######## design 1 ########
Design 1, routed metal, one color a layer:
Bar = 20 um.
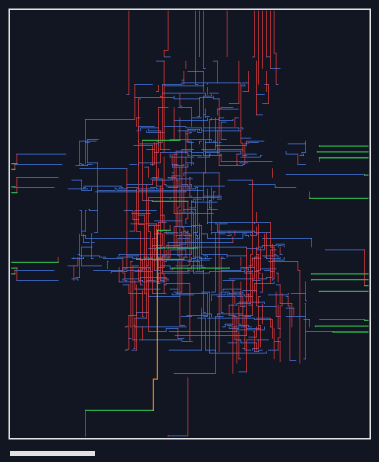

`config.mk`:
```
export PLATFORM = sky130hd
export DESIGN_NAME = phase_scheduler
export DESIGN_NICKNAME = d
export VERILOG_FILES = /design/src/rtl/phase_scheduler.sv
export SDC_FILE = /design/constraint.sdc
export NUM_CORES = 1
export LEC_CHECK = 0
export CAP_MARGIN = 20
export CORE_ASPECT_RATIO = 1.25
export CORE_MARGIN = 10
export CORE_UTILIZATION = 30
export CTS_CLUSTER_DIAMETER = 50
export DETAILED_ROUTE_END_ITERATION = 16
export HOLD_SLACK_MARGIN = 0.1
export PLACE_DENSITY_LB_ADDON = 0.3
export SLEW_MARGIN = 20
export SYNTH_ARGS = -nofsm -noshare
export SYNTH_HDL_FRONTEND = slang
export SYNTH_SLANG_ARGS = --single-unit
```
`constraint.sdc`:
```
create_clock -name CLK -period 3.5 [get_ports CLK]
set_input_delay 0.7 -clock CLK [delete_from_list [all_inputs] [get_ports CLK]]
set_output_delay 0.7 -clock CLK [all_outputs]
set_load 0.02 [all_outputs]
```
`src/rtl/phase_scheduler.sv`:
```
// Four-phase traffic-light sequencer: per-cycle latched priority/congestion
// config sets green times; GREEN/YELLOW stepping on a 1 Hz tick with BCD countdown.
module phase_scheduler #(
  parameter int YELLOW_T = 5,
  parameter int T_EQ     = 44,
  parameter int T_HI1    = 55,
  parameter int T_LO1    = 33,
  parameter int T_HI2    = 66,
  parameter int T_LO2    = 22
) (
  input  logic       CLK,
  input  logic       Reset,
  input  logic       tick,
  input  logic       count_en,
  input  logic [1:0] speed_select,
  input  logic [2:0] flowspeed,
  output logic [1:0] phase,
  output logic       is_yellow,
  output logic [3:0] green,
  output logic [3:0] yellow,
  output logic [3:0] red,
  output logic [3:0] cnt_tens,
  output logic [3:0] cnt_ones,
  output logic       cycle_start
);

  typedef enum logic {S_GREEN = 1'b0, S_YELLOW = 1'b1} state_t;

  state_t     state_q, state_d;
  logic [1:0] phase_q, phase_d, sel_q, sel_d, lvl_q, lvl_d;
  logic [6:0] cnt_q, cnt_d;
  logic [3:0] green_q, green_d, yellow_q, yellow_d;
  logic       cs_q, cs_d;
  logic       adv;

  function automatic logic [1:0] decode_level(input logic [2:0] f);
    case (f)
      3'b001:         return 2'd1;
      3'b011, 3'b111: return 2'd2;
      default:        return 2'd0;
    endcase
  endfunction

  function automatic logic [6:0] green_time(input logic [1:0] p, input logic [1:0] sel,
                                            input logic [1:0] lvl);
    case (lvl)
      2'd1:    return (p == sel) ? 7'(T_HI1) : 7'(T_LO1);
      2'd2:    return (p == sel) ? 7'(T_HI2) : 7'(T_LO2);
      default: return 7'(T_EQ);
    endcase
  endfunction

  assign adv = tick & count_en;

  always_comb begin
    state_d = state_q;
    phase_d = phase_q;
    sel_d   = sel_q;
    lvl_d   = lvl_q;
    cnt_d   = cnt_q;
    cs_d    = 1'b0;
    if (adv) begin
      if (cnt_q != 7'd1) begin
        cnt_d = cnt_q - 7'd1;
      end else if (state_q == S_GREEN) begin
        state_d = S_YELLOW;
        cnt_d   = 7'(YELLOW_T);
      end else begin
        state_d = S_GREEN;
        phase_d = phase_q + 2'd1;
        // Config is latched on the wrap so phase 0 already sees the new setting.
        if (phase_q == 2'd3) begin
          sel_d = speed_select;
          lvl_d = decode_level(flowspeed);
          cnt_d = green_time(2'd0, speed_select, decode_level(flowspeed));
          cs_d  = 1'b1;
        end else begin
          cnt_d = green_time(phase_d, sel_q, lvl_q);
        end
      end
    end
    green_d  = '0;
    yellow_d = '0;
    if (state_d == S_YELLOW) yellow_d[phase_d] = 1'b1;
    else                     green_d[phase_d]  = 1'b1;
  end

  always_ff @(posedge CLK) begin
    if (!Reset) begin
      state_q  <= S_GREEN;
      phase_q  <= 2'd0;
      sel_q    <= speed_select;
      lvl_q    <= decode_level(flowspeed);
      cnt_q    <= green_time(2'd0, speed_select, decode_level(flowspeed));
      green_q  <= 4'b0001;
      yellow_q <= 4'b0000;
      cs_q     <= 1'b0;
    end else begin
      state_q  <= state_d;
      phase_q  <= phase_d;
      sel_q    <= sel_d;
      lvl_q    <= lvl_d;
      cnt_q    <= cnt_d;
      green_q  <= green_d;
      yellow_q <= yellow_d;
      cs_q     <= cs_d;
    end
  end

  // Count never exceeds 99, so a compare chain covers the tens digit.
  always_comb begin
    cnt_tens = 4'd0;
    for (int i = 1; i < 10; i++)
      if (cnt_q >= 7'(10 * i)) cnt_tens = 4'(i);
    cnt_ones = 4'(cnt_q - 7'(10 * cnt_tens));
  end

  assign phase       = phase_q;
  assign is_yellow   = (state_q == S_YELLOW);
  assign green       = green_q;
  assign yellow      = yellow_q;
  assign red         = ~green_q & ~yellow_q;
  assign cycle_start = cs_q;

endmodule

```
######## design 2 ########
`src/rtl/transition_debouncer.sv`:
```
// transition_debouncer: two-flop synchronizer followed by a four-state
// debounce FSM. The clean level o_out only changes after the synchronized
// input has held a new value for STABLE_CYCLES consecutive cycles; the
// o_rise/o_fall/o_edge strobes are registered and line up with the first
// cycle that o_out shows the new value.
// Optional feature macro: TRANSITION_DEBOUNCER_GLITCH_CNT_EN
//   defined   -> o_glitch_cnt is a saturating count of rejected pulses
//   undefined -> no counter flops, o_glitch_cnt tied to zero
module transition_debouncer #(
  parameter int unsigned STABLE_CYCLES = 4,
  parameter int unsigned CNT_W         = 16,
  parameter logic        RESET_LEVEL   = 1'b0
) (
  input  logic             i_clk,
  input  logic             i_reset,
  input  logic             i_in,
  output logic             o_out,
  output logic             o_rise,
  output logic             o_fall,
  output logic             o_edge,
  output logic [CNT_W-1:0] o_glitch_cnt
);

  localparam int unsigned     CW   = $clog2(STABLE_CYCLES + 1);
  localparam logic [CW-1:0]   LAST = CW'(STABLE_CYCLES - 1);

  typedef enum logic [1:0] {
    STABLE_LO = 2'd0,
    PEND_HI   = 2'd1,
    STABLE_HI = 2'd2,
    PEND_LO   = 2'd3
  } state_t;

  localparam state_t RESET_STATE = RESET_LEVEL ? STABLE_HI : STABLE_LO;

  logic          r_s1;
  logic          r_s2;
  state_t        r_state;
  logic [CW-1:0] r_cnt;
  logic          r_out;
  logic          r_rise;
  logic          r_fall;
  logic          r_edge;

`ifdef TRANSITION_DEBOUNCER_GLITCH_CNT_EN
  logic [CNT_W-1:0] r_glitch_cnt;
`endif

  // Bring the raw input into the clock domain; only r_s2 is used downstream.
  always_ff @(posedge i_clk or posedge i_reset) begin
    if (i_reset) begin
      r_s1 <= RESET_LEVEL;
      r_s2 <= RESET_LEVEL;
    end else begin
      r_s1 <= i_in;
      r_s2 <= r_s1;
    end
  end

  // Debounce FSM: qualify level changes, emit registered strobes, count rejects.
  always_ff @(posedge i_clk or posedge i_reset) begin
    if (i_reset) begin
      r_state <= RESET_STATE;
      r_cnt   <= '0;
      r_out   <= RESET_LEVEL;
      r_rise  <= 1'b0;
      r_fall  <= 1'b0;
      r_edge  <= 1'b0;
`ifdef TRANSITION_DEBOUNCER_GLITCH_CNT_EN
      r_glitch_cnt <= '0;
`endif
    end else begin
      r_rise <= 1'b0;
      r_fall <= 1'b0;
      r_edge <= 1'b0;
      case (r_state)
        STABLE_LO, STABLE_HI: begin
          if (r_s2 == r_out) begin
            r_cnt <= '0;
          end else if (STABLE_CYCLES == 1) begin
            // A single-cycle qualification window needs no pending state.
            r_out   <= r_s2;
            r_rise  <= r_s2;
            r_fall  <= ~r_s2;
            r_edge  <= 1'b1;
            r_state <= r_s2 ? STABLE_HI : STABLE_LO;
            r_cnt   <= '0;
          end else begin
            r_state <= r_s2 ? PEND_HI : PEND_LO;
            r_cnt   <= CW'(1);
          end
        end
        PEND_HI, PEND_LO: begin
          if (r_s2 == r_out) begin
            r_state <= r_out ? STABLE_HI : STABLE_LO;
            r_cnt   <= '0;
`ifdef TRANSITION_DEBOUNCER_GLITCH_CNT_EN
            if (r_glitch_cnt != '1)
              r_glitch_cnt <= r_glitch_cnt + 1'b1;
`endif
          end else if (r_cnt == LAST) begin
            r_out   <= r_s2;
            r_rise  <= r_s2;
            r_fall  <= ~r_s2;
            r_edge  <= 1'b1;
            r_state <= r_s2 ? STABLE_HI : STABLE_LO;
            r_cnt   <= '0;
          end else begin
            r_cnt <= r_cnt + 1'b1;
          end
        end
        default: begin
          r_state <= RESET_STATE;
          r_cnt   <= '0;
        end
      endcase
    end
  end

  assign o_out  = r_out;
  assign o_rise = r_rise;
  assign o_fall = r_fall;
  assign o_edge = r_edge;

`ifdef TRANSITION_DEBOUNCER_GLITCH_CNT_EN
  assign o_glitch_cnt = r_glitch_cnt;
`else
  assign o_glitch_cnt = '0;
`endif

endmodule
```
`config.mk`:
```
export PLATFORM = sky130hd
export DESIGN_NAME = transition_debouncer
export DESIGN_NICKNAME = d
export VERILOG_FILES = /design/src/rtl/transition_debouncer.sv
export SDC_FILE = /design/constraint.sdc
export NUM_CORES = 1
export LEC_CHECK = 0
export ABC_AREA = 1
export ABC_CLOCK_PERIOD_IN_PS = 2000
export CORE_AREA = 2 2 39 41
export CTS_CLUSTER_SIZE = 28
export DETAILED_ROUTE_END_ITERATION = 16
export DIE_AREA = 0 0 41 43
export PLACE_DENSITY = 0.81
export SYNTH_ARGS = -nofsm -noshare
export SYNTH_HDL_FRONTEND = slang
export SYNTH_SLANG_ARGS = --single-unit
```
`constraint.sdc`:
```
create_clock -name i_clk -period 2 [get_ports i_clk]
set_input_delay 0.2 -clock i_clk [delete_from_list [all_inputs] [get_ports i_clk]]
set_output_delay 0.2 -clock i_clk [all_outputs]
set_load 0.03 [all_outputs]
```
Design 2, port wiring:
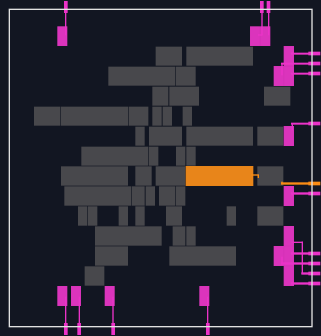
color	port	bits	direction	edge	end cells	buffers	wire
orange	`o_edge`	1	output	east	1	1	5.00 um
magenta	`o_glitch_cnt`	16	output	9 east, 4 south, 3 north	16	0	55.0 um
IO Port Bufs: 6
IO Count: 23

Design 2, routed metal, one color a layer:
Bar = 10 um.
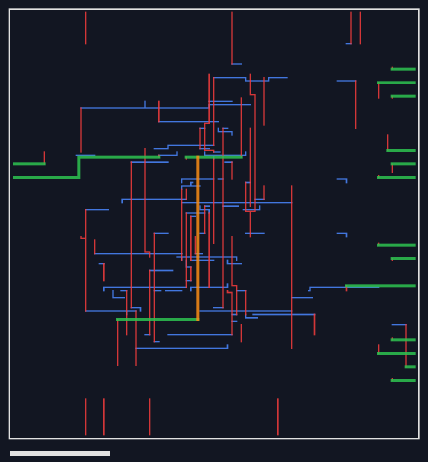
color	layer	wire length
blue	met1	200 um
red	met2	280 um
orange	met4	16.3 um
green	met3	70.8 um

==> metrics.yaml, design 2 <==
worst_setup_path:
  setup.worst_path.start: "o_out"
  critPathRequiredTime_ps: 1800
synth:
  yosys-stat-area_um2: 513.0
  ys_ff: 10
  synth.avg_cell_area_um2: 9.865
  simple_gate_share_pct: 14.63
  yosys_warnings: 0
  area_leaders: "dfrtp_1 (49%), buf_4 (23%), inv_1 (5.1%)"
finish:
  seq_share_pct: 45.35
  diodes: 0
grt:
  grt_use_met1_pct: 9.030
power_and_ir_drop:
  p_comb_share_pct: 36.7
  p_leak_nw: 0.2931
outcome:
  status: "finished, final reports clean"
final_timing:
  grt_setup_unrepaired: "false"
cts:
  cts_tree: "yes"
routing:
  dr.pass1.iters: 2
  top_layer: "met4"
flow_run:
  warnings: 27
## design 2: path summary, 6_finish.rpt
check | endpoint | depth (start not counted)
setup / recovery | o_out | 1
hold / removal | o_edge | 2
setup reg to reg | o_out | 7
hold reg to reg | r_s2 | 0
max in group asynchronous | r_cnt[1] | 2
min in group i_clk | r_s1 | 1
## design 2: state kept, by name (all words and copies together) (netlist names)
signal   count
r_s1         1
r_s2         1
o_rise       1
o_fall       1
o_out        1
r_state      1
o_edge       1
r_cnt        3
## design 2: synth_stat cells
library cell / number
dfrtp_1: 10
inv_2: 2
inv_1: 7
nand2_1: 2
nor2_1: 4
ha_1: 2
nor3_1: 1
nand2_2: 2
buf_4: 16
a21oi_1: 1
nor2_4: 2
nor2_2: 2
conb_1: 1
## design 2: power groups by stage
stage | clock network, mW | logic, mW | registers, mW
6_report | 0.133 | 0.235 | 0.273
5_1_grt | 0.150 | 0.258 | 0.279
4_1_cts | 0.141 | 0.239 | 0.274
3_5_place_dp | 0 | 0.237 | 0.278
3_3_place_gp | 0 | 0.229 | 0.275
2_1_floorplan | 0 | 0.187 | 0.297
Design 1, the clock network:
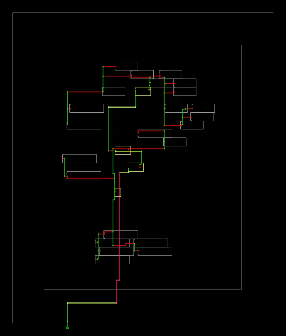
flop count: 23
total clock sinks: 23
clk latency late pin: 270 ps
clk_skew: 4.813 ps

Notes on 'routed metal, one color a layer' of design 1 above:
color	layer	wire length
orange	met4	43.1 um
red	met2	1,770 um
green	met3	194 um
blue	met1	1,560 um
WL/cell: 12.62 um
All-Layer GR Usage: 8.505%

==> metrics.yaml, design 1 <==
outcome:
  status: "finished, final reports clean"
finish:
  final_util_pct: 40.73
  final_cell_area_um2: 2054
  fill_cells: 524
final_timing:
  timing_hold_violations_final: 0
  final_max_slew_viol_count: 0
  finalCritPeriodShare_pct: 94.96
routing:
  vias: 1328
  ant_nets: 0
  routed_wl_um: 3560
worst_setup_path:
  crit_cells: 10
  setup.worst_path.end: "cnt_ones[3]"
  crit_path_end_kind: "output port"
  critPathBufInv: 2
  critPathKind: "flop to output port"
cts:
  numCtsBuffers: 3
  hold_buffers: 0
power_and_ir_drop:
  p_leak_nw: 0.8770
die:
  fp-utilization_pct: 30.61
  design.core.area_um2: 5044
  rows: 29
  die_w_um: 84.17
  die-area_um2: 8434
synth:
  yosys-stat-area_um2: 1544
  synth_cells: 177
  synth-async-reset-ratio_pct: 0
  top_cells_by_count: "nor2_1 (27), nand2_1 (14), inv_1 (13), a21oi_1 (12), dfxtp_1 (12)"
  syn_area_um2: 1544
  yosysTopAreaCellShare_pct: 21.39
hold_path:
  holdPathEnd: "yellow[3]"
  hold_class: "flop to flop"
grt:
  grt_pass1_vias: 1329
flow_run:
  cap_violations: 0
design 1: timing repair:
action,CTS,global route
setup endpoints to repair,2,2
resized,4,3
buffers inserted,4,2
design 1: report_power, final:
part / switching (mW) / internal [mW]
logic: 0.147 / 0.142
clock network: 0.0869 / 0.0796
registers: 0.0130 / 0.299
total: 0.247 / 0.520
design 1: cell families after synthesis:
family,after synthesis,synth area share [%]
AND/OR/NAND/NOR,71,23.83
adder cells (fa/ha/maj),11,9.400
AND-OR/OR-AND,36,14.51
multiplexers,5,3.646
flip-flops,23,36.95
XOR/XNOR,8,4.538
buffers and inverters,23,7.132
design 1: layout make-up:
class                   instances  area, um^2  share of cell area, %
multi-input cells             131       863.3                  42.02
clock buffers                   3       41.29                  2.010
inverters                      13       48.80                  2.375
flip-flops and latches         23       570.5                  27.77
clock inverters                 1       5.005                 0.2436
well taps                      62       77.57                  3.776
repair buffers                 49       447.9                  21.80
design 1: sequential cells by signal (all words and copies together), names as in the netlist:
signal	cells
yellow	4
green	4
sel_q	2
cycle_start	1
phase	2
cnt_q	7
is_yellow	1
lvl_q	2

######## design 3 ########
Design 3, routed metal, one color a layer:
Bar = 20 um.
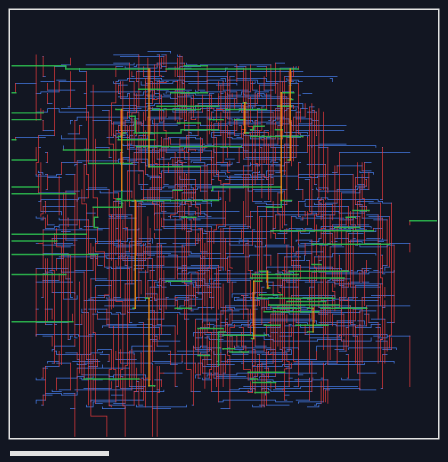

<file path="src/rtl/kpad_pkg.sv">
// Shared types and helpers for the 4x4 keypad scanner.
// Optional auto-repeat is selected in kpad_scanner with KPAD_AUTOREPEAT_EN.
package kpad_pkg;

  typedef enum logic [1:0] {
    SCAN     = 2'd0,
    DEBOUNCE = 2'd1,
    HELD     = 2'd2,
    RELEASE  = 2'd3
  } kpad_state_t;

  localparam logic [3:0] COL_FIRST = 4'b0001;

  function automatic logic onehot4(input logic [3:0] v);
    return (v != 4'd0) && ((v & (v - 4'd1)) == 4'd0);
  endfunction

  function automatic logic [3:0] next_col(input logic [3:0] c);
    return {c[2:0], c[3]};
  endfunction

endpackage

</file>
<file path="src/rtl/kpad_sync.sv">
// Two-flop synchronizer for the raw, asynchronous keypad row lines.
module kpad_sync (
  input  logic       clk,
  input  logic       reset,
  input  logic [3:0] d,
  output logic [3:0] q
);

  logic [3:0] meta_q, meta_d;
  logic [3:0] sync_q, sync_d;

  // synchronizer next-state
  always_comb begin
    meta_d = d;
    sync_d = meta_q;
  end

  // synchronizer flops
  always_ff @(posedge clk) begin
    if (reset) begin
      meta_q <= 4'd0;
      sync_q <= 4'd0;
    end else begin
      meta_q <= meta_d;
      sync_q <= sync_d;
    end
  end

  assign q = sync_q;

endmodule

</file>
<file path="src/rtl/kpad_scanner.sv">
// 4x4 keypad column scanner with press/release debounce and one-cycle enable.
// Define KPAD_AUTOREPEAT_EN to re-pulse enable every REPEAT_CYCLES while a key is held.
module kpad_scanner
  import kpad_pkg::*;
#(
  parameter int SCAN_DIV        = 100_000,
  parameter int DEBOUNCE_CYCLES = 500_000
`ifdef KPAD_AUTOREPEAT_EN
  ,
  parameter int REPEAT_CYCLES   = 5_000_000
`endif
) (
  input  logic       clk,
  input  logic       reset,
  input  logic [3:0] row_in,
  output logic [3:0] col_drive,
  output logic [3:0] row,
  output logic [3:0] col,
  output logic       enable
);

  localparam int DWELL_W = (SCAN_DIV > 1) ? $clog2(SCAN_DIV) : 1;
  localparam int DB_W    = (DEBOUNCE_CYCLES > 1) ? $clog2(DEBOUNCE_CYCLES) : 1;
  localparam logic [DWELL_W-1:0] DWELL_LAST = DWELL_W'(SCAN_DIV - 1);
  localparam logic [DB_W-1:0]    DB_LAST    = DB_W'(DEBOUNCE_CYCLES - 1);

  logic [3:0]         row_sync;
  kpad_state_t        state_q, state_d;
  logic [3:0]         col_drive_q, col_drive_d;
  logic [DWELL_W-1:0] dwell_q, dwell_d;
  logic [DB_W-1:0]    db_q, db_d;
  logic [3:0]         cand_row_q, cand_row_d;
  logic [3:0]         cand_col_q, cand_col_d;
  logic [3:0]         key_row_q, key_row_d;
  logic [3:0]         key_col_q, key_col_d;
  logic               enable_q, enable_d;
  logic               key_bit_s;

`ifdef KPAD_AUTOREPEAT_EN
  localparam int RPT_W = (REPEAT_CYCLES > 1) ? $clog2(REPEAT_CYCLES) : 1;
  localparam logic [RPT_W-1:0] RPT_LAST = RPT_W'(REPEAT_CYCLES - 1);
  logic [RPT_W-1:0] rpt_q, rpt_d;
`endif

  kpad_sync u_sync (
    .clk   (clk),
    .reset (reset),
    .d     (row_in),
    .q     (row_sync)
  );

  // Only the captured row line matters once a key is accepted.
  assign key_bit_s = ((row_sync & cand_row_q) != 4'd0);

  // FSM next-state, counters and output pulse
  always_comb begin
    state_d     = state_q;
    col_drive_d = col_drive_q;
    dwell_d     = dwell_q;
    db_d        = db_q;
    cand_row_d  = cand_row_q;
    cand_col_d  = cand_col_q;
    key_row_d   = key_row_q;
    key_col_d   = key_col_q;
    enable_d    = 1'b0;
`ifdef KPAD_AUTOREPEAT_EN
    rpt_d       = rpt_q;
`endif
    case (state_q)
      SCAN: begin
        if (dwell_q == DWELL_LAST) begin
          dwell_d = '0;
          if (onehot4(row_sync)) begin
            cand_row_d = row_sync;
            cand_col_d = col_drive_q;
            db_d       = '0;
            state_d    = DEBOUNCE;
          end else begin
            col_drive_d = next_col(col_drive_q);
          end
        end else begin
          dwell_d = dwell_q + DWELL_W'(1);
        end
      end
      DEBOUNCE: begin
        if (row_sync == cand_row_q) begin
          if (db_q == DB_LAST) begin
            key_row_d = cand_row_q;
            key_col_d = cand_col_q;
            enable_d  = 1'b1;
            db_d      = '0;
            state_d   = HELD;
`ifdef KPAD_AUTOREPEAT_EN
            rpt_d     = '0;
`endif
          end else begin
            db_d = db_q + DB_W'(1);
          end
        end else begin
          db_d        = '0;
          dwell_d     = '0;
          col_drive_d = next_col(col_drive_q);
          state_d     = SCAN;
        end
      end
      HELD: begin
        if (!key_bit_s) begin
          db_d    = '0;
          state_d = RELEASE;
`ifdef KPAD_AUTOREPEAT_EN
          rpt_d   = '0;
`endif
        end else begin
          state_d = HELD;
`ifdef KPAD_AUTOREPEAT_EN
          if (rpt_q == RPT_LAST) begin
            rpt_d    = '0;
            enable_d = 1'b1;
          end else begin
            rpt_d = rpt_q + RPT_W'(1);
          end
`endif
        end
      end
      RELEASE: begin
        if (key_bit_s) begin
          db_d    = '0;
          state_d = HELD;
        end else if (db_q == DB_LAST) begin
          db_d        = '0;
          dwell_d     = '0;
          col_drive_d = next_col(col_drive_q);
          state_d     = SCAN;
        end else begin
          db_d = db_q + DB_W'(1);
        end
      end
      default: begin
        state_d     = SCAN;
        col_drive_d = COL_FIRST;
        dwell_d     = '0;
        db_d        = '0;
      end
    endcase
  end

  // state and datapath registers
  always_ff @(posedge clk) begin
    if (reset) begin
      state_q     <= SCAN;
      col_drive_q <= COL_FIRST;
      dwell_q     <= '0;
      db_q        <= '0;
      cand_row_q  <= 4'd0;
      cand_col_q  <= 4'd0;
      key_row_q   <= 4'd0;
      key_col_q   <= 4'd0;
      enable_q    <= 1'b0;
`ifdef KPAD_AUTOREPEAT_EN
      rpt_q       <= '0;
`endif
    end else begin
      state_q     <= state_d;
      col_drive_q <= col_drive_d;
      dwell_q     <= dwell_d;
      db_q        <= db_d;
      cand_row_q  <= cand_row_d;
      cand_col_q  <= cand_col_d;
      key_row_q   <= key_row_d;
      key_col_q   <= key_col_d;
      enable_q    <= enable_d;
`ifdef KPAD_AUTOREPEAT_EN
      rpt_q       <= rpt_d;
`endif
    end
  end

  assign col_drive = col_drive_q;
  assign row       = key_row_q;
  assign col       = key_col_q;
  assign enable    = enable_q;

endmodule

</file>
<file path="config.mk">
export PLATFORM = sky130hd
export DESIGN_NAME = kpad_scanner
export DESIGN_NICKNAME = d
export VERILOG_FILES = /design/src/rtl/kpad_pkg.sv /design/src/rtl/kpad_sync.sv /design/src/rtl/kpad_scanner.sv
export SDC_FILE = /design/constraint.sdc
export NUM_CORES = 1
export LEC_CHECK = 0
export ABC_CLOCK_PERIOD_IN_PS = 2400
export CAP_MARGIN = 20
export CORE_MARGIN = 5
export CORE_UTILIZATION = 57
export DETAILED_ROUTE_END_ITERATION = 16
export DONT_BUFFER_PORTS = 1
export GPL_TIMING_DRIVEN = 0
export PLACE_DENSITY = 0.75
export SLEW_MARGIN = 10
export SYNTH_ARGS = -nofsm -noshare
export SYNTH_HDL_FRONTEND = slang
export SYNTH_SLANG_ARGS = --single-unit
</file>
<file path="constraint.sdc">
create_clock -name clk -period 2.4 [get_ports clk]
set_clock_uncertainty 0.2 [all_clocks]
set_input_delay 0.48 -clock clk [delete_from_list [all_inputs] [get_ports clk]]
set_output_delay 0.48 -clock clk [all_outputs]
set_load 0.005 [all_outputs]
</file>
######## design 4 ########
**src/rtl/mem_port_arbiter.sv**
```systemverilog
// Single-port memory arbiter between instruction fetch and load/store requesters.
// One access in flight; data has priority, bounded by a starvation counter for fetch.
module mem_port_arbiter #(
  parameter int unsigned MEM_LATENCY = 1,
  parameter int unsigned STARVE_MAX  = 4
) (
  input  logic        clk,
  input  logic        rst_n,
  input  logic        i_req,
  input  logic [31:0] i_addr,
  output logic [31:0] i_rdata,
  output logic        i_valid,
  input  logic        d_req,
  input  logic        d_we,
  input  logic [31:0] d_addr,
  input  logic [31:0] d_wdata,
  output logic [31:0] d_rdata,
  output logic        d_valid,
  output logic [31:0] mem_addr,
  output logic [31:0] mem_wdata,
  output logic        mem_write,
  output logic        mem_read,
  input  logic [31:0] mem_rdata
);

  typedef enum logic [1:0] {IDLE, ISSUE, WAIT, RESP} state_t;

  state_t      state, state_nxt;
  logic [3:0]  lat_cnt;
  logic [3:0]  starve_cnt;
  logic        own_i;
  logic        we_q;
  logic        any_req;
  logic        grant_i;
  logic [31:0] win_addr;

  assign any_req  = i_req | d_req;
  assign grant_i  = i_req & (~d_req | (starve_cnt == 4'(STARVE_MAX)));
  assign win_addr = grant_i ? i_addr : d_addr;

  always_ff @(posedge clk or negedge rst_n) begin
    if (!rst_n) state <= IDLE;
    else        state <= state_nxt;
  end

  always_comb begin
    state_nxt = state;
    unique case (state)
      IDLE:  if (any_req) state_nxt = ISSUE;
      ISSUE: state_nxt = we_q ? RESP : WAIT;
      WAIT:  if (lat_cnt == 4'd1) state_nxt = RESP;
      RESP:  state_nxt = IDLE;
      default: state_nxt = IDLE;
    endcase
  end

  always_ff @(posedge clk or negedge rst_n) begin
    if (!rst_n) begin
      lat_cnt    <= '0;
      starve_cnt <= '0;
      own_i      <= 1'b0;
      we_q       <= 1'b0;
      mem_addr   <= '0;
      mem_wdata  <= '0;
      i_rdata    <= '0;
      d_rdata    <= '0;
    end else begin
      unique case (state)
        IDLE: if (any_req) begin
          own_i     <= grant_i;
          we_q      <= grant_i ? 1'b0 : d_we;
          mem_addr  <= {win_addr[31:2], 2'b00};
          mem_wdata <= grant_i ? '0 : d_wdata;
          // Count data wins only while fetch is waiting; saturate at the limit.
          if (grant_i || !i_req)
            starve_cnt <= '0;
          else if (starve_cnt != 4'(STARVE_MAX))
            starve_cnt <= starve_cnt + 4'd1;
        end
        ISSUE: lat_cnt <= 4'(MEM_LATENCY);
        WAIT: begin
          if (lat_cnt == 4'd1) begin
            if (own_i) i_rdata <= mem_rdata;
            else       d_rdata <= mem_rdata;
          end else begin
            lat_cnt <= lat_cnt - 4'd1;
          end
        end
        default: ;
      endcase
    end
  end

  assign mem_read  = (state == ISSUE) & ~we_q;
  assign mem_write = (state == ISSUE) &  we_q;
  assign i_valid   = (state == RESP)  &  own_i;
  assign d_valid   = (state == RESP)  & ~own_i;

endmodule

```
**config.mk**
```make
export PLATFORM = sky130hd
export DESIGN_NAME = mem_port_arbiter
export DESIGN_NICKNAME = d
export VERILOG_FILES = /design/src/rtl/mem_port_arbiter.sv
export SDC_FILE = /design/constraint.sdc
export NUM_CORES = 1
export LEC_CHECK = 0
export CELL_PAD_IN_SITES_DETAIL_PLACEMENT = 2
export CELL_PAD_IN_SITES_GLOBAL_PLACEMENT = 2
export CORE_ASPECT_RATIO = 0.7
export CORE_UTILIZATION = 27
export CTS_CLUSTER_SIZE = 14
export DETAILED_ROUTE_END_ITERATION = 6
export GPL_TIMING_DRIVEN = 0
export PLACE_DENSITY = 0.91
export REMOVE_ABC_BUFFERS = 1
export SLEW_MARGIN = 20
export SYNTH_ARGS = -nofsm -noshare
export SYNTH_HDL_FRONTEND = slang
export SYNTH_SLANG_ARGS = --single-unit
```
**constraint.sdc**
```tcl
create_clock -name clk -period 5.8 [get_ports clk]
set_clock_uncertainty 0.2 [all_clocks]
set_input_delay 1.16 -clock clk [delete_from_list [all_inputs] [get_ports clk]]
set_output_delay 1.16 -clock clk [all_outputs]
set_load 0.02 [all_outputs]
```
######## design 5 ########
<file path="config.mk">
export PLATFORM = sky130hd
export DESIGN_NAME = axi_stream_pkt_fifo
export DESIGN_NICKNAME = d
export VERILOG_FILES = /design/src/rtl/axis_pkg.sv /design/src/rtl/axi_stream_fifo_mem.sv /design/src/rtl/axi_stream_pkt_fifo.sv
export SDC_FILE = /design/constraint.sdc
export NUM_CORES = 1
export LEC_CHECK = 0
export ABC_AREA = 1
export CORE_MARGIN = 3
export CORE_UTILIZATION = 33
export CTS_BUF_LIST = sky130_fd_sc_hd__clkbuf_16
export DETAILED_ROUTE_END_ITERATION = 8
export GPL_TIMING_DRIVEN = 0
export PLACE_DENSITY = 0.51
export SLEW_MARGIN = 20
export SYNTH_ARGS = -nofsm -noshare
export SYNTH_HDL_FRONTEND = slang
export SYNTH_HIERARCHICAL = 1
export SYNTH_SLANG_ARGS = --single-unit
export TNS_END_PERCENT = 50
</file>
<file path="constraint.sdc">
create_clock -name aclk -period 5.6 [get_ports aclk]
set_clock_uncertainty 0.1 [all_clocks]
set_input_delay 1.12 -clock aclk [delete_from_list [all_inputs] [get_ports aclk]]
set_output_delay 1.12 -clock aclk [all_outputs]
set_load 0.05 [all_outputs]
</file>
<file path="src/rtl/axis_pkg.sv">
// Shared definitions for the AXI-Stream packet FIFO: default data width,
// keep-width derivation and the packet-mode state encoding.
package axis_pkg;

    localparam int DEFAULT_TDATA_WIDTH = 32;

    function automatic int keep_width(input int data_width);
        return data_width / 8;
    endfunction

    typedef enum logic {
        STORE = 1'b0,
        CUT   = 1'b1
    } pkt_state_e;

endpackage

</file>
<file path="src/rtl/axi_stream_fifo_mem.sv">
// Simple dual-port storage: synchronous write, asynchronous read so the
// head entry can fall through to the output without a cycle of latency.
module axi_stream_fifo_mem #(
    parameter int WIDTH = 37,
    parameter int ADDR_W = 4
) (
    input  logic              aclk,
    input  logic              wr_en,
    input  logic [ADDR_W-1:0] wr_addr,
    input  logic [WIDTH-1:0]  wr_data,
    input  logic [ADDR_W-1:0] rd_addr,
    output logic [WIDTH-1:0]  rd_data
);

    localparam int ENTRIES = 2 ** ADDR_W;

    logic [WIDTH-1:0] mem_array [ENTRIES];

    always_ff @(posedge aclk) begin
        if (wr_en) begin
            mem_array[wr_addr] <= wr_data;
        end
    end

    assign rd_data = mem_array[rd_addr];

endmodule

</file>
<file path="src/rtl/axi_stream_pkt_fifo.sv">
// Packet-mode AXI-Stream FIFO: holds beats until a whole packet is stored,
// and falls back to cut-through when a packet is larger than the buffer.
module axi_stream_pkt_fifo
    import axis_pkg::*;
#(
    parameter int TDATA_WIDTH = DEFAULT_TDATA_WIDTH,
    parameter int DEPTH       = 16
) (
    input  logic                                 aclk,
    input  logic                                 aresetn,
    input  logic [TDATA_WIDTH-1:0]               s_axis_tdata,
    input  logic [keep_width(TDATA_WIDTH)-1:0]   s_axis_tkeep,
    input  logic                                 s_axis_tvalid,
    input  logic                                 s_axis_tlast,
    output logic                                 s_axis_tready,
    output logic [TDATA_WIDTH-1:0]               m_axis_tdata,
    output logic [keep_width(TDATA_WIDTH)-1:0]   m_axis_tkeep,
    output logic                                 m_axis_tvalid,
    output logic                                 m_axis_tlast,
    input  logic                                 m_axis_tready,
    output logic [$clog2(DEPTH):0]               occupancy,
    output logic [$clog2(DEPTH):0]               pkt_count
);

    localparam int KEEP_W  = keep_width(TDATA_WIDTH);
    localparam int AW      = $clog2(DEPTH);
    localparam int ENTRY_W = TDATA_WIDTH + KEEP_W + 1;
    localparam logic [AW:0] FULL_COUNT = DEPTH[AW:0];

    logic [AW-1:0]      wr_ptr;
    logic [AW-1:0]      rd_ptr;
    logic               ready_en;
    pkt_state_e         state;
    pkt_state_e         state_next;
    logic               wr_fire;
    logic               rd_fire;
    logic               wr_pkt;
    logic               rd_pkt;
    logic [ENTRY_W-1:0] wr_entry;
    logic [ENTRY_W-1:0] rd_entry;

    // ready_en holds tready low through reset and the first clock after it
    assign s_axis_tready = ready_en && (occupancy != FULL_COUNT);
    assign wr_fire       = s_axis_tvalid && s_axis_tready;
    assign rd_fire       = m_axis_tvalid && m_axis_tready;
    assign wr_pkt        = wr_fire && s_axis_tlast;
    assign rd_pkt        = rd_fire && m_axis_tlast;
    assign wr_entry      = {s_axis_tlast, s_axis_tkeep, s_axis_tdata};
    assign {m_axis_tlast, m_axis_tkeep, m_axis_tdata} = rd_entry;

    axi_stream_fifo_mem #(
        .WIDTH  (ENTRY_W),
        .ADDR_W (AW)
    ) u_mem (
        .aclk    (aclk),
        .wr_en   (wr_fire),
        .wr_addr (wr_ptr),
        .wr_data (wr_entry),
        .rd_addr (rd_ptr),
        .rd_data (rd_entry)
    );

    always_ff @(posedge aclk or negedge aresetn) begin
        if (!aresetn) begin
            wr_ptr    <= '0;
            rd_ptr    <= '0;
            occupancy <= '0;
            pkt_count <= '0;
            state     <= STORE;
            ready_en  <= 1'b0;
        end else begin
            ready_en <= 1'b1;
            state    <= state_next;
            if (wr_fire) begin
                wr_ptr <= wr_ptr + AW'(1);
            end
            if (rd_fire) begin
                rd_ptr <= rd_ptr + AW'(1);
            end
            case ({wr_fire, rd_fire})
                2'b10:   occupancy <= occupancy + (AW+1)'(1);
                2'b01:   occupancy <= occupancy - (AW+1)'(1);
                default: occupancy <= occupancy;
            endcase
            case ({wr_pkt, rd_pkt})
                2'b10:   pkt_count <= pkt_count + (AW+1)'(1);
                2'b01:   pkt_count <= pkt_count - (AW+1)'(1);
                default: pkt_count <= pkt_count;
            endcase
        end
    end

    // A full buffer with no complete packet can never drain in STORE,
    // so switch to cut-through until that packet's last beat leaves.
    always_comb begin
        state_next    = state;
        m_axis_tvalid = 1'b0;
        case (state)
            STORE: begin
                m_axis_tvalid = (pkt_count != '0) && (occupancy != '0);
                if ((occupancy == FULL_COUNT) && (pkt_count == '0)) begin
                    state_next = CUT;
                end
            end
            CUT: begin
                m_axis_tvalid = (occupancy != '0);
                if (rd_pkt) begin
                    state_next = STORE;
                end
            end
            default: state_next = STORE;
        endcase
    end

endmodule
</file>
######## design 6 ########
==> config.mk <==
export PLATFORM = sky130hd
export DESIGN_NAME = pipe_hazard_ctrl
export DESIGN_NICKNAME = d
export VERILOG_FILES = /design/src/rtl/pipe_ctrl_pkg.sv /design/src/rtl/instr_use_decode.sv /design/src/rtl/pipe_hazard_ctrl.sv
export SDC_FILE = /design/constraint.sdc
export NUM_CORES = 1
export LEC_CHECK = 0
export ABC_CLOCK_PERIOD_IN_PS = 4100
export CAP_MARGIN = 5
export CORE_ASPECT_RATIO = 1.5
export CORE_MARGIN = 1
export CORE_UTILIZATION = 30
export DETAILED_ROUTE_END_ITERATION = 8
export PLACE_DENSITY_LB_ADDON = 0.08
export SYNTH_ARGS = -nofsm -noshare
export SYNTH_HDL_FRONTEND = slang
export SYNTH_SLANG_ARGS = --single-unit
==> constraint.sdc <==
create_clock -name clk -period 4.1 [get_ports clk]
set_input_delay 0.82 -clock clk [delete_from_list [all_inputs] [get_ports clk]]
set_output_delay 0.82 -clock clk [all_outputs]
set_load 0.1 [all_outputs]
==> src/rtl/pipe_ctrl_pkg.sv <==
// Shared constants and state type for the pipeline hazard/sequencing controller.
package pipe_ctrl_pkg;

    localparam logic [6:0] OPC_LOAD   = 7'b0000011;
    localparam logic [6:0] OPC_OP     = 7'b0110011;
    localparam logic [6:0] OPC_STORE  = 7'b0100011;
    localparam logic [6:0] OPC_BRANCH = 7'b1100011;
    localparam logic [6:0] OPC_LUI    = 7'b0110111;
    localparam logic [6:0] OPC_AUIPC  = 7'b0010111;
    localparam logic [6:0] OPC_JAL    = 7'b1101111;

    localparam logic [6:0] FUNCT7_MULDIV = 7'b0000001;

    typedef enum logic {
        RUN,
        EX_WAIT
    } ex_state_t;

endpackage

==> src/rtl/instr_use_decode.sv <==
// Register-field extraction and source-operand usage decode for one instruction.
module instr_use_decode
    import pipe_ctrl_pkg::*;
(
    input  logic [31:0] instr,
    output logic [4:0]  rd,
    output logic [4:0]  rs1,
    output logic [4:0]  rs2,
    output logic        uses_rs1,
    output logic        uses_rs2
);

    logic [6:0] opcode;
    logic       unused_fields;

    assign opcode = instr[6:0];
    assign rd     = instr[11:7];
    assign rs1    = instr[19:15];
    assign rs2    = instr[24:20];

    assign uses_rs1 = (opcode != OPC_LUI) && (opcode != OPC_AUIPC) && (opcode != OPC_JAL);
    assign uses_rs2 = (opcode == OPC_OP) || (opcode == OPC_STORE) || (opcode == OPC_BRANCH);

    assign unused_fields = ^{instr[31:25], instr[14:12]};

endmodule

==> src/rtl/pipe_hazard_ctrl.sv <==
// Stall/flush controller: load-use bubbles, redirect squashes and divider sequencing.
// Optional PIPE_HAZARD_CTRL_PERF_EN adds saturating perf counter outputs.
module pipe_hazard_ctrl
    import pipe_ctrl_pkg::*;
#(
    parameter int unsigned MAX_EX_CYC = 64
) (
    input  logic        clk,
    input  logic        rst_n,
    input  logic [31:0] Instr_D,
    input  logic [31:0] Instr_E,
    input  logic        br_taken_E,
    input  logic        ex_done,
    output logic        stall_F,
    output logic        stall_D,
    output logic        stall_E,
    output logic        flush_D,
    output logic        flush_E,
    output logic        flush_M,
    output logic        ex_start,
    output logic        ex_abort,
    output logic        ex_timeout
`ifdef PIPE_HAZARD_CTRL_PERF_EN
    ,
    output logic [31:0] perf_lu_stall,
    output logic [31:0] perf_flush,
    output logic [31:0] perf_ex_wait
`endif
);

    localparam int unsigned CW = $clog2(MAX_EX_CYC + 1);
    localparam logic [CW-1:0] LAST_CNT = CW'(MAX_EX_CYC - 1);

    logic [4:0] rd_D, rs1_D, rs2_D, rd_E, rs1_E, rs2_E;
    logic       uses_rs1_D, uses_rs2_D, uses_rs1_E, uses_rs2_E;
    logic       load_use, is_div_E, div_stall, timeout_set;
    logic       unused_dec;

    ex_state_t     state, state_nxt;
    logic [CW-1:0] wait_cnt, wait_cnt_nxt;

    instr_use_decode u_dec_d (
        .instr    (Instr_D),
        .rd       (rd_D),
        .rs1      (rs1_D),
        .rs2      (rs2_D),
        .uses_rs1 (uses_rs1_D),
        .uses_rs2 (uses_rs2_D)
    );

    instr_use_decode u_dec_e (
        .instr    (Instr_E),
        .rd       (rd_E),
        .rs1      (rs1_E),
        .rs2      (rs2_E),
        .uses_rs1 (uses_rs1_E),
        .uses_rs2 (uses_rs2_E)
    );

    assign unused_dec = ^{rd_D, rs1_E, rs2_E, uses_rs1_E, uses_rs2_E};

    assign load_use = (Instr_E[6:0] == OPC_LOAD) && (rd_E != 5'd0) &&
                      ((uses_rs1_D && (rs1_D == rd_E)) || (uses_rs2_D && (rs2_D == rd_E)));

    assign is_div_E = (Instr_E[6:0] == OPC_OP) && (Instr_E[31:25] == FUNCT7_MULDIV) && Instr_E[14];

    always_comb begin
        stall_F      = 1'b0;
        stall_D      = 1'b0;
        stall_E      = 1'b0;
        flush_D      = 1'b0;
        flush_E      = 1'b0;
        flush_M      = 1'b0;
        ex_start     = 1'b0;
        ex_abort     = 1'b0;
        div_stall    = 1'b0;
        timeout_set  = 1'b0;
        state_nxt    = state;
        wait_cnt_nxt = wait_cnt;

        case (state)
            RUN: begin
                if (br_taken_E) begin
                    flush_D = 1'b1;
                    flush_E = 1'b1;
                end else if (load_use) begin
                    stall_F = 1'b1;
                    stall_D = 1'b1;
                    flush_E = 1'b1;
                end
                if (is_div_E && !ex_done) begin
                    ex_start     = 1'b1;
                    div_stall    = 1'b1;
                    state_nxt    = EX_WAIT;
                    wait_cnt_nxt = '0;
                end
            end
            EX_WAIT: begin
                if (ex_done) begin
                    state_nxt = RUN;
                end else if (wait_cnt == LAST_CNT) begin
                    ex_abort    = 1'b1;
                    timeout_set = 1'b1;
                    state_nxt   = RUN;
                end else begin
                    div_stall = 1'b1;
                    if (wait_cnt != '1)
                        wait_cnt_nxt = wait_cnt + CW'(1);
                end
            end
            default: state_nxt = RUN;
        endcase

        if (div_stall) begin
            stall_F = 1'b1;
            stall_D = 1'b1;
            stall_E = 1'b1;
            flush_M = 1'b1;
        end

        // Outputs are forced quiet for the whole reset interval, not just after the edge.
        if (!rst_n) begin
            stall_F  = 1'b0;
            stall_D  = 1'b0;
            stall_E  = 1'b0;
            flush_D  = 1'b0;
            flush_E  = 1'b0;
            flush_M  = 1'b0;
            ex_start = 1'b0;
            ex_abort = 1'b0;
        end
    end

    always_ff @(posedge clk or negedge rst_n) begin
        if (!rst_n) begin
            state      <= RUN;
            wait_cnt   <= '0;
            ex_timeout <= 1'b0;
        end else begin
            state    <= state_nxt;
            wait_cnt <= wait_cnt_nxt;
            if (timeout_set)
                ex_timeout <= 1'b1;
        end
    end

`ifdef PIPE_HAZARD_CTRL_PERF_EN
    // Events recovered from the outputs: only load-use holds IF/ID without ID/EX,
    // only a redirect flushes IF/ID, and only the divider stalls ID/EX.
    always_ff @(posedge clk or negedge rst_n) begin
        if (!rst_n) begin
            perf_lu_stall <= '0;
            perf_flush    <= '0;
            perf_ex_wait  <= '0;
        end else begin
            if (stall_D && !stall_E && perf_lu_stall != '1)
                perf_lu_stall <= perf_lu_stall + 32'd1;
            if (flush_D && perf_flush != '1)
                perf_flush <= perf_flush + 32'd1;
            if (stall_E && perf_ex_wait != '1)
                perf_ex_wait <= perf_ex_wait + 32'd1;
        end
    end
`endif

endmodule

Design 6, routed metal, one color a layer:
Bar = 10 um.
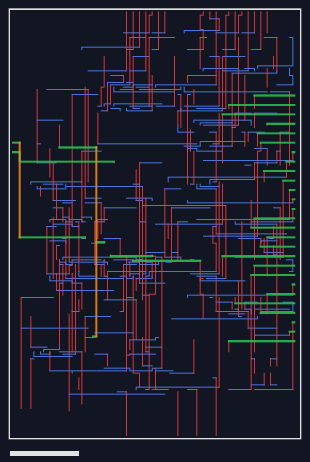
color	layer	wire length
blue	met1	841 um
red	met2	1,020 um
orange	met4	40.8 um
green	met3	167 um
WL/cell: 13.98 um
All-Layer GR Usage: 16.97%
drt total wl: 2069 um
vias post-DR: 762

==> metrics.yaml, design 6 <==
finish:
  comb_area_um2: 473.0
synth:
  yosysSeqAreaShare_pct: 31.69
  syn_nets: 141
  yosys.area_share.aoi_pct: 13.56
  flop_cell: "dfrtp_1"
  synth_cells: 72
place:
  dp_slack_ps: 548.5
  gp_congestion: 0.7335
  io_buffer_count: 49
routing:
  drt_first_iter_violations: 8
cts:
  cts_resized: 0
  clk_pin_slew_ps: 60
worst_setup_path:
  critPathKind: "primary input to output port"
  regToRegStartpoint: "state"
  cpMaxStageDelayCell: "or4_4"
power_and_ir_drop:
  p_leak_nw: 0.5501
  p_seq_mw: 0.0900
  internal_power_mw: 0.1713
grt:
  grt_max_degree: 14
hold_path:
  hold_start: "ex_timeout"
final_timing:
  worstMarginPinSlew_ps: 962.9
  fmaxAchievable_mhz: 281.2
flow_run:
  warnings: 53
  cap_violations: 0
outcome:
  status: "finished, final reports clean"
die:
  rows: 21
[design 6: worst register-to-register path: cells and delay by family, from the launching register on]
family	cells	cell delay, ps
compound gates	1	110
buf+inv	1	180
flops	1	420
mux	1	280
simple gates	3	720
[design 6: routing by layer]
metal  vias up  global-route usage, %  routed length [um]
li1        379                      -                   -
met4         0                  9.217                  40
met3         5                  2.933                 167
met2        36                  28.79                1019
met5         -                      0                   0
met1       342                  20.61                 841
[design 6: registers in the layout, indices dropped and copies added (netlist names)]
register,count
ex_timeout,1
wait_cnt,7
state,1
[design 6: path summary, 6_finish.rpt]
check	slack, ps	endpoint
max	540	stall_D
min	470	ex_timeout
max reg2reg	2270	wait_cnt[0]
min reg2reg	470	ex_timeout
max in group asynchronous	3040	wait_cnt[0]
min in group asynchronous	910	wait_cnt[2]
[design 6: logic make-up after synthesis]
family | after synthesis
AOI/OAI and AO/OA | 11
and+or+nand+nor | 32
muxes | 1
buffers and inverters | 4
DFF | 9
adders and majority gates | 1
xor gates and xnor gates | 14
[design 6: area by class of cell]
cell class	instances	area share, %
repair buffers	51	42.38
multi-input cells	59	35.76
flip-flops and latches	9	17.03
well taps	23	2.176
clock buffers	3	1.703
inverters	2	0.5676
clock inverters	1	0.3784
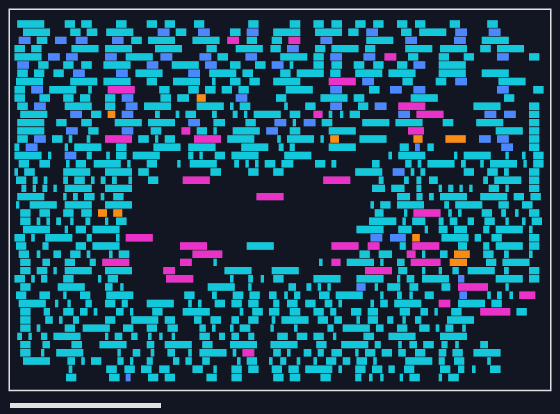
Design 4: sizing map
Bar = 50 um.
color	size	cells	share	most used
blue	drive 2	69	8.7%	mux2_2
cyan	drive 1 or less	675	86%	clkdlybuf4s50_1
magenta	drive 6 and up	35	4.4%	clkbuf_16
orange	drive 3 to 4	10	1.3%	clkinv_4
post-route cell area: 9407 um^2
Area growth syn-to-layout: 59.48%
final setup margin: 2466 ps
Non-clk bufs: 268

==> metrics.yaml, design 4 <==
cts:
  clock-root-buffer: "clkbuf_16"
  cts_sinks: 138
  numCtsBuffers: 17
  clk_pin_slew_ps: 60
  hold_buffers: 0
  clockBufferDepth: 2
  post-cts-setup-buffer-count: 0
finish:
  clockBufferCount: 17
  design.seq.count: 138
  final_layout_size_suffix_gt1_share_pct: 14.45
  nMultiInputCombCells: 344
die:
  taps: 276
  die_h_um: 125.7
outcome:
  status: "finished, final reports clean"
worst_setup_path:
  critPathRequiredTime_ps: 4440
  setup.worst_path.start: "state[1]"
  reg2regPathDepth: 7
  worstPathArrival_ps: 1970
  worst_path_dominant_cell_family: "buffers and inverters"
  cpMaxStageDelayCell: "clkdlybuf4s50_1"
  critPathMaxFanout: 5
synth:
  synthTopLogicFamily: "simple AND/OR/NAND/NOR gates"
  yosys-stat-area_um2: 5898
  syn_area_um2: 5898
  ys_cells: 529
  edf_count: 0
grt:
  grt_pass1_wl_um: 34960
  overflow: 0
  grt_antenna_before_repair: 0
flow_run:
  cap_violations: 0
  warnings: 35
power_and_ir_drop:
  p_sw_share_pct: 39.49
  p_seq_mw: 1.67
  ir_worst_vdd_v: 0.0002370
  pg_clk_mw: 1.05
  p_comb_share_pct: 49.7
final_timing:
  final.min_clock_period_ps: 3334
  grt_setup_unrepaired: "false"
routing:
  routed_wl_um: 21990
place:
  dp_slack_ps: 2328
-- design 4: layout by cell type (no fill, tap or decap), drive strengths merged --
cell and instances:
nor2 7, buf 12, o211ai 30, mux2 66
nand4b 1, a211oi 1, and3b 1, conb 2
nor3b 4, nand2b 1, a211o 1, o31ai 1
inv 14, ha 9, a31o 1, nand3 3
nand4 31, clkinv 6, clkdlybuf4s50 256, a31oi 1
clkinvlp 2, a22o 4, nor2b 3, and2 3
a21oi 1, nor3 2, a32o 1, or3b 1
a2bb2oi 1, o21a 2, dfrtp 138, nand2 128
mux2i 1, nor4 1, o21ai 36, clkbuf 17
-- design 4: flip-flops by register name, indices dropped and copies added, names as in the netlist --
name and count:
mem_addr 30, lat_cnt 4, i_rdata 32, mem_wdata 32, own_i 1, we_q 1, starve_cnt 4, state 2
d_rdata 32
-- design 4: layer usage --
layer | part of all wire (%) | GRT usage (%) | vias to the layer above
li1 | - | - | 2335
met1 | 43 | 25.78 | 2598
met2 | 49 | 34.09 | 137
met3 | 6.2 | 6.401 | 24
met4 | 1.5 | 5.583 | 0
met5 | 0 | 0 | -
-- design 4: tightest hold or removal path: stages (launching register included) --
cell and delay (ps):
dfrtp_1 340, nand2_1 40, o21ai_0 60
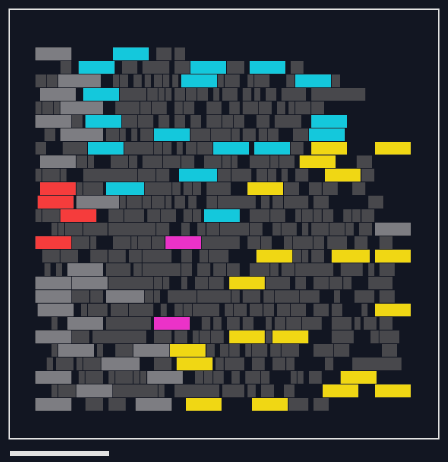
Design 3: sequential cells colored by netlist name
Bar = 20 um. Other sequential cells in the stronger gray, the rest of the logic in the fainter gray.
color	name in the netlist	sequential cells
cyan	`dwell_q`	17
magenta	`state_q`	2
red	`col_drive`	4
yellow	`db_q`	19
not colored	25
Flop area: 1363 um^2
Seq area share: 32.79%
sequential power: 1.13 mW

Design 3, port wiring:
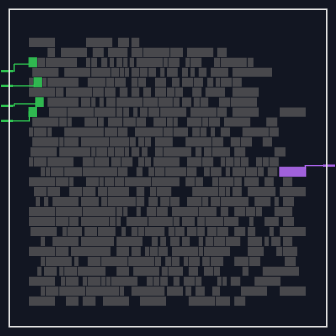
color	port	bits	direction	edge	end cells	buffers	wire
green	`row_in`	4	input	west	4	0	28.0 um
purple	`enable`	1	output	east	1	0	6.10 um
IO Port Bufs: 0
IO Count: 19

## Picture notes: 'routed metal, one color a layer' of design 3
color	layer	wire length
red	met2	4,290 um
green	met3	628 um
orange	met4	141 um
blue	met1	3,790 um

==> metrics.yaml, design 3 <==
outcome:
  status: "finished, violations left"
  violations: "negative setup slack"
power_and_ir_drop:
  power.switching_mw: 0.5158
  seqPwrFrac_pct: 48.0
  top_power_group: "the clock network"
  pg_clk_mw: 1.15
  power_density_nw_per_um2: 568.2
  p_sw_share_pct: 21.85
synth:
  ys_ff: 67
  ys_sh_adder_pct: 2.257
  yosys.area_share.aoi_pct: 18.02
  flop_cell: "dfxtp_1"
  mux_share_pct: 6.622
  syn_area_um2: 3326
  ys_cells: 366
worst_setup_path:
  path_cells: "buf_6 > or4b_4 > o311ai_4 > a21oi_4 > buf_6 > o31ai_4 > buf_6 > a21oi_2"
  worstSetupStartpointType: "flop"
  crit_path_end_kind: "flop"
  setup.worst_path.start: "u_sync.q[1]"
  critPathMaxFanout: 8
final_timing:
  setup_tns_ps: -110.5
  worstMarginPinSlew_ps: 566.1
  fin_ws_ps: -18.43
  finalSetupViolCount: 11
grt:
  top_usage_layer: "met2"
  grt_max_degree: 13
  met3_usage_pct: 5.418
die:
  die_h_um: 86.39
finish:
  largestClassByArea: "combinational gates"
  final_util_pct: 74.55
  buf_share_pct: 8.010
  largest_register: "db_q"
  top_regs: "db_q: 19 flops, dwell_q: 17 flops"
routing:
  wl_met2_um: 4293
  dr.pass1.iters: 5
  routed_wl_um: 8853
  vias: 3169
hold_path:
  hold_start: "row_in[3]"
  hold_path_depth: 1
cts:
  cts_sinks: 67
  post-cts-setup-buffer-count: 10
  clockBufferDepth: 2
  clock-root-buffer: "clkbuf_8"
flow_run:
  cap_violations: 0
==> design 3: synthesized netlist by cell type (2+ instances only) <==
cell type	count	area, um^2
inv_1	5	18.77
nand3_1	12	60.06
a31oi_1	5	31.28
nand2_1	28	105.1
nor4_2	2	25.02
nor2b_1	8	50.05
o311a_1	2	20.02
nor4_1	4	25.02
nand4_1	7	43.79
nor3b_1	2	15.01
buf_2	8	40.04
or2_2	2	12.51
buf_6	2	22.52
or4b_1	4	40.04
ha_1	6	75.07
o21ai_0	17	85.08
mux2i_1	22	220.2
nor2_1	22	82.58
dfxtp_1	67	1341
or4_1	14	105.1
a21oi_1	28	140.1
nor3_2	2	20.02
or4b_2	2	20.02
and3_1	8	50.05
or3_1	6	37.54
a311oi_1	8	70.07
and4_1	9	78.83
a211oi_1	2	15.01
and2_1	3	18.77
nand3b_1	2	15.01
nor4b_1	3	26.28
o31ai_1	12	90.09
nand4bb_1	2	22.52
clkbuf_1	10	37.54
nor3_1	6	30.03
a21o_1	3	22.52
==> design 3: stage by stage <==
step	hold slack [ps]	instances	total power, mW
floorplan	213.8	366	1.200
global placement	218.2	438	1.213
detailed placement	225.4	438	1.215
CTS	53.34	464	2.348
global route	69.70	475	2.432
finish	61.69	475	2.361
Design 5, sequential cells colored by netlist name:
Bar = 100 um. Other sequential cells in the stronger gray, the rest of the logic in the fainter gray.
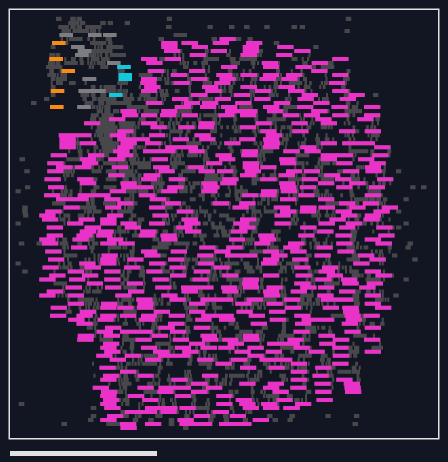
color	name in the netlist	sequential cells
orange	`occupancy`	5
magenta	`u_mem/mem_array`	592
cyan	`rd_ptr`	4
not colored	11
Final Util: 39.95%
Flop area: 18,280 um^2
Seq area share: 57.53%
sequential power: 5.46 mW

==> metrics.yaml, design 5 <==
grt:
  grt_pass1_vias: 17860
  overflow: 0
synth:
  area_leaders: "edfxtp_1 (67%), nand2_1 (11%), nand3_1 (8.5%)"
  top_area_cell: "edfxtp_1"
  ys_cells: 2546
  ys_types: 32
final_timing:
  fin_ws_ps: 683.6
  relSlewSlack_pct: 23.37
  finalSetupViolCount: 0
place:
  io_buffer_count: 89
  hpwl_um: 54330
routing:
  drt_first_iter_violations: 1522
  wl_met1_um: 34540
  vias_per_cell: 4.787
die:
  die_w_um: 290.3
cts:
  hold_buffers: 0
outcome:
  status: "finished, final reports clean"
power_and_ir_drop:
  p_sw_share_pct: 42.85
  pg_clk_mw: 4.12
  seqPwrFrac_pct: 31.8
flow_run:
  cap_violations: 0
worst_setup_path:
  crit_top_cell: "clkbuf_1"
  worstPathArrival_ps: 3700
design 5: per-layer routing:
metal  track usage (%)  up-vias
li1                  -     8623
met1             25.07     8945
met2             32.27      658
met3             2.843      142
met4             6.946        0
met5                 0        -
design 5: layout make-up:
cell class	instances	area [um^2]	area share, %
flip-flops and latches	612	18280	57.53
multi-input cells	1345	5995	18.87
well taps	1050	1314	4.135
clock buffers	69	1727	5.435
repair buffers	122	1644	5.175
plain buffers	121	757.0	2.383
clock inverters	50	292.8	0.9216
inverters	468	1762	5.545
design 5: path summary, 6_finish.rpt:
| path | from | to | slack, ps | depth (start not counted) |
|---|---|---|---|---|
| worst min register to register | occupancy[4] | occupancy[4] | 430 | 1 |
| worst max-delay path | rd_ptr[3] | m_axis_tdata[21] | 680 | 5 |
| worst min-delay path | occupancy[4] | occupancy[4] | 430 | 1 |
| max in group asynchronous | aresetn | wr_ptr[1] | 3870 | 1 |
| min in group asynchronous | aresetn | ready_en | 940 | 1 |
| worst max register to register | rd_ptr[1] | pkt_count[4] | 1900 | 20 |
design 5: worst max-delay path: cells and delay by family (launching register included):
kind | cells | cell delay [ps]
buffers and inverters | 3 | 2330
AND/OR/NAND/NOR | 2 | 320
flip-flops | 1 | 420

######## design 7 ########
Design 7, routed metal, one color a layer:
Bar = 20 um.
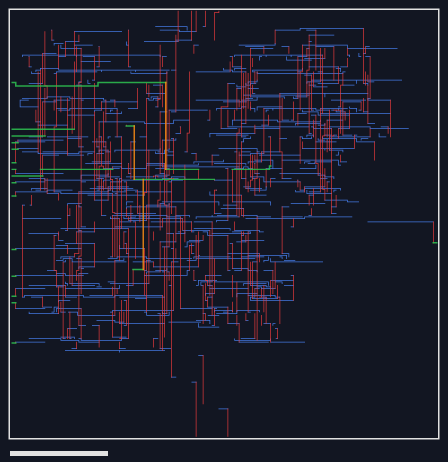

--- config.mk ---
export PLATFORM = sky130hd
export DESIGN_NAME = led_scan_scheduler
export DESIGN_NICKNAME = d
export VERILOG_FILES = /design/src/rtl/led_scan_scheduler.sv
export SDC_FILE = /design/constraint.sdc
export NUM_CORES = 1
export LEC_CHECK = 0
export CORE_MARGIN = 2
export CORE_UTILIZATION = 32
export DETAILED_ROUTE_END_ITERATION = 7
export GPL_TIMING_DRIVEN = 0
export MAX_ROUTING_LAYER = met4
export PLACE_DENSITY = 0.57
export SLEW_MARGIN = 15
export SYNTH_ARGS = -nofsm -noshare
export SYNTH_HDL_FRONTEND = slang
export SYNTH_SLANG_ARGS = --single-unit
--- constraint.sdc ---
create_clock -name clk -period 5.55 [get_ports clk]
set_clock_uncertainty 0.15 [all_clocks]
set_input_delay 1.11 -clock clk [delete_from_list [all_inputs] [get_ports clk]]
set_output_delay 1.11 -clock clk [all_outputs]
set_load 0.1 [all_outputs]
--- src/rtl/led_scan_scheduler.sv ---
// HUB75 row-scan sequencer: frame pacing timer, per-row shift/latch/show FSM, buffer swap handshake.
// Optional BRIGHTNESS_EN adds bright[3:0] for PWM-style dimming within the fixed-length SHOW window.
module led_scan_scheduler #(
  parameter int COLS           = 32,
  parameter int ROWS_HALF      = 16,
  parameter int DISPLAY_CYCLES = 256,
  parameter int FRAME_CYCLES   = 250000,
  localparam int COL_W  = $clog2(COLS),
  localparam int ROW_W  = $clog2(ROWS_HALF),
  localparam int SHOW_W = (DISPLAY_CYCLES > 1) ? $clog2(DISPLAY_CYCLES) : 1,
  localparam int TMR_W  = $clog2(FRAME_CYCLES)
) (
  input  logic             clk,
  input  logic             reset,
  input  logic             swap_req,
`ifdef BRIGHTNESS_EN
  input  logic [3:0]       bright,
`endif
  output logic             swap_ack,
  output logic             front_sel,
  output logic [ROW_W-1:0] rd_row,
  output logic [COL_W-1:0] rd_col,
  output logic             pix_vld,
  output logic [ROW_W-1:0] A,
  output logic             lch,
  output logic             blank,
  output logic             frame_start,
  output logic             overrun
);

  typedef enum logic [2:0] {
    S_WAIT, S_SHIFT, S_DRAIN, S_BLANK, S_LATCH, S_SHOW
  } state_t;

  state_t            state;
  logic [TMR_W-1:0]  timer;
  logic [SHOW_W-1:0] show_cnt;
  logic              pending;
  logic              tick;
  logic              scan_last;
  logic              start;

  assign tick      = (timer == TMR_W'(FRAME_CYCLES - 1));
  assign scan_last = (state == S_SHOW) && (show_cnt == SHOW_W'(DISPLAY_CYCLES - 1))
                     && (rd_row == ROW_W'(ROWS_HALF - 1));
  // A pending frame may start straight out of the last SHOW cycle so no WAIT cycle is lost.
  assign start     = (tick | pending) & ((state == S_WAIT) | scan_last);

`ifdef BRIGHTNESS_EN
  logic [3:0]      bright_q;
  logic [SHOW_W:0] on_len;
  assign on_len = (SHOW_W+1)'(((32'(bright_q) + 32'd1) * 32'(DISPLAY_CYCLES)) >> 4);
`endif

  always_ff @(posedge clk) begin
    if (reset) begin
      state       <= S_WAIT;
      timer       <= '0;
      show_cnt    <= '0;
      pending     <= 1'b1;  // first cycle after release behaves as a tick
      rd_row      <= '0;
      rd_col      <= '0;
      A           <= '0;
      lch         <= 1'b0;
      blank       <= 1'b1;
      pix_vld     <= 1'b0;
      swap_ack    <= 1'b0;
      front_sel   <= 1'b0;
      frame_start <= 1'b0;
      overrun     <= 1'b0;
`ifdef BRIGHTNESS_EN
      bright_q    <= '0;
`endif
    end else begin
      timer       <= tick ? '0 : timer + 1'b1;
      pix_vld     <= (state == S_SHIFT);
      frame_start <= 1'b0;
      swap_ack    <= 1'b0;
      lch         <= 1'b0;

      if (tick && state != S_WAIT)
        overrun <= 1'b1;
      if (start)
        pending <= 1'b0;
      else if (tick)
        pending <= 1'b1;

      if (start) begin
        state       <= S_SHIFT;
        rd_row      <= '0;
        rd_col      <= '0;
        blank       <= 1'b1;
        frame_start <= 1'b1;
        if (swap_req) begin
          front_sel <= ~front_sel;
          swap_ack  <= 1'b1;
        end
`ifdef BRIGHTNESS_EN
        bright_q    <= bright;
`endif
      end else begin
        case (state)
          S_WAIT: blank <= 1'b1;
          S_SHIFT: begin
            if (rd_col == COL_W'(COLS - 1))
              state <= S_DRAIN;
            else
              rd_col <= rd_col + 1'b1;
          end
          S_DRAIN: state <= S_BLANK;
          S_BLANK: begin
            state <= S_LATCH;
            lch   <= 1'b1;
            A     <= rd_row;
          end
          S_LATCH: begin
            state    <= S_SHOW;
            show_cnt <= '0;
`ifdef BRIGHTNESS_EN
            blank    <= (on_len == '0);
`else
            blank    <= 1'b0;
`endif
          end
          S_SHOW: begin
            if (show_cnt == SHOW_W'(DISPLAY_CYCLES - 1)) begin
              blank <= 1'b1;
              if (rd_row == ROW_W'(ROWS_HALF - 1)) begin
                state <= S_WAIT;
              end else begin
                rd_row <= rd_row + 1'b1;
                rd_col <= '0;
                state  <= S_SHIFT;
              end
            end else begin
              show_cnt <= show_cnt + 1'b1;
`ifdef BRIGHTNESS_EN
              blank    <= (({1'b0, show_cnt} + 1'b1) >= on_len);
`else
              blank    <= 1'b0;
`endif
            end
          end
          default: begin
            state <= S_WAIT;
            blank <= 1'b1;
          end
        endcase
      end
    end
  end

endmodule
######## design 8 ########
==> src/rtl/path_metric_register_unit_if.sv <==
`default_nettype none
// ============================================================================
// Module   : path_metric_register_unit_if
// Brief    : ACSU-facing bundle of the path-metric register unit.
// Revision : 1.0 - initial release
// ============================================================================
interface path_metric_register_unit_if #(
   parameter int PM_WIDTH  = 2,
   parameter int CNT_WIDTH = 5
);
   logic                 i_start;
   logic                 i_valid;
   logic [PM_WIDTH-1:0]  i_PM_0;
   logic [PM_WIDTH-1:0]  i_PM_1;
   logic [PM_WIDTH-1:0]  i_PM_2;
   logic [PM_WIDTH-1:0]  i_PM_3;
   logic [PM_WIDTH-1:0]  o_PM_0;
   logic [PM_WIDTH-1:0]  o_PM_1;
   logic [PM_WIDTH-1:0]  o_PM_2;
   logic [PM_WIDTH-1:0]  o_PM_3;
   logic                 o_busy;
   logic [1:0]           o_best_state;
   logic [PM_WIDTH-1:0]  o_best_PM;
   logic [CNT_WIDTH-1:0] o_step_cnt;
   logic                 o_frame_done;

   modport master (
      output i_start, i_valid, i_PM_0, i_PM_1, i_PM_2, i_PM_3,
      input  o_PM_0, o_PM_1, o_PM_2, o_PM_3,
      input  o_busy, o_best_state, o_best_PM, o_step_cnt, o_frame_done
   );

   modport slave (
      input  i_start, i_valid, i_PM_0, i_PM_1, i_PM_2, i_PM_3,
      output o_PM_0, o_PM_1, o_PM_2, o_PM_3,
      output o_busy, o_best_state, o_best_PM, o_step_cnt, o_frame_done
   );
endinterface
`default_nettype wire

==> src/rtl/path_metric_register_unit.sv <==
`default_nettype none
// ============================================================================
// Module   : path_metric_register_unit
// Brief    : Normalized path-metric store, best-state tracker and frame
//            step counter closing the loop around the 4-state ACSU.
// Revision : 1.0 - initial release
// ============================================================================
module path_metric_register_unit #(
   parameter int PM_WIDTH  = 2,
   parameter int FRAME_LEN = 16,
   parameter int CNT_WIDTH = 5
) (
   input wire i_clk,
   input wire i_rst,
   path_metric_register_unit_if.slave bus
);

   typedef enum logic [1:0] {
      S_IDLE = 2'd0,
      S_RUN  = 2'd1,
      S_DONE = 2'd2
   } state_t;

   localparam logic [PM_WIDTH-1:0]  c_PM_MAX = {PM_WIDTH{1'b1}};
   localparam logic [CNT_WIDTH-1:0] c_LAST   = CNT_WIDTH'(FRAME_LEN - 1);

   state_t               r_state;
   state_t               w_nextState;
   logic [PM_WIDTH-1:0]  r_pm [4];
   logic [PM_WIDTH-1:0]  w_pmIn [4];
   logic [PM_WIDTH-1:0]  w_pmNorm [4];
   logic [PM_WIDTH-1:0]  w_min;
   logic [1:0]           w_minIdx;
   logic                 r_busy;
   logic [1:0]           r_bestState;
   logic [PM_WIDTH-1:0]  r_bestPm;
   logic [CNT_WIDTH-1:0] r_stepCnt;
   logic                 r_frameDone;
   logic                 w_accept;
   logic                 w_lastStep;

   assign w_pmIn[0] = bus.i_PM_0;
   assign w_pmIn[1] = bus.i_PM_1;
   assign w_pmIn[2] = bus.i_PM_2;
   assign w_pmIn[3] = bus.i_PM_3;

   // Strict less-than keeps the earliest index on ties.
   always_comb begin
      w_min    = w_pmIn[0];
      w_minIdx = 2'd0;
      for (int k = 1; k < 4; k++) begin
         if (w_pmIn[k] < w_min) begin
            w_min    = w_pmIn[k];
            w_minIdx = 2'(k);
         end
      end
   end

   generate
      for (genvar k = 0; k < 4; k++) begin : g_norm
         assign w_pmNorm[k] = w_pmIn[k] - w_min;
      end
   endgenerate

   assign w_accept   = (r_state == S_RUN) && bus.i_valid && !bus.i_start;
   assign w_lastStep = (r_stepCnt == c_LAST);

   always_ff @(posedge i_clk) begin
      if (i_rst) begin
         r_state <= S_IDLE;
      end else begin
         r_state <= w_nextState;
      end
   end

   // A start pulse restarts the frame from any state.
   always_comb begin
      w_nextState = r_state;
      case (r_state)
         S_IDLE: begin
            if (bus.i_start) begin
               w_nextState = S_RUN;
            end
         end
         S_RUN: begin
            if (bus.i_start) begin
               w_nextState = S_RUN;
            end else if (w_accept && w_lastStep) begin
               w_nextState = S_DONE;
            end
         end
         S_DONE: begin
            w_nextState = bus.i_start ? S_RUN : S_IDLE;
         end
         default: begin
            w_nextState = S_IDLE;
         end
      endcase
   end

   always_ff @(posedge i_clk) begin
      if (i_rst) begin
         r_pm[0]     <= '0;
         r_pm[1]     <= c_PM_MAX;
         r_pm[2]     <= c_PM_MAX;
         r_pm[3]     <= c_PM_MAX;
         r_busy      <= 1'b0;
         r_bestState <= 2'd0;
         r_bestPm    <= '0;
         r_stepCnt   <= '0;
         r_frameDone <= 1'b0;
      end else begin
         r_busy      <= (w_nextState == S_RUN);
         r_frameDone <= w_accept && w_lastStep;
         if (bus.i_start) begin
            r_pm[0]   <= '0;
            r_pm[1]   <= c_PM_MAX;
            r_pm[2]   <= c_PM_MAX;
            r_pm[3]   <= c_PM_MAX;
            r_stepCnt <= '0;
         end else if (w_accept) begin
            for (int k = 0; k < 4; k++) begin
               r_pm[k] <= w_pmNorm[k];
            end
            r_bestState <= w_minIdx;
            r_bestPm    <= w_min;
            r_stepCnt   <= r_stepCnt + CNT_WIDTH'(1);
         end
      end
   end

   assign bus.o_PM_0       = r_pm[0];
   assign bus.o_PM_1       = r_pm[1];
   assign bus.o_PM_2       = r_pm[2];
   assign bus.o_PM_3       = r_pm[3];
   assign bus.o_busy       = r_busy;
   assign bus.o_best_state = r_bestState;
   assign bus.o_best_PM    = r_bestPm;
   assign bus.o_step_cnt   = r_stepCnt;
   assign bus.o_frame_done = r_frameDone;

endmodule
`default_nettype wire

==> src/flat_wrapper.sv <==
// flat-port wrapper written by rule: the top's interface ports become plain ports
module path_metric_register_unit_flat 
#(
   parameter int PM_WIDTH  = 2,
   parameter int FRAME_LEN = 16,
   parameter int CNT_WIDTH = 5
)
  (i_clk, i_rst, bus_i_start, bus_i_valid, bus_i_PM_0, bus_i_PM_1, bus_i_PM_2, bus_i_PM_3, bus_o_PM_0, bus_o_PM_1, bus_o_PM_2, bus_o_PM_3, bus_o_busy, bus_o_best_state, bus_o_best_PM, bus_o_step_cnt, bus_o_frame_done);
  path_metric_register_unit_if #(.PM_WIDTH(PM_WIDTH), .CNT_WIDTH(CNT_WIDTH)) bus_i ();
  input wire i_clk;
  input wire i_rst;
  input wire logic [$bits(bus_i.i_start)-1:0] bus_i_start;
  input wire logic [$bits(bus_i.i_valid)-1:0] bus_i_valid;
  input wire logic [$bits(bus_i.i_PM_0)-1:0] bus_i_PM_0;
  input wire logic [$bits(bus_i.i_PM_1)-1:0] bus_i_PM_1;
  input wire logic [$bits(bus_i.i_PM_2)-1:0] bus_i_PM_2;
  input wire logic [$bits(bus_i.i_PM_3)-1:0] bus_i_PM_3;
  output wire logic [$bits(bus_i.o_PM_0)-1:0] bus_o_PM_0;
  output wire logic [$bits(bus_i.o_PM_1)-1:0] bus_o_PM_1;
  output wire logic [$bits(bus_i.o_PM_2)-1:0] bus_o_PM_2;
  output wire logic [$bits(bus_i.o_PM_3)-1:0] bus_o_PM_3;
  output wire logic [$bits(bus_i.o_busy)-1:0] bus_o_busy;
  output wire logic [$bits(bus_i.o_best_state)-1:0] bus_o_best_state;
  output wire logic [$bits(bus_i.o_best_PM)-1:0] bus_o_best_PM;
  output wire logic [$bits(bus_i.o_step_cnt)-1:0] bus_o_step_cnt;
  output wire logic [$bits(bus_i.o_frame_done)-1:0] bus_o_frame_done;
  assign bus_i.i_start = bus_i_start;
  assign bus_i.i_valid = bus_i_valid;
  assign bus_i.i_PM_0 = bus_i_PM_0;
  assign bus_i.i_PM_1 = bus_i_PM_1;
  assign bus_i.i_PM_2 = bus_i_PM_2;
  assign bus_i.i_PM_3 = bus_i_PM_3;
  assign bus_o_PM_0 = bus_i.o_PM_0;
  assign bus_o_PM_1 = bus_i.o_PM_1;
  assign bus_o_PM_2 = bus_i.o_PM_2;
  assign bus_o_PM_3 = bus_i.o_PM_3;
  assign bus_o_busy = bus_i.o_busy;
  assign bus_o_best_state = bus_i.o_best_state;
  assign bus_o_best_PM = bus_i.o_best_PM;
  assign bus_o_step_cnt = bus_i.o_step_cnt;
  assign bus_o_frame_done = bus_i.o_frame_done;
  path_metric_register_unit #(.PM_WIDTH(PM_WIDTH), .FRAME_LEN(FRAME_LEN), .CNT_WIDTH(CNT_WIDTH)) u_core (.i_clk(i_clk), .i_rst(i_rst), .bus(bus_i));
endmodule
==> config.mk <==
export PLATFORM = sky130hd
export DESIGN_NAME = path_metric_register_unit_flat
export DESIGN_NICKNAME = d
export VERILOG_FILES = /design/src/rtl/path_metric_register_unit_if.sv /design/src/rtl/path_metric_register_unit.sv /design/src/flat_wrapper.sv
export SDC_FILE = /design/constraint.sdc
export NUM_CORES = 1
export LEC_CHECK = 0
export CAP_MARGIN = 20
export CORE_UTILIZATION = 45
export DETAILED_ROUTE_END_ITERATION = 12
export PLACE_DENSITY_LB_ADDON = 0.1
export SLEW_MARGIN = 30
export SYNTH_ARGS = -nofsm -noshare
export SYNTH_HDL_FRONTEND = slang
export SYNTH_SLANG_ARGS = --single-unit
==> constraint.sdc <==
create_clock -name i_clk -period 3.17 [get_ports i_clk]
set_clock_uncertainty 0.05 [all_clocks]
set_input_delay 0.634 -clock i_clk [delete_from_list [all_inputs] [get_ports i_clk]]
set_output_delay 0.634 -clock i_clk [all_outputs]
set_load 0.02 [all_outputs]
######## design 9 ########
--- src/rtl/xmem_bridge.sv ---
// Bridge from the b16 cpu memory port to an 8-bit asynchronous SRAM/flash.
// Each 16-bit access becomes one or two byte phases of ws+1 cycles, stalling the cpu via run.
module xmem_bridge #(
    parameter int unsigned l  = 16,
    parameter int unsigned ws = 2,
    parameter int unsigned cw = 4
) (
    input  logic         clk,
    input  logic         nreset,
    input  logic         sel,
    input  logic [l-1:0] cpu_addr,
    input  logic         cpu_rd,
    input  logic [1:0]   cpu_wr,
    input  logic [l-1:0] cpu_dout,
    output logic [l-1:0] cpu_din,
    output logic         run,
    output logic [l-1:0] xaddr,
    output logic [7:0]   xdata_o,
    input  logic [7:0]   xdata_i,
    output logic         xdata_oe,
    output logic         xce_n,
    output logic         xoe_n,
    output logic         xwe_n
);

    typedef enum logic [1:0] {StIdle, StEven, StOdd, StDone} state_e;

    localparam logic [cw-1:0] WsLoad = cw'(ws);

    state_e        state_q, state_d;
    logic [cw-1:0] cnt_q, cnt_d;
    logic [l-1:0]  hold_q, hold_d;
    logic [l-1:0]  xaddr_q, xaddr_d;
    logic [7:0]    xdata_o_q, xdata_o_d;
    logic          xdata_oe_q, xdata_oe_d;
    logic          xce_n_q, xce_n_d;
    logic          xoe_n_q, xoe_n_d;
    logic          xwe_n_q, xwe_n_d;

    logic is_wr, is_rd, req, last, phase_d;
    logic unused_addr0;

    assign unused_addr0 = cpu_addr[0];

    // A write wins over rd; the cpu never asserts both.
    assign is_wr = |cpu_wr;
    assign is_rd = cpu_rd & ~is_wr;
    assign req   = sel & (cpu_rd | is_wr);
    assign last  = (cnt_q == '0);

    assign run = ~(req & (state_q != StDone));

    always_comb begin
        state_d = state_q;
        cnt_d   = cnt_q;
        hold_d  = hold_q;
        unique case (state_q)
            StIdle: begin
                if (req) begin
                    state_d = (is_rd || cpu_wr[1]) ? StEven : StOdd;
                    cnt_d   = WsLoad;
                end
            end
            StEven: begin
                if (last) begin
                    if (is_rd) begin
                        hold_d[l-1:l-8] = xdata_i;
                    end
                    // Losing sel mid-access finishes this phase and skips the odd byte.
                    if (sel && (is_rd || cpu_wr[0])) begin
                        state_d = StOdd;
                        cnt_d   = WsLoad;
                    end else begin
                        state_d = StDone;
                    end
                end else begin
                    cnt_d = cnt_q - 1'b1;
                end
            end
            StOdd: begin
                if (last) begin
                    if (is_rd) begin
                        hold_d[7:0] = xdata_i;
                    end
                    state_d = StDone;
                end else begin
                    cnt_d = cnt_q - 1'b1;
                end
            end
            StDone: begin
                state_d = StIdle;
            end
            default: begin
                state_d = StIdle;
            end
        endcase
    end

    // Strobes are registered from the next state so they line up with the phase itself.
    always_comb begin
        phase_d    = (state_d == StEven) || (state_d == StOdd);
        xce_n_d    = ~phase_d;
        xoe_n_d    = ~(phase_d & is_rd);
        xwe_n_d    = ~(phase_d & is_wr & (cnt_d != '0));
        xdata_oe_d = phase_d & is_wr;
        xaddr_d    = xaddr_q;
        xdata_o_d  = xdata_o_q;
        if (phase_d) begin
            xaddr_d = {cpu_addr[l-1:1], (state_d == StOdd)};
        end
        if (state_d == StEven) begin
            xdata_o_d = cpu_dout[l-1:l-8];
        end else if (state_d == StOdd) begin
            xdata_o_d = cpu_dout[7:0];
        end
    end

    always_ff @(posedge clk or negedge nreset) begin
        if (!nreset) begin
            state_q    <= StIdle;
            cnt_q      <= '0;
            hold_q     <= '0;
            xaddr_q    <= '0;
            xdata_o_q  <= '0;
            xdata_oe_q <= 1'b0;
            xce_n_q    <= 1'b1;
            xoe_n_q    <= 1'b1;
            xwe_n_q    <= 1'b1;
        end else begin
            state_q    <= state_d;
            cnt_q      <= cnt_d;
            hold_q     <= hold_d;
            xaddr_q    <= xaddr_d;
            xdata_o_q  <= xdata_o_d;
            xdata_oe_q <= xdata_oe_d;
            xce_n_q    <= xce_n_d;
            xoe_n_q    <= xoe_n_d;
            xwe_n_q    <= xwe_n_d;
        end
    end

    assign cpu_din  = hold_q;
    assign xaddr    = xaddr_q;
    assign xdata_o  = xdata_o_q;
    assign xdata_oe = xdata_oe_q;
    assign xce_n    = xce_n_q;
    assign xoe_n    = xoe_n_q;
    assign xwe_n    = xwe_n_q;

endmodule

--- config.mk ---
export PLATFORM = sky130hd
export DESIGN_NAME = xmem_bridge
export DESIGN_NICKNAME = d
export VERILOG_FILES = /design/src/rtl/xmem_bridge.sv
export SDC_FILE = /design/constraint.sdc
export NUM_CORES = 1
export LEC_CHECK = 0
export ABC_CLOCK_PERIOD_IN_PS = 4400
export CAP_MARGIN = 10
export CORE_ASPECT_RATIO = 0.7
export CORE_MARGIN = 8
export CORE_UTILIZATION = 39
export DETAILED_ROUTE_END_ITERATION = 10
export GPL_TIMING_DRIVEN = 0
export PLACE_DENSITY = 0.7
export SYNTH_ARGS = -nofsm -noshare
export SYNTH_HDL_FRONTEND = slang
export SYNTH_SLANG_ARGS = --single-unit
--- constraint.sdc ---
create_clock -name clk -period 4.4 [get_ports clk]
set_clock_uncertainty 0.2 [all_clocks]
set_input_delay 1.32 -clock clk [delete_from_list [all_inputs] [get_ports clk]]
set_output_delay 1.32 -clock clk [all_outputs]
set_load 0.005 [all_outputs]

==> screenshots <==
Sequential cells colored by netlist name.
Bar = 20 um. Other sequential cells in the stronger gray, the rest of the logic in the fainter gray.
shot_01.png
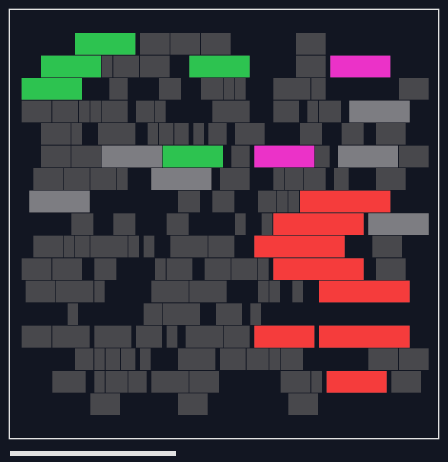
shot_02.png
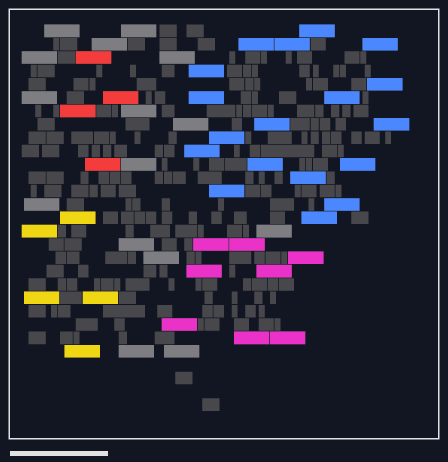
shot_03.png
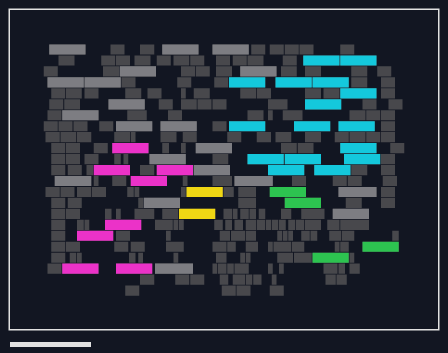
shot_03.png comes from design 9.
shot_02.png comes from design 7.
shot_01.png comes from design 8.

Key to shot_01.png:
color	name in the netlist	sequential cells
green	`u_core.bus.o_step_cnt`	5
red	`u_core.r_pm`	8
magenta	`u_core.r_state`	2

Design 7, port wiring:
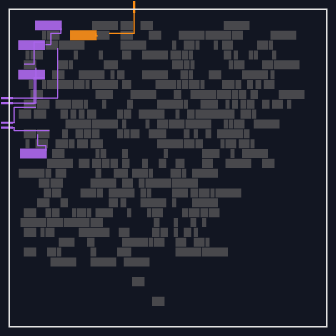
color	port	bits	direction	edge	end cells	buffers	wire
orange	`lch`	1	output	north	1	1	14.3 um
purple	`A`	4	output	west	4	4	105 um
IO Count: 23
IO Port Bufs: 22

About 'routed metal, one color a layer' of design 7:
color	layer	wire length
green	met3	117 um
blue	met1	2,160 um
red	met2	1,930 um
orange	met4	46.9 um

==> metrics.yaml, design 7 <==
power_and_ir_drop:
  top_power_group: "registers"
  p_seq_mw: 0.368
cts:
  hold_buffers: 0
  cts_tree: "yes"
  clk_pin_slew_ps: 100
grt:
  met2_usage_pct: 18.95
  grt_pass1_vias: 1583
  grt_antenna_before_repair: 0
synth:
  mux_share_pct: 3.219
  ys_ff: 50
  top_cell: "dfxtp_1"
  edf_count: 0
routing:
  ant_nets: 0
worst_setup_path:
  critPathMaxFanout: 6
  cpMaxStageDelayCell: "clkdlybuf4s50_1"
finish:
  layout_top_cell: "dfxtp_1"
  seqCellArea_um2: 1001
outcome:
  status: "finished, final reports clean"
final_timing:
  worstMarginPinSlew_ps: 987.1
  finalSetupViolCount: 0
  relSlewSlack_pct: 33.99
place:
  placed_area_um2: 2536
-- design 7: area by class of cell --
class / instances / area share, %
Multi-Input combinational cell: 175 / 43.08
Inverter: 4 / 0.5668
Clock inverter: 3 / 1.653
Tap cell: 80 / 3.779
Timing Repair Buffer: 22 / 8.314
Sequential cell: 50 / 37.79
Buffer: 9 / 2.220
Clock buffer: 5 / 2.598
-- design 7: final timing paths --
check	slack, ps	to	from	cells past startpoint
max	2320	rd_row[2]	rd_row[2]	1
min	330	timer[0]	timer[0]	1
max reg2reg	3220	rd_col[3]	rd_col[0]	8
min reg2reg	330	timer[0]	timer[0]	1
-- design 7: state kept, by name, summed over array words and instances, names as in the netlist --
| signal | cells |
|---|---|
| front_sel | 1 |
| pix_vld | 1 |
| lch | 1 |
| frame_start | 1 |
| pending | 1 |
| blank | 1 |
| rd_col | 5 |
| state | 3 |
| show_cnt | 8 |
| overrun | 1 |
| timer | 18 |
| A | 4 |
| rd_row | 4 |
| swap_ack | 1 |
-- design 7: routing by layer --
metal / up-vias / routed length (um) / part of all wire [%]
met5: - / 0 / 0
met1: 776 / 2164 / 51
met4: 0 / 46 / 1.1
met3: 6 / 117 / 2.7
met2: 23 / 1930 / 45
li1: 871 / - / -
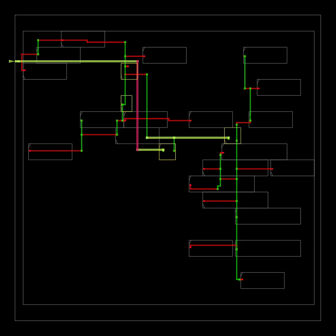
Design 8: the clock network
Clk. pwr: 0.125 mW
total clock sinks: 21
flop count: 21
clk latency late pin: 300 ps

==> metrics.yaml, design 8 <==
outcome:
  status: "finished, final reports clean"
synth:
  xor_share_pct: 7.883
  edf_count: 6
  synthTopLogicFamily: "simple AND/OR/NAND/NOR gates"
  ys_ff: 21
  yosysTopAreaCellShare_pct: 27.03
  top_cell: "dfxtp_1"
finish:
  largest_register: "u_core.r_pm"
  final_cell_area_um2: 1478
  diodes: 0
  final_cell_mix: "clkdlybuf4s50_1 (30), dfxtp_1 (15), nand2_1 (13), ha_1 (13), nor2_1 (11)"
worst_setup_path:
  r2r_setup_slack_ps: 1660
  worstSetupStartpointType: "primary input"
  worstPathArrival_ps: 2820
  path_cells: "clkdlybuf4s50_1 > ha_1 > ha_1 > ha_1 > inv_1 > o22ai_1 > o22a_1 > ha_1 > xor2_1 > xnor2_1 > nand2_1"
  crit_path_end_kind: "flop"
power_and_ir_drop:
  p_comb_share_pct: 20.9
  power_frac_clock_pct: 24.0
  total_power_mw: 0.5199
cts:
  hold_buffers: 0
  clk_pin_slew_ps: 110
  cts_resized: 0
  clockBufferDepth: 2
  numCtsBuffers: 3
  clock-root-buffer: "clkbuf_4"
final_timing:
  worstMarginPinSlew_ps: 378.4
  relSlewSlack_pct: 74.63
  grt_setup_unrepaired: "false"
grt:
  gr-usage-all-layers_pct: 17.68
  grt_pass1_vias: 817
  top_usage_layer: "met2"
routing:
  vias: 886
  top_layer: "met4"
die:
  die_w_um: 51.69
design 8: how the worst max path moves through the flow:
| stage | cells past startpoint | to | start |
|---|---|---|---|
| after global placement | 11 | u_core.r_pm[1][1] | bus_i_PM_1[1] |
| after detailed placement | 11 | u_core.r_pm[1][1] | bus_i_PM_1[1] |
| after CTS | 11 | u_core.r_pm[1][1] | bus_i_PM_1[1] |
| after global routing | 11 | u_core.r_pm[1][1] | bus_i_PM_1[1] |
| after floorplan | 10 | u_core.r_pm[1][1] | bus_i_PM_1[1] |
| final | 11 | u_core.r_pm[1][1] | bus_i_PM_1[1] |
design 8: cell type report:
| cell class | count | area (um^2) | area share, % |
|---|---|---|---|
| clock buffers | 3 | 22.52 | 1.524 |
| clock inverters | 1 | 5.005 | 0.3387 |
| flip-flops and latches | 21 | 480.5 | 32.51 |
| inverters | 9 | 33.78 | 2.286 |
| well taps | 28 | 35.03 | 2.371 |
| multi-input cells | 81 | 585.6 | 39.63 |
| repair buffers | 32 | 315.3 | 21.34 |
Design 9, port wiring:
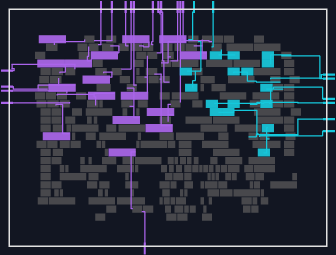
color	port	bits	direction	edge	end cells	buffers	wire
purple	`xaddr`	16	output	11 north, 4 west, 1 south	16	16	508 um
cyan	`xdata_i`	8	input	6 east, 2 north	16	8	286 um

Design 9, sizing map:
Bar = 20 um.
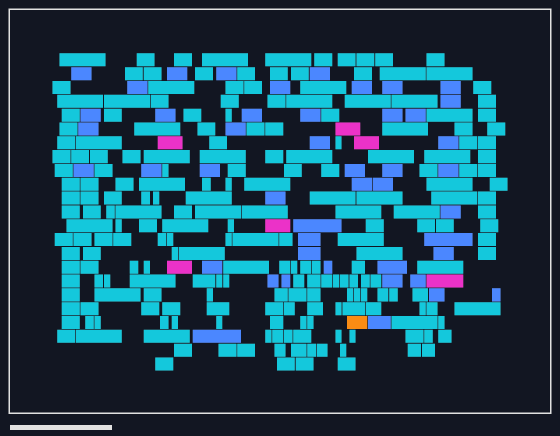
color	size	cells	share	most used
cyan	drive 1 or less	220	81%	clkdlybuf4s50_1
magenta	drive 6 and up	6	2.2%	clkbuf_8
blue	drive 2	46	17%	mux2_2
orange	drive 3 to 4	1	0.37%	or3b_4

==> metrics.yaml, design 9 <==
outcome:
  status: "finished, final reports clean"
synth:
  ys_ff: 50
  syn_area_um2: 2223
  synth-async-reset-ratio_pct: 100.0
  ys_types: 40
  synthTopLogicFamily: "multiplexers"
  top_cell: "dfrtp_1"
hold_path:
  hold_class: "flop to flop"
  hold_start: "xdata_o[3]"
final_timing:
  fmaxAchievable_mhz: 235.5
  relSlewSlack_pct: 62.41
  final.min_clock_period_ps: 4247
  fin_ws_ps: 153.3
  final_max_slew_viol_count: 0
  setup_tns_ps: 0
cts:
  hold_buffers: 0
  cts_sinks: 50
  clockBufferDepth: 2
routing:
  ant_nets: 0
  vias: 1675
  drc_errors: 0
power_and_ir_drop:
  pg_clk_mw: 0.259
  internal_power_mw: 1.449
  power.switching_mw: 0.7421
  p_leak_nw: 1.441
  top_power_group: "combinational logic"
  p_comb_share_pct: 52.7
worst_setup_path:
  reg2regPathDepth: 9
  critPathBufInv: 2
  critPathMaxFanout: 6
  r2r_setup_slack_ps: 1120
  crit_top_cell: "clkdlybuf4s50_1"
finish:
  final_layout_size_suffix_gt1_share_pct: 19.41
  area_growth_pct: 48.57
  diodes: 0
place:
  placed_area_um2: 3223
grt:
  met2_usage_pct: 19.36
  grt_max_degree: 38
  overflow: 0
  grt_antenna_before_repair: 0
die:
  fp-utilization_pct: 39.62
design 9: how the worst max path moves through the flow:
stage,start,endpoint,slack [ps],cells past startpoint
6_report,cpu_rd,run,150,4
5_1_grt,cpu_rd,xaddr[11],90,9
4_1_cts,cpu_rd,run,140,4
3_5_place_dp,cpu_rd,xaddr[12],-50,9
3_3_place_gp,cpu_rd,xaddr[9],-30,9
2_1_floorplan,cpu_rd,xaddr[10],980,8
design 9: layout make-up:
cell class / instances / area [um^2]
fill: 489 / 2308
buffer: 7 / 28.78
timing repair buffer: 90 / 905.9
inverter: 7 / 26.28
sequential: 50 / 1255
tap: 75 / 93.84
multi-input combinational: 111 / 913.4
clock buffer: 8 / 80.08
design 9: state kept, by name, indices dropped and copies added, names as in the netlist:
register and flops:
xoe_n 1, xce_n 1, xdata_oe 1, xdata_o 8, cnt_q 4, xaddr 16
xwe_n 1, cpu_din 16, state_q 2
design 9: cells by family (layout without fill, tap and decap cells):
group,Yosys count,count (layout)
adders and majority gates,5,5
DFF,50,50
buffers and inverters,14,112
and+or+nand+nor,36,36
muxes,41,41
AOI/OAI and AO/OA,29,29

######## design 10 ########
**src/rtl/disp_pkg.sv**
```systemverilog
// Shared types and helpers for the go/finish job dispatcher.
package disp_pkg;

  typedef enum logic [1:0] {
    IDLE  = 2'd0,
    ISSUE = 2'd1,
    WAIT  = 2'd2,
    GAP   = 2'd3
  } disp_state_t;

  // Ceiling log2, never less than 1; sizes the WAIT timer.
  function automatic int unsigned clog2(input int unsigned value);
    int unsigned r;
    r = 0;
    for (int unsigned i = 0; i < 32; i++) begin
      if ((64'd1 << i) < 64'(value)) r = i + 1;
    end
    return (r == 0) ? 1 : r;
  endfunction

endpackage

```
**src/rtl/disp_fifo.sv**
```systemverilog
// Show-ahead synchronous FIFO holding queued job tags.
module disp_fifo #(
  parameter int unsigned DEPTH = 4,
  parameter int unsigned ID_W  = 4
) (
  input  logic                     clk,
  input  logic                     rst_n,
  input  logic                     push,
  input  logic                     pop,
  input  logic [ID_W-1:0]          din,
  output logic [ID_W-1:0]          dout,
  output logic                     full,
  output logic                     empty,
  output logic [$clog2(DEPTH):0]   count
);

  localparam int unsigned AW = $clog2(DEPTH);

  logic [ID_W-1:0] r_mem [DEPTH];
  logic [AW:0]     r_wr_ptr;
  logic [AW:0]     r_rd_ptr;
  logic            w_push;
  logic            w_pop;

  assign w_push = push && !full;
  assign w_pop  = pop && !empty;

  always_ff @(posedge clk) begin
    if (!rst_n) begin
      r_wr_ptr <= '0;
      r_rd_ptr <= '0;
    end else begin
      if (w_push) r_wr_ptr <= r_wr_ptr + (AW+1)'(1);
      if (w_pop)  r_rd_ptr <= r_rd_ptr + (AW+1)'(1);
    end
  end

  always_ff @(posedge clk) begin
    if (w_push) r_mem[r_wr_ptr[AW-1:0]] <= din;
  end

  // Pointers carry one extra bit so full and empty differ only in the MSB.
  assign empty = (r_wr_ptr == r_rd_ptr);
  assign full  = (r_wr_ptr[AW] != r_rd_ptr[AW]) &&
                 (r_wr_ptr[AW-1:0] == r_rd_ptr[AW-1:0]);
  assign count = r_wr_ptr - r_rd_ptr;
  assign dout  = r_mem[r_rd_ptr[AW-1:0]];

endmodule

```
**src/rtl/go_dispatcher.sv**
```systemverilog
// Job queue feeding a go/finish FSM: one go pulse per job, serialised,
// with finish/timeout tracking and sticky error flags.
module go_dispatcher
  import disp_pkg::*;
#(
  parameter int unsigned DEPTH   = 4,
  parameter int unsigned ID_W    = 4,
  parameter int unsigned TIMEOUT = 32,
  parameter int unsigned CNT_W   = 8
) (
  input  logic                   clk,
  input  logic                   rst_n,
  input  logic                   req,
  input  logic [ID_W-1:0]        req_id,
  output logic                   req_ready,
  output logic                   go,
  output logic [ID_W-1:0]        go_id,
  input  logic                   finish,
  output logic                   busy,
  output logic [$clog2(DEPTH):0] pending,
  output logic [CNT_W-1:0]       done_cnt,
  output logic [ID_W-1:0]        last_done_id,
  output logic                   timeout_err,
  output logic                   ovf_err,
  input  logic                   err_clr,
  output logic [1:0]             disp_state
);

  localparam int unsigned TW = clog2(TIMEOUT);

  disp_state_t       r_state;
  logic [TW-1:0]     r_timer;
  logic              r_go;
  logic [ID_W-1:0]   r_go_id;
  logic [CNT_W-1:0]  r_done_cnt;
  logic [ID_W-1:0]   r_last_done_id;
  logic              r_timeout_err;
  logic              r_ovf_err;

  logic              w_full;
  logic              w_empty;
  logic              w_pop;
  logic [ID_W-1:0]   w_head;
  logic [$clog2(DEPTH):0] w_count;

  assign w_pop = (r_state == IDLE) && !w_empty;

  disp_fifo #(
    .DEPTH (DEPTH),
    .ID_W  (ID_W)
  ) u_fifo (
    .clk   (clk),
    .rst_n (rst_n),
    .push  (req),
    .pop   (w_pop),
    .din   (req_id),
    .dout  (w_head),
    .full  (w_full),
    .empty (w_empty),
    .count (w_count)
  );

  // Dispatch FSM; an error set later in this block overrides an err_clr in the same cycle.
  always_ff @(posedge clk) begin
    if (!rst_n) begin
      r_state        <= IDLE;
      r_timer        <= '0;
      r_go           <= 1'b0;
      r_go_id        <= '0;
      r_done_cnt     <= '0;
      r_last_done_id <= '0;
      r_timeout_err  <= 1'b0;
      r_ovf_err      <= 1'b0;
    end else begin
      r_go <= 1'b0;
      if (err_clr) begin
        r_timeout_err <= 1'b0;
        r_ovf_err     <= 1'b0;
      end
      if (req && w_full) r_ovf_err <= 1'b1;

      case (r_state)
        IDLE: begin
          if (!w_empty) begin
            r_go_id <= w_head;
            r_state <= ISSUE;
          end
        end
        ISSUE: begin
          r_go    <= 1'b1;
          r_timer <= '0;
          r_state <= WAIT;
        end
        WAIT: begin
          if (finish) begin
            r_done_cnt     <= r_done_cnt + CNT_W'(1);
            r_last_done_id <= r_go_id;
            r_state        <= GAP;
          end else if (r_timer == TW'(TIMEOUT - 1)) begin
            r_timeout_err <= 1'b1;
            r_state       <= GAP;
          end else begin
            r_timer <= r_timer + TW'(1);
          end
        end
        GAP: begin
          // Hold here until a level finish drops so it cannot complete the next job.
          if (!finish) r_state <= IDLE;
        end
        default: r_state <= IDLE;
      endcase
    end
  end

  assign req_ready    = !w_full;
  assign go           = r_go;
  assign go_id        = r_go_id;
  assign busy         = (r_state != IDLE);
  assign pending      = w_count;
  assign done_cnt     = r_done_cnt;
  assign last_done_id = r_last_done_id;
  assign timeout_err  = r_timeout_err;
  assign ovf_err      = r_ovf_err;
  assign disp_state   = r_state;

endmodule
```
**config.mk**
```make
export PLATFORM = sky130hd
export DESIGN_NAME = go_dispatcher
export DESIGN_NICKNAME = d
export VERILOG_FILES = /design/src/rtl/disp_pkg.sv /design/src/rtl/disp_fifo.sv /design/src/rtl/go_dispatcher.sv
export SDC_FILE = /design/constraint.sdc
export NUM_CORES = 1
export LEC_CHECK = 0
export CORE_MARGIN = 2
export CORE_UTILIZATION = 57
export CTS_BUF_LIST = sky130_fd_sc_hd__clkbuf_8 sky130_fd_sc_hd__clkbuf_16
export CTS_CLUSTER_SIZE = 25
export DETAILED_ROUTE_END_ITERATION = 12
export PLACE_DENSITY = 0.87
export SLEW_MARGIN = 15
export SYNTH_ARGS = -nofsm -noshare
export SYNTH_HDL_FRONTEND = slang
export SYNTH_SLANG_ARGS = --single-unit
```
**constraint.sdc**
```tcl
create_clock -name clk -period 4.25 [get_ports clk]
set_input_delay 1.275 -clock clk [delete_from_list [all_inputs] [get_ports clk]]
set_output_delay 1.275 -clock clk [all_outputs]
set_load 0.05 [all_outputs]
```
######## design 11 ########
## config.mk

```make
export PLATFORM = sky130hd
export DESIGN_NAME = spi_bus_arbiter
export DESIGN_NICKNAME = d
export VERILOG_FILES = /design/src/rtl/spi_bus_arbiter.sv
export SDC_FILE = /design/constraint.sdc
export NUM_CORES = 1
export LEC_CHECK = 0
export CAP_MARGIN = 5
export CELL_PAD_IN_SITES_DETAIL_PLACEMENT = 1
export CELL_PAD_IN_SITES_GLOBAL_PLACEMENT = 2
export CORE_MARGIN = 2
export CORE_UTILIZATION = 36
export CTS_CLUSTER_DIAMETER = 120
export DETAILED_ROUTE_END_ITERATION = 8
export PLACE_DENSITY_LB_ADDON = 0.05
export SLEW_MARGIN = 10
export SYNTH_ARGS = -nofsm -noshare
export SYNTH_HDL_FRONTEND = slang
export SYNTH_SLANG_ARGS = --single-unit
```

## constraint.sdc

```tcl
create_clock -name clk -period 4.52 [get_ports clk]
set_clock_uncertainty 0.1 [all_clocks]
set_input_delay 0.452 -clock clk [delete_from_list [all_inputs] [get_ports clk]]
set_output_delay 0.452 -clock clk [all_outputs]
set_load 0.005 [all_outputs]
```

## src/rtl/spi_bus_arbiter.sv

```systemverilog
// Two-requester SPI bus arbiter: round-robin tie break, forced dead time between
// owners, per-grant timeout, and a combinational pin mux for the current owner.
//
// state | meaning
// IDLE  | bus free, arbitrating incoming requests
// OWN0  | requester 0 (flash reader) drives the physical bus
// OWN1  | requester 1 (SPI RAM controller) drives the physical bus
// GAP   | enforced dead time after an owner leaves, all pins parked
module spi_bus_arbiter #(
  parameter int GAP_CYCLES     = 2,
  parameter int TIMEOUT_CYCLES = 4096
) (
  input  logic clk,
  input  logic rst_n,
  input  logic req0,
  input  logic req1,
  output logic gnt0,
  output logic gnt1,
  input  logic clk0,
  input  logic mosi0,
  input  logic cs0_n,
  input  logic clk1,
  input  logic mosi1,
  input  logic cs1_n,
  output logic miso0,
  output logic miso1,
  output logic SPI_CLK,
  output logic SPI_MOSI,
  output logic SPI_CS0_N,
  output logic SPI_CS1_N,
  input  logic SPI_MISO,
  output logic busy,
  output logic timeout_err
);

  typedef enum logic [1:0] {
    IDLE = 2'd0,
    OWN0 = 2'd1,
    OWN1 = 2'd2,
    GAP  = 2'd3
  } state_e;

  localparam int TW = (TIMEOUT_CYCLES > 0) ? $clog2(TIMEOUT_CYCLES + 1) : 1;
  localparam bit TO_EN = (TIMEOUT_CYCLES > 0);
  localparam logic [3:0] GAP_LAST = 4'(GAP_CYCLES - 1);
  localparam logic [TW-1:0] TO_LAST = (TIMEOUT_CYCLES > 0) ? TW'(TIMEOUT_CYCLES - 1) : '0;

  state_e        state_q, state_d;
  logic [3:0]    gap_q, gap_d;
  logic [TW-1:0] to_q, to_d;
  logic          last_q, last_d;
  logic          terr_q, terr_d;
  logic          own_req, own_cs_n;

  always_ff @(posedge clk or negedge rst_n) begin
    if (!rst_n) begin
      state_q <= IDLE;
      gap_q   <= '0;
      to_q    <= '0;
      last_q  <= 1'b1;
      terr_q  <= 1'b0;
    end else begin
      state_q <= state_d;
      gap_q   <= gap_d;
      to_q    <= to_d;
      last_q  <= last_d;
      terr_q  <= terr_d;
    end
  end

  always_comb begin
    state_d  = state_q;
    gap_d    = gap_q;
    to_d     = to_q;
    last_d   = last_q;
    terr_d   = 1'b0;
    own_req  = (state_q == OWN1) ? req1 : req0;
    own_cs_n = (state_q == OWN1) ? cs1_n : cs0_n;
    unique case (state_q)
      IDLE: begin
        to_d = '0;
        // On a tie the requester that did not own the bus last wins.
        if (req0 && (!req1 || last_q)) begin
          state_d = OWN0;
        end else if (req1) begin
          state_d = OWN1;
        end
      end
      OWN0, OWN1: begin
        if (to_q != '1) begin
          to_d = to_q + 1'b1;
        end
        if (!own_req && own_cs_n) begin
          state_d = GAP;
          gap_d   = '0;
          last_d  = (state_q == OWN1);
        end else if (TO_EN && (to_q == TO_LAST)) begin
          state_d = GAP;
          gap_d   = '0;
          last_d  = (state_q == OWN1);
          terr_d  = 1'b1;
        end
      end
      GAP: begin
        if (gap_q >= GAP_LAST) begin
          state_d = IDLE;
        end else begin
          gap_d = gap_q + 1'b1;
        end
      end
      default: state_d = IDLE;
    endcase
  end

  always_comb begin
    gnt0      = (state_q == OWN0);
    gnt1      = (state_q == OWN1);
    busy      = (state_q != IDLE);
    timeout_err = terr_q;
    SPI_CLK   = 1'b0;
    SPI_MOSI  = 1'b0;
    SPI_CS0_N = 1'b1;
    SPI_CS1_N = 1'b1;
    miso0     = 1'b0;
    miso1     = 1'b0;
    case (state_q)
      OWN0: begin
        SPI_CLK   = clk0;
        SPI_MOSI  = mosi0;
        SPI_CS0_N = cs0_n;
        miso0     = SPI_MISO;
      end
      OWN1: begin
        SPI_CLK   = clk1;
        SPI_MOSI  = mosi1;
        SPI_CS1_N = cs1_n;
        miso1     = SPI_MISO;
      end
      default: ;
    endcase
  end

endmodule

```

######## design 12 ########
$ cat src/rtl/triad_uart_tx.sv
// Triad result UART transmitter: edge-detects data_avl, queues 68-bit triad words in a
// small FIFO and sends each as an 11-byte SYNC/payload/XOR-checksum 8N1 frame.
module triad_uart_tx #(
    parameter int unsigned CLKS_PER_BIT = 96,
    parameter int unsigned FIFO_DEPTH   = 4,
    parameter logic [7:0]  SYNC_BYTE    = 8'hAA
) (
    input  logic                        clk_96MHz,
    input  logic                        reset,
    input  logic                        data_avl,
    input  logic [67:0]                 triad_data,
    output logic                        uart_tx,
    output logic                        busy,
    output logic [$clog2(FIFO_DEPTH):0] fifo_level,
    output logic [7:0]                  overflow_count
);
    localparam int unsigned PW = $clog2(FIFO_DEPTH);
    localparam int unsigned TW = $clog2(CLKS_PER_BIT);
    localparam logic [PW:0]   LVL_FULL  = (PW+1)'(FIFO_DEPTH);
    localparam logic [PW:0]   LVL_ONE   = (PW+1)'(1);
    localparam logic [PW-1:0] PTR_ONE   = PW'(1);
    localparam logic [TW-1:0] TIMER_END = TW'(CLKS_PER_BIT - 1);
    localparam logic [TW-1:0] TIMER_ONE = TW'(1);

    typedef enum logic [1:0] {IDLE, START, DATA, STOP} state_t;

    state_t        state_q;
    logic          avl_q;
    logic [67:0]   mem_q [FIFO_DEPTH];
    logic [PW-1:0] wr_ptr_q, rd_ptr_q;
    logic [PW:0]   level_q, level_d;
    logic [7:0]    ovf_q;
    logic [71:0]   word_q;
    logic [7:0]    shift_q, csum_q, cur_byte;
    logic [3:0]    idx_q;
    logic [2:0]    bit_q;
    logic [TW-1:0] timer_q;
    logic          tx_q, busy_q;
    logic          capture, full, pop, push, drop, bit_done;

    assign capture  = data_avl & ~avl_q;
    assign full     = (level_q == LVL_FULL);
    assign pop      = (state_q == IDLE) && (level_q != '0);
    // A pop on the same edge frees the slot, so a capture into a full FIFO still fits.
    assign push     = capture && (!full || pop);
    assign drop     = capture && full && !pop;
    assign bit_done = (timer_q == TIMER_END);

    // NOTE: every variable assigned in always_comb gets a default first, so no latch is inferred.
    always_comb begin
        level_d = level_q;
        if (push && !pop) begin
            level_d = level_q + LVL_ONE;
        end else if (pop && !push) begin
            level_d = level_q - LVL_ONE;
        end
    end

    always_comb begin
        cur_byte = word_q[71:64];
        if (idx_q == 4'd0) begin
            cur_byte = SYNC_BYTE;
        end else if (idx_q == 4'd10) begin
            cur_byte = csum_q;
        end
    end

    // NOTE: sequential state uses non-blocking assignments so all registers update together.
    always_ff @(posedge clk_96MHz) begin
        if (reset) begin
            avl_q    <= 1'b0;
            wr_ptr_q <= '0;
            rd_ptr_q <= '0;
            level_q  <= '0;
            ovf_q    <= '0;
        end else begin
            avl_q   <= data_avl;
            level_q <= level_d;
            if (push) begin
                wr_ptr_q <= wr_ptr_q + PTR_ONE;
            end
            if (pop) begin
                rd_ptr_q <= rd_ptr_q + PTR_ONE;
            end
            if (drop && ovf_q != 8'hFF) begin
                ovf_q <= ovf_q + 8'd1;
            end
        end
    end

    // NOTE: FIFO storage is not reset; the cleared pointers and level make stale words unreachable.
    always_ff @(posedge clk_96MHz) begin
        if (push) begin
            mem_q[wr_ptr_q] <= triad_data;
        end
    end

    always_ff @(posedge clk_96MHz) begin
        if (reset) begin
            state_q <= IDLE;
            tx_q    <= 1'b1;
            busy_q  <= 1'b0;
            timer_q <= '0;
            idx_q   <= '0;
            bit_q   <= '0;
            word_q  <= '0;
            shift_q <= '0;
            csum_q  <= '0;
        end else begin
            timer_q <= bit_done ? '0 : timer_q + TIMER_ONE;
            case (state_q)
                IDLE: begin
                    tx_q    <= 1'b1;
                    busy_q  <= 1'b0;
                    timer_q <= '0;
                    if (pop) begin
                        word_q  <= {4'b0000, mem_q[rd_ptr_q]};
                        csum_q  <= '0;
                        idx_q   <= '0;
                        tx_q    <= 1'b0;
                        busy_q  <= 1'b1;
                        state_q <= START;
                    end
                end
                START: begin
                    if (bit_done) begin
                        shift_q <= cur_byte;
                        tx_q    <= cur_byte[0];
                        bit_q   <= '0;
                        state_q <= DATA;
                        // Payload bytes feed the checksum; the hold register shifts MSB-first.
                        if (idx_q != 4'd0 && idx_q != 4'd10) begin
                            csum_q <= csum_q ^ cur_byte;
                            word_q <= {word_q[63:0], 8'h00};
                        end
                    end
                end
                DATA: begin
                    if (bit_done) begin
                        if (bit_q == 3'd7) begin
                            tx_q    <= 1'b1;
                            state_q <= STOP;
                        end else begin
                            shift_q <= shift_q >> 1;
                            tx_q    <= shift_q[1];
                            bit_q   <= bit_q + 3'd1;
                        end
                    end
                end
                STOP: begin
                    if (bit_done) begin
                        if (idx_q == 4'd10) begin
                            busy_q  <= 1'b0;
                            state_q <= IDLE;
                        end else begin
                            idx_q   <= idx_q + 4'd1;
                            tx_q    <= 1'b0;
                            state_q <= START;
                        end
                    end
                end
                default: state_q <= IDLE;
            endcase
        end
    end

    assign uart_tx        = tx_q;
    assign busy           = busy_q;
    assign fifo_level     = level_q;
    assign overflow_count = ovf_q;
endmodule

$ cat config.mk
export PLATFORM = sky130hd
export DESIGN_NAME = triad_uart_tx
export DESIGN_NICKNAME = d
export VERILOG_FILES = /design/src/rtl/triad_uart_tx.sv
export SDC_FILE = /design/constraint.sdc
export NUM_CORES = 1
export LEC_CHECK = 0
export CAP_MARGIN = 5
export CORE_MARGIN = 2
export CORE_UTILIZATION = 45
export CTS_CLUSTER_DIAMETER = 80
export DETAILED_ROUTE_END_ITERATION = 10
export HOLD_SLACK_MARGIN = 0.08
export SLEW_MARGIN = 5
export SYNTH_ARGS = -nofsm -noshare
export SYNTH_HDL_FRONTEND = slang
export SYNTH_SLANG_ARGS = --single-unit
$ cat constraint.sdc
create_clock -name clk_96MHz -period 7.7 [get_ports clk_96MHz]
set_clock_uncertainty 0.1 [all_clocks]
set_input_delay 2.31 -clock clk_96MHz [delete_from_list [all_inputs] [get_ports clk_96MHz]]
set_output_delay 2.31 -clock clk_96MHz [all_outputs]
set_load 0.005 [all_outputs]
Design 11, port wiring:
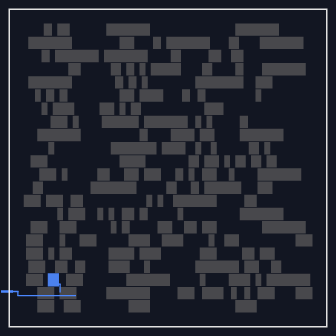
color	port	bits	direction	edge	end cells	buffers	wire
blue	`miso1`	1	output	west	1	1	16.1 um
IO Count: 21
IO Port Bufs: 20

==> metrics.yaml, design 11 <==
power_and_ir_drop:
  p_sw_share_pct: 43.01
final_timing:
  relSlewSlack_pct: 33.72
  setup_tns_ps: 0
routing:
  vias_per_cell: 5.552
cts:
  cts_sinks: 21
  cts_resized: 0
  clockBufferDepth: 2
finish:
  seqCellArea_um2: 526.8
  n_all_buffers: 20
  final_cell_mix: "dfrtp_1 (20), clkdlybuf4s50_1 (20), nand2_1 (14), inv_1 (10), ha_1 (9)"
grt:
  grt_antenna_before_repair: 0
synth:
  ys_sh_adder_pct: 8.333
  yosysSeqAreaShare_pct: 38.98
  synthTopLogicFamily: "simple AND/OR/NAND/NOR gates"
  mux_share_pct: 5.926
outcome:
  status: "finished, final reports clean"
flow_run:
  cap_violations: 0
die:
  die_h_um: 65.27
place:
  gp_congestion: 0.7436
-- design 11: synthesized netlist by cell type (all sizes together), types with 2 or more instances --
library cell,number
dfrtp,20
nand2,14
inv,10
ha,9
o21ai,9
nand3,8
nor2,8
mux2i,5
a31oi,4
a22oi,3
and2,3
nand2b,3
nand3b,3
o211ai,3
o311ai,3
o31ai,3
and3,2
mux2,2
nand4,2
nand4b,2
nor3,2
nor4,2
o41ai,2
-- design 11: critical path: cells and delay by family (launching register included) --
kind	cells	cell delay [ps]
buffers and inverters	3	810
adders and majority gates	1	620
DFF	1	420
and+or+nand+nor	1	150
-- design 11: logic make-up (layout without fill, tap and decap cells) --
logic type      count (synthesis)  count (layout)
buf+inv                        12              34
fa+ha+maj                       9               9
compound gates                 32              32
mux                             7               7
flops                          21              21
simple gates                   52              52
-- design 11: how the worst min path moves through the flow --
stage / cells after the start / endpoint / slack, ps / startpoint
global route: 1 / gap_q[3] / 430 / gap_q[3]
detailed placement: 1 / gap_q[3] / 380 / gap_q[3]
finish: 1 / gap_q[3] / 400 / gap_q[3]
floorplan: 0 / gap_q[0] / 60 / rst_n
global placement: 1 / gap_q[3] / 380 / gap_q[3]
CTS: 1 / gap_q[3] / 400 / gap_q[3]
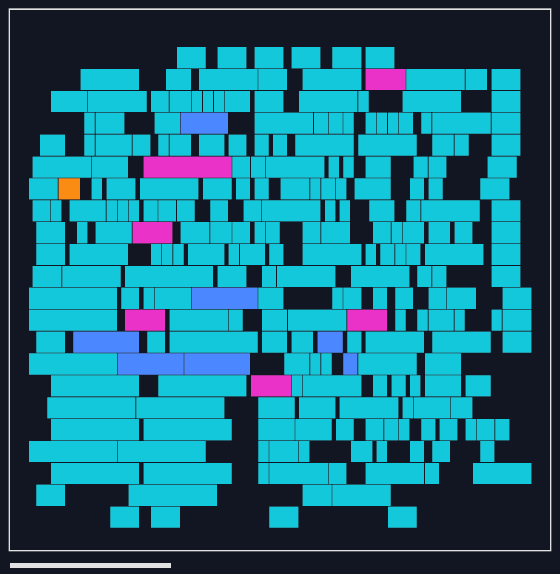
Design 10: sizing map
Bar = 20 um.
color	size	cells	share	most used
magenta	drive 6 and up	6	2.4%	clkbuf_8
cyan	drive 1 or less	236	94%	clkdlybuf4s50_1
orange	drive 3 to 4	1	0.40%	buf_4
blue	drive 2	7	2.8%	mux4_2
post-route cell area: 2729 um^2
final setup margin: 561.2 ps
Non-clk bufs: 35
Area growth syn-to-layout: 20.17%

Design 10, the clock network:
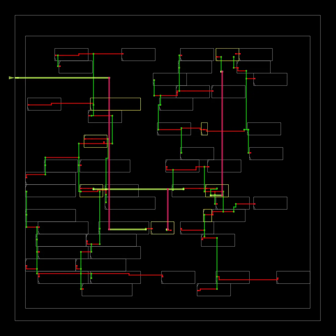
total clock sinks: 48
clkbuf count: 5
Clk. pwr: 0.317 mW

==> metrics.yaml, design 10 <==
outcome:
  status: "finished, final reports clean"
power_and_ir_drop:
  internal_power_mw: 0.8900
  top_power_group: "registers"
flow_run:
  warnings: 34
synth:
  yosysTopAreaCellShare_pct: 28.21
  edf_count: 16
  ys_ff: 48
routing:
  vias_per_cell: 5.644
hold_path:
  hold_path_depth: 2
  hold_class: "flop to flop"
worst_setup_path:
  critPathRequiredTime_ps: 2970
  crit_path_end_kind: "output port"
  path_cells: "inv_1 > ha_1 > and2_1 > nand2_1 > clkdlybuf4s50_1"
  critPathMaxFanout: 8
cts:
  clockBufferDepth: 2
  numCtsBuffers: 5
grt:
  gr-usage-all-layers_pct: 20.71
  grt_max_degree: 32
  grt_antenna_before_repair: 0
final_timing:
  timing_hold_violations_final: 0
die:
  fp-utilization_pct: 60.66
finish:
  diodes: 0
-- design 10: metrics by stage --
step / utilization (%) / area, um^2 / worst slack [ps] / power, mW / std cells
after detailed placement: 70.02 / 2621 / 885.6 / 1.122 / 290
after floorplan: - / 2271 / 1129 / 0.9696 / 219
final: 72.89 / 2729 / 561.2 / 1.428 / 298
after global routing: 72.89 / 2729 / 437.7 / 1.503 / 298
after global placement: 70.02 / 2621 / 928.3 / 1.110 / 290
after CTS: 72.89 / 2729 / 538.1 / 1.437 / 298
-- design 10: final cells by class --
cell class | count | area, um^2 | area share (%)
flip-flops and latches | 48 | 1121 | 41.08
well taps | 48 | 60.06 | 2.201
repair buffers | 35 | 347.8 | 12.75
inverters | 13 | 48.80 | 1.788
multi-input cells | 146 | 1044 | 38.24
clock buffers | 5 | 68.82 | 2.522
clock inverters | 3 | 38.79 | 1.421
-- design 10: cells by family after synthesis --
group,after synthesis,synth area share (%)
buf+inv,25,4.683
fa+ha+maj,16,9.146
xor+xnor,5,2.259
flops,48,49.37
mux,11,7.053
simple gates,81,18.13
compound gates,33,9.366
-- design 10: routing by layer --
metal  track usage, %  routed length, um
met5                0                  0
met4            11.48                110
met3            4.223                159
met2            35.27               2058
met1            24.29               1820
Design 12, port wiring:
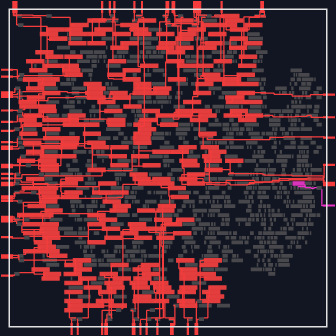
color	port	bits	direction	edge	end cells	buffers	wire
magenta	`uart_tx`	1	output	east	1	1	25.6 um
red	`triad_data`	68	input	27 west, 20 north, 15 south, 6 east	272	68	4,280 um
IO Count: 84
IO Port Bufs: 83

==> metrics.yaml, design 12 <==
place:
  placed_area_um2: 16740
power_and_ir_drop:
  pg_clk_mw: 1.89
  top_power_group: "registers"
cts:
  cts_sinks: 395
  numCtsBuffers: 41
  clock-root-buffer: "clkbuf_16"
  cts_tree: "yes"
synth:
  yosys_warnings: 0
  yosys-stat-area_um2: 15560
  area_leaders: "edfxtp_1 (53%), dfxtp_1 (16%), mux4_2 (9.8%)"
  yosysSeqAreaShare_pct: 68.33
  edf_count: 272
  ys_ff: 395
die:
  design.core.area_um2: 34290
  rows: 68
finish:
  buf_share_pct: 5.008
  seqCellArea_um2: 10640
  layout_top_cell: "edfxtp_1"
  comb_area_um2: 4577
  final_cell_mix: "edfxtp_1 (272), dfxtp_1 (121), nor2_1 (102), clkdlybuf4s50_1 (82), mux2i_1 (71)"
  clock_cell_area_share_pct: 7.214
  final_nets: 1156
worst_setup_path:
  reg2regPathDepth: 8
  crit_cells: 5
  worstPathArrival_ps: 4660
  critPathMaxFanout: 36
  worstSetupStartpointType: "primary input"
  slowest_delay_ps: 650
  setup.worst_path.start: "data_avl"
  critPathRequiredTime_ps: 7770
grt:
  overflow: 0
  gr-usage-all-layers_pct: 17.23
  grt_pass1_vias: 8600
outcome:
  status: "finished, final reports clean"
final_timing:
  timing_hold_violations_final: 0
routing:
  drt_first_iter_violations: 420
hold_path:
  hold_start: "word_q[62]"
flow_run:
  cap_violations: 0
## design 12: logic make-up (layout without fill, tap and decap cells)
kind of cell    after synthesis  after routing  share of synthesized area (%)
buf+inv                      78            183                          2.421
flops                       395            395                          68.33
compound gates              130            130                          5.646
mux                         139            139                          14.41
simple gates                216            216                          6.587
xor+xnor                     21             21                          1.182
fa+ha+maj                    17             17                          1.416
## design 12: through the flow
step | instances | util, % | setup WS [ps]
2_1_floorplan | 996 | - | 2795
3_3_place_gp | 1480 | 48.81 | 2587
3_5_place_dp | 1480 | 48.81 | 2499
4_1_cts | 1556 | 52.61 | 3050
5_1_grt | 1556 | 52.61 | 2898
6_report | 1556 | 52.61 | 3113
## design 12: registers in the layout, summed over array words and instances, names as in the netlist, named ones only
signal,cells
avl_q,1
bit_q,3
busy,1
csum_q,8
fifo_level,3
idx_q,4
mem_q,272
overflow_count,8
rd_ptr_q,2
shift_q,7
state_q,2
timer_q,7
uart_tx,1
word_q,72
wr_ptr_q,2
## design 12: metal layers
layer	up-vias	GRT usage, %	wire length, um
met2	152	26.85	13640
met3	50	2.638	1162
met4	0	4.413	536
li1	3981	-	-
met5	-	0	0
met1	4093	25.48	14540

## Gallery

Routed metal, one color a layer.
Plate I
Bar = 20 um.
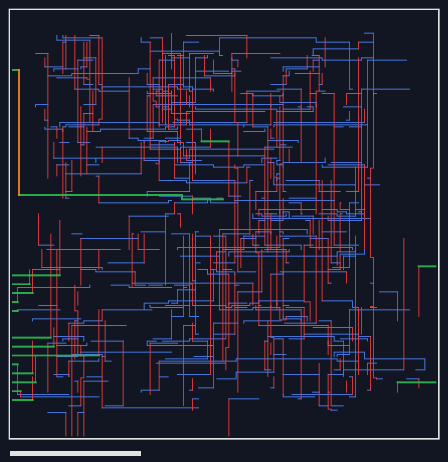
Plate II
Bar = 50 um.
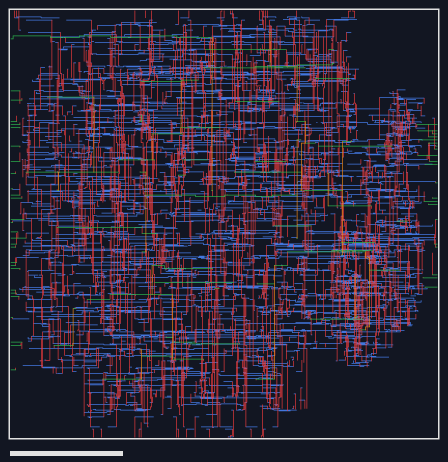
Plate III
Bar = 20 um.
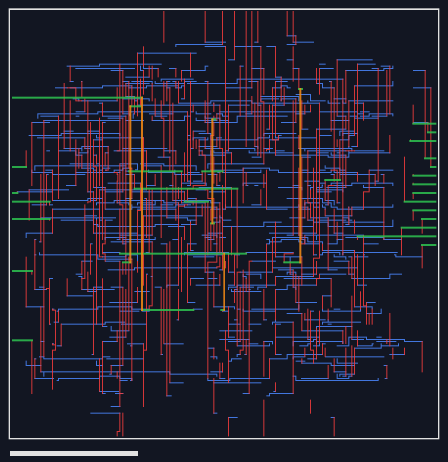
- least wire: Plate I
- most wire: Plate II
- Plate III = design 10
- Plate I = design 11
- Plate II = design 12

Key to Plate III:
color	layer	wire length
red	met2	2,060 um
orange	met4	110 um
blue	met1	1,820 um
green	met3	159 um



==> layout pictures side by side <==
Sizing map.
(a)
Bar = 20 um.
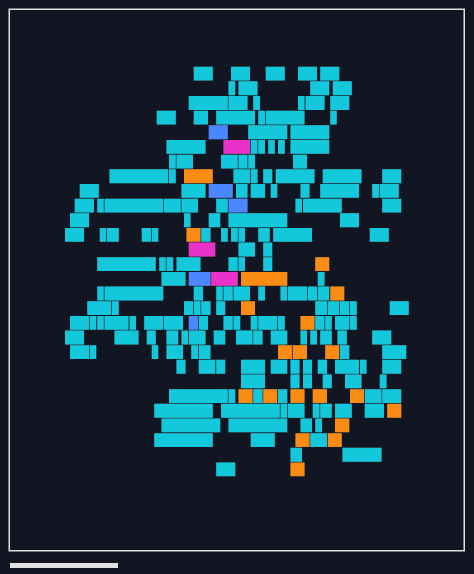
(b)
Bar = 10 um.
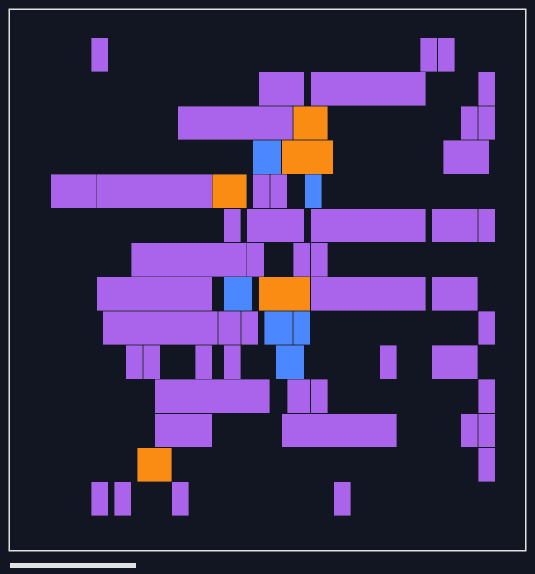
(c)
Bar = 10 um.
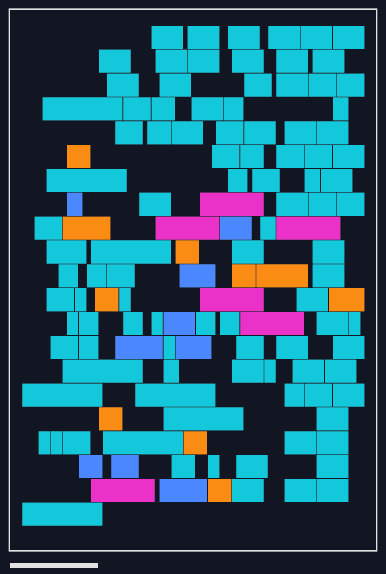
(d)
Bar = 20 um.
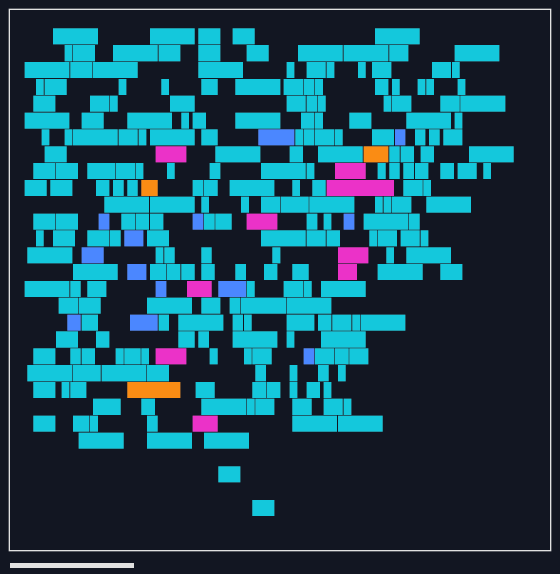
(e)
Bar = 20 um.
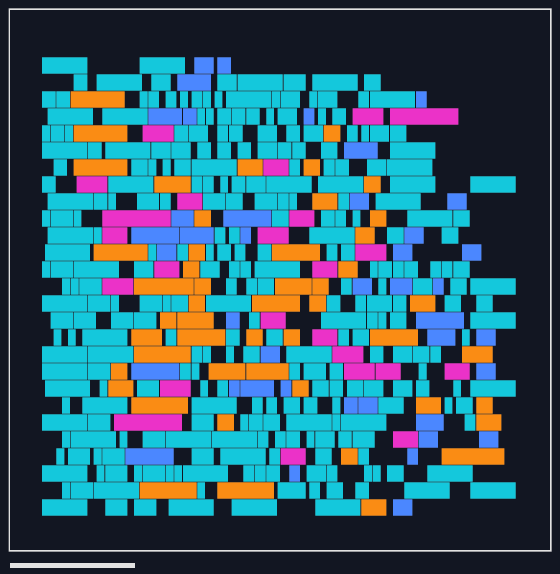
(f)
Bar = 20 um.
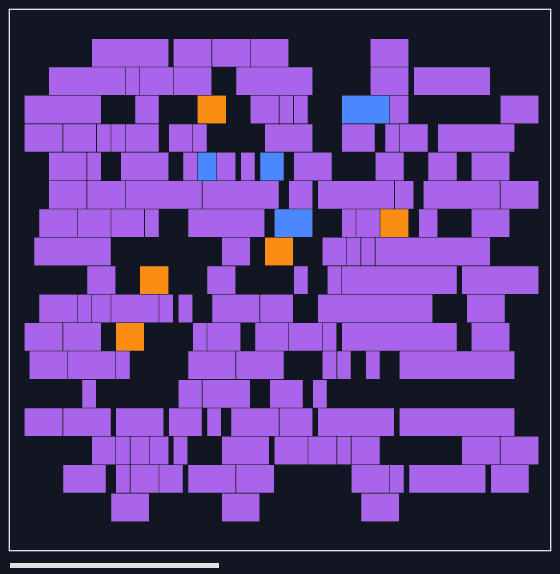
(c) -> design 6
(f) -> design 8
(d) -> design 7
(e) -> design 3
(a) -> design 1
(b) -> design 2
The one with the most cells is (e).
The one with the fewest cells is (b).


## Gallery

The clock network.
image #1
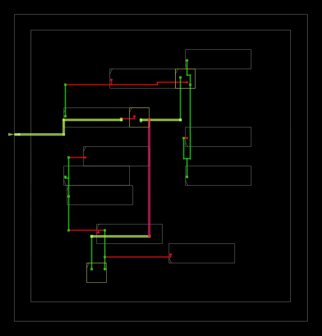
image #2
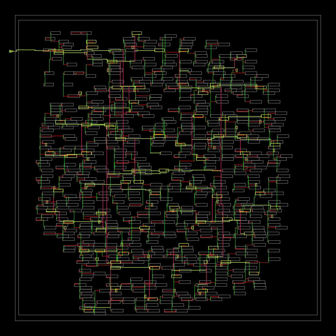
image #3
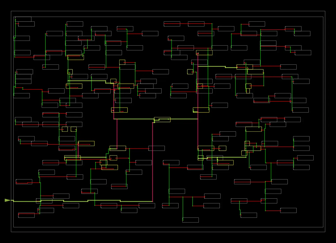
image #4
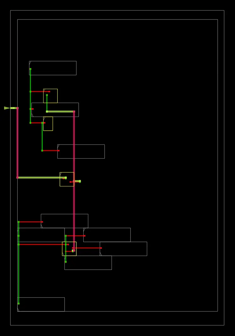
image #5
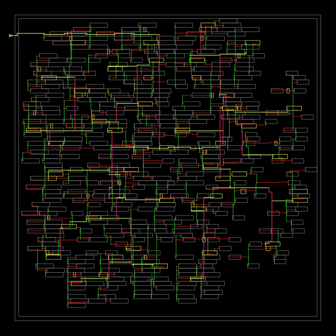
image #6
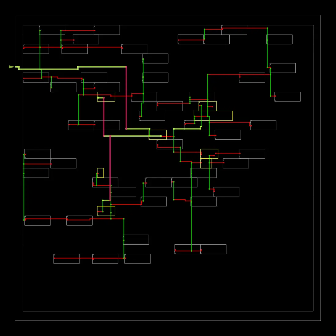
The one with the most sequential cells is image #2.
- design 6 = image #4
- design 5 = image #2
- design 7 = image #6
- design 4 = image #3
- design 12 = image #5
- design 2 = image #1

Power and IR drop assume default switching activity.
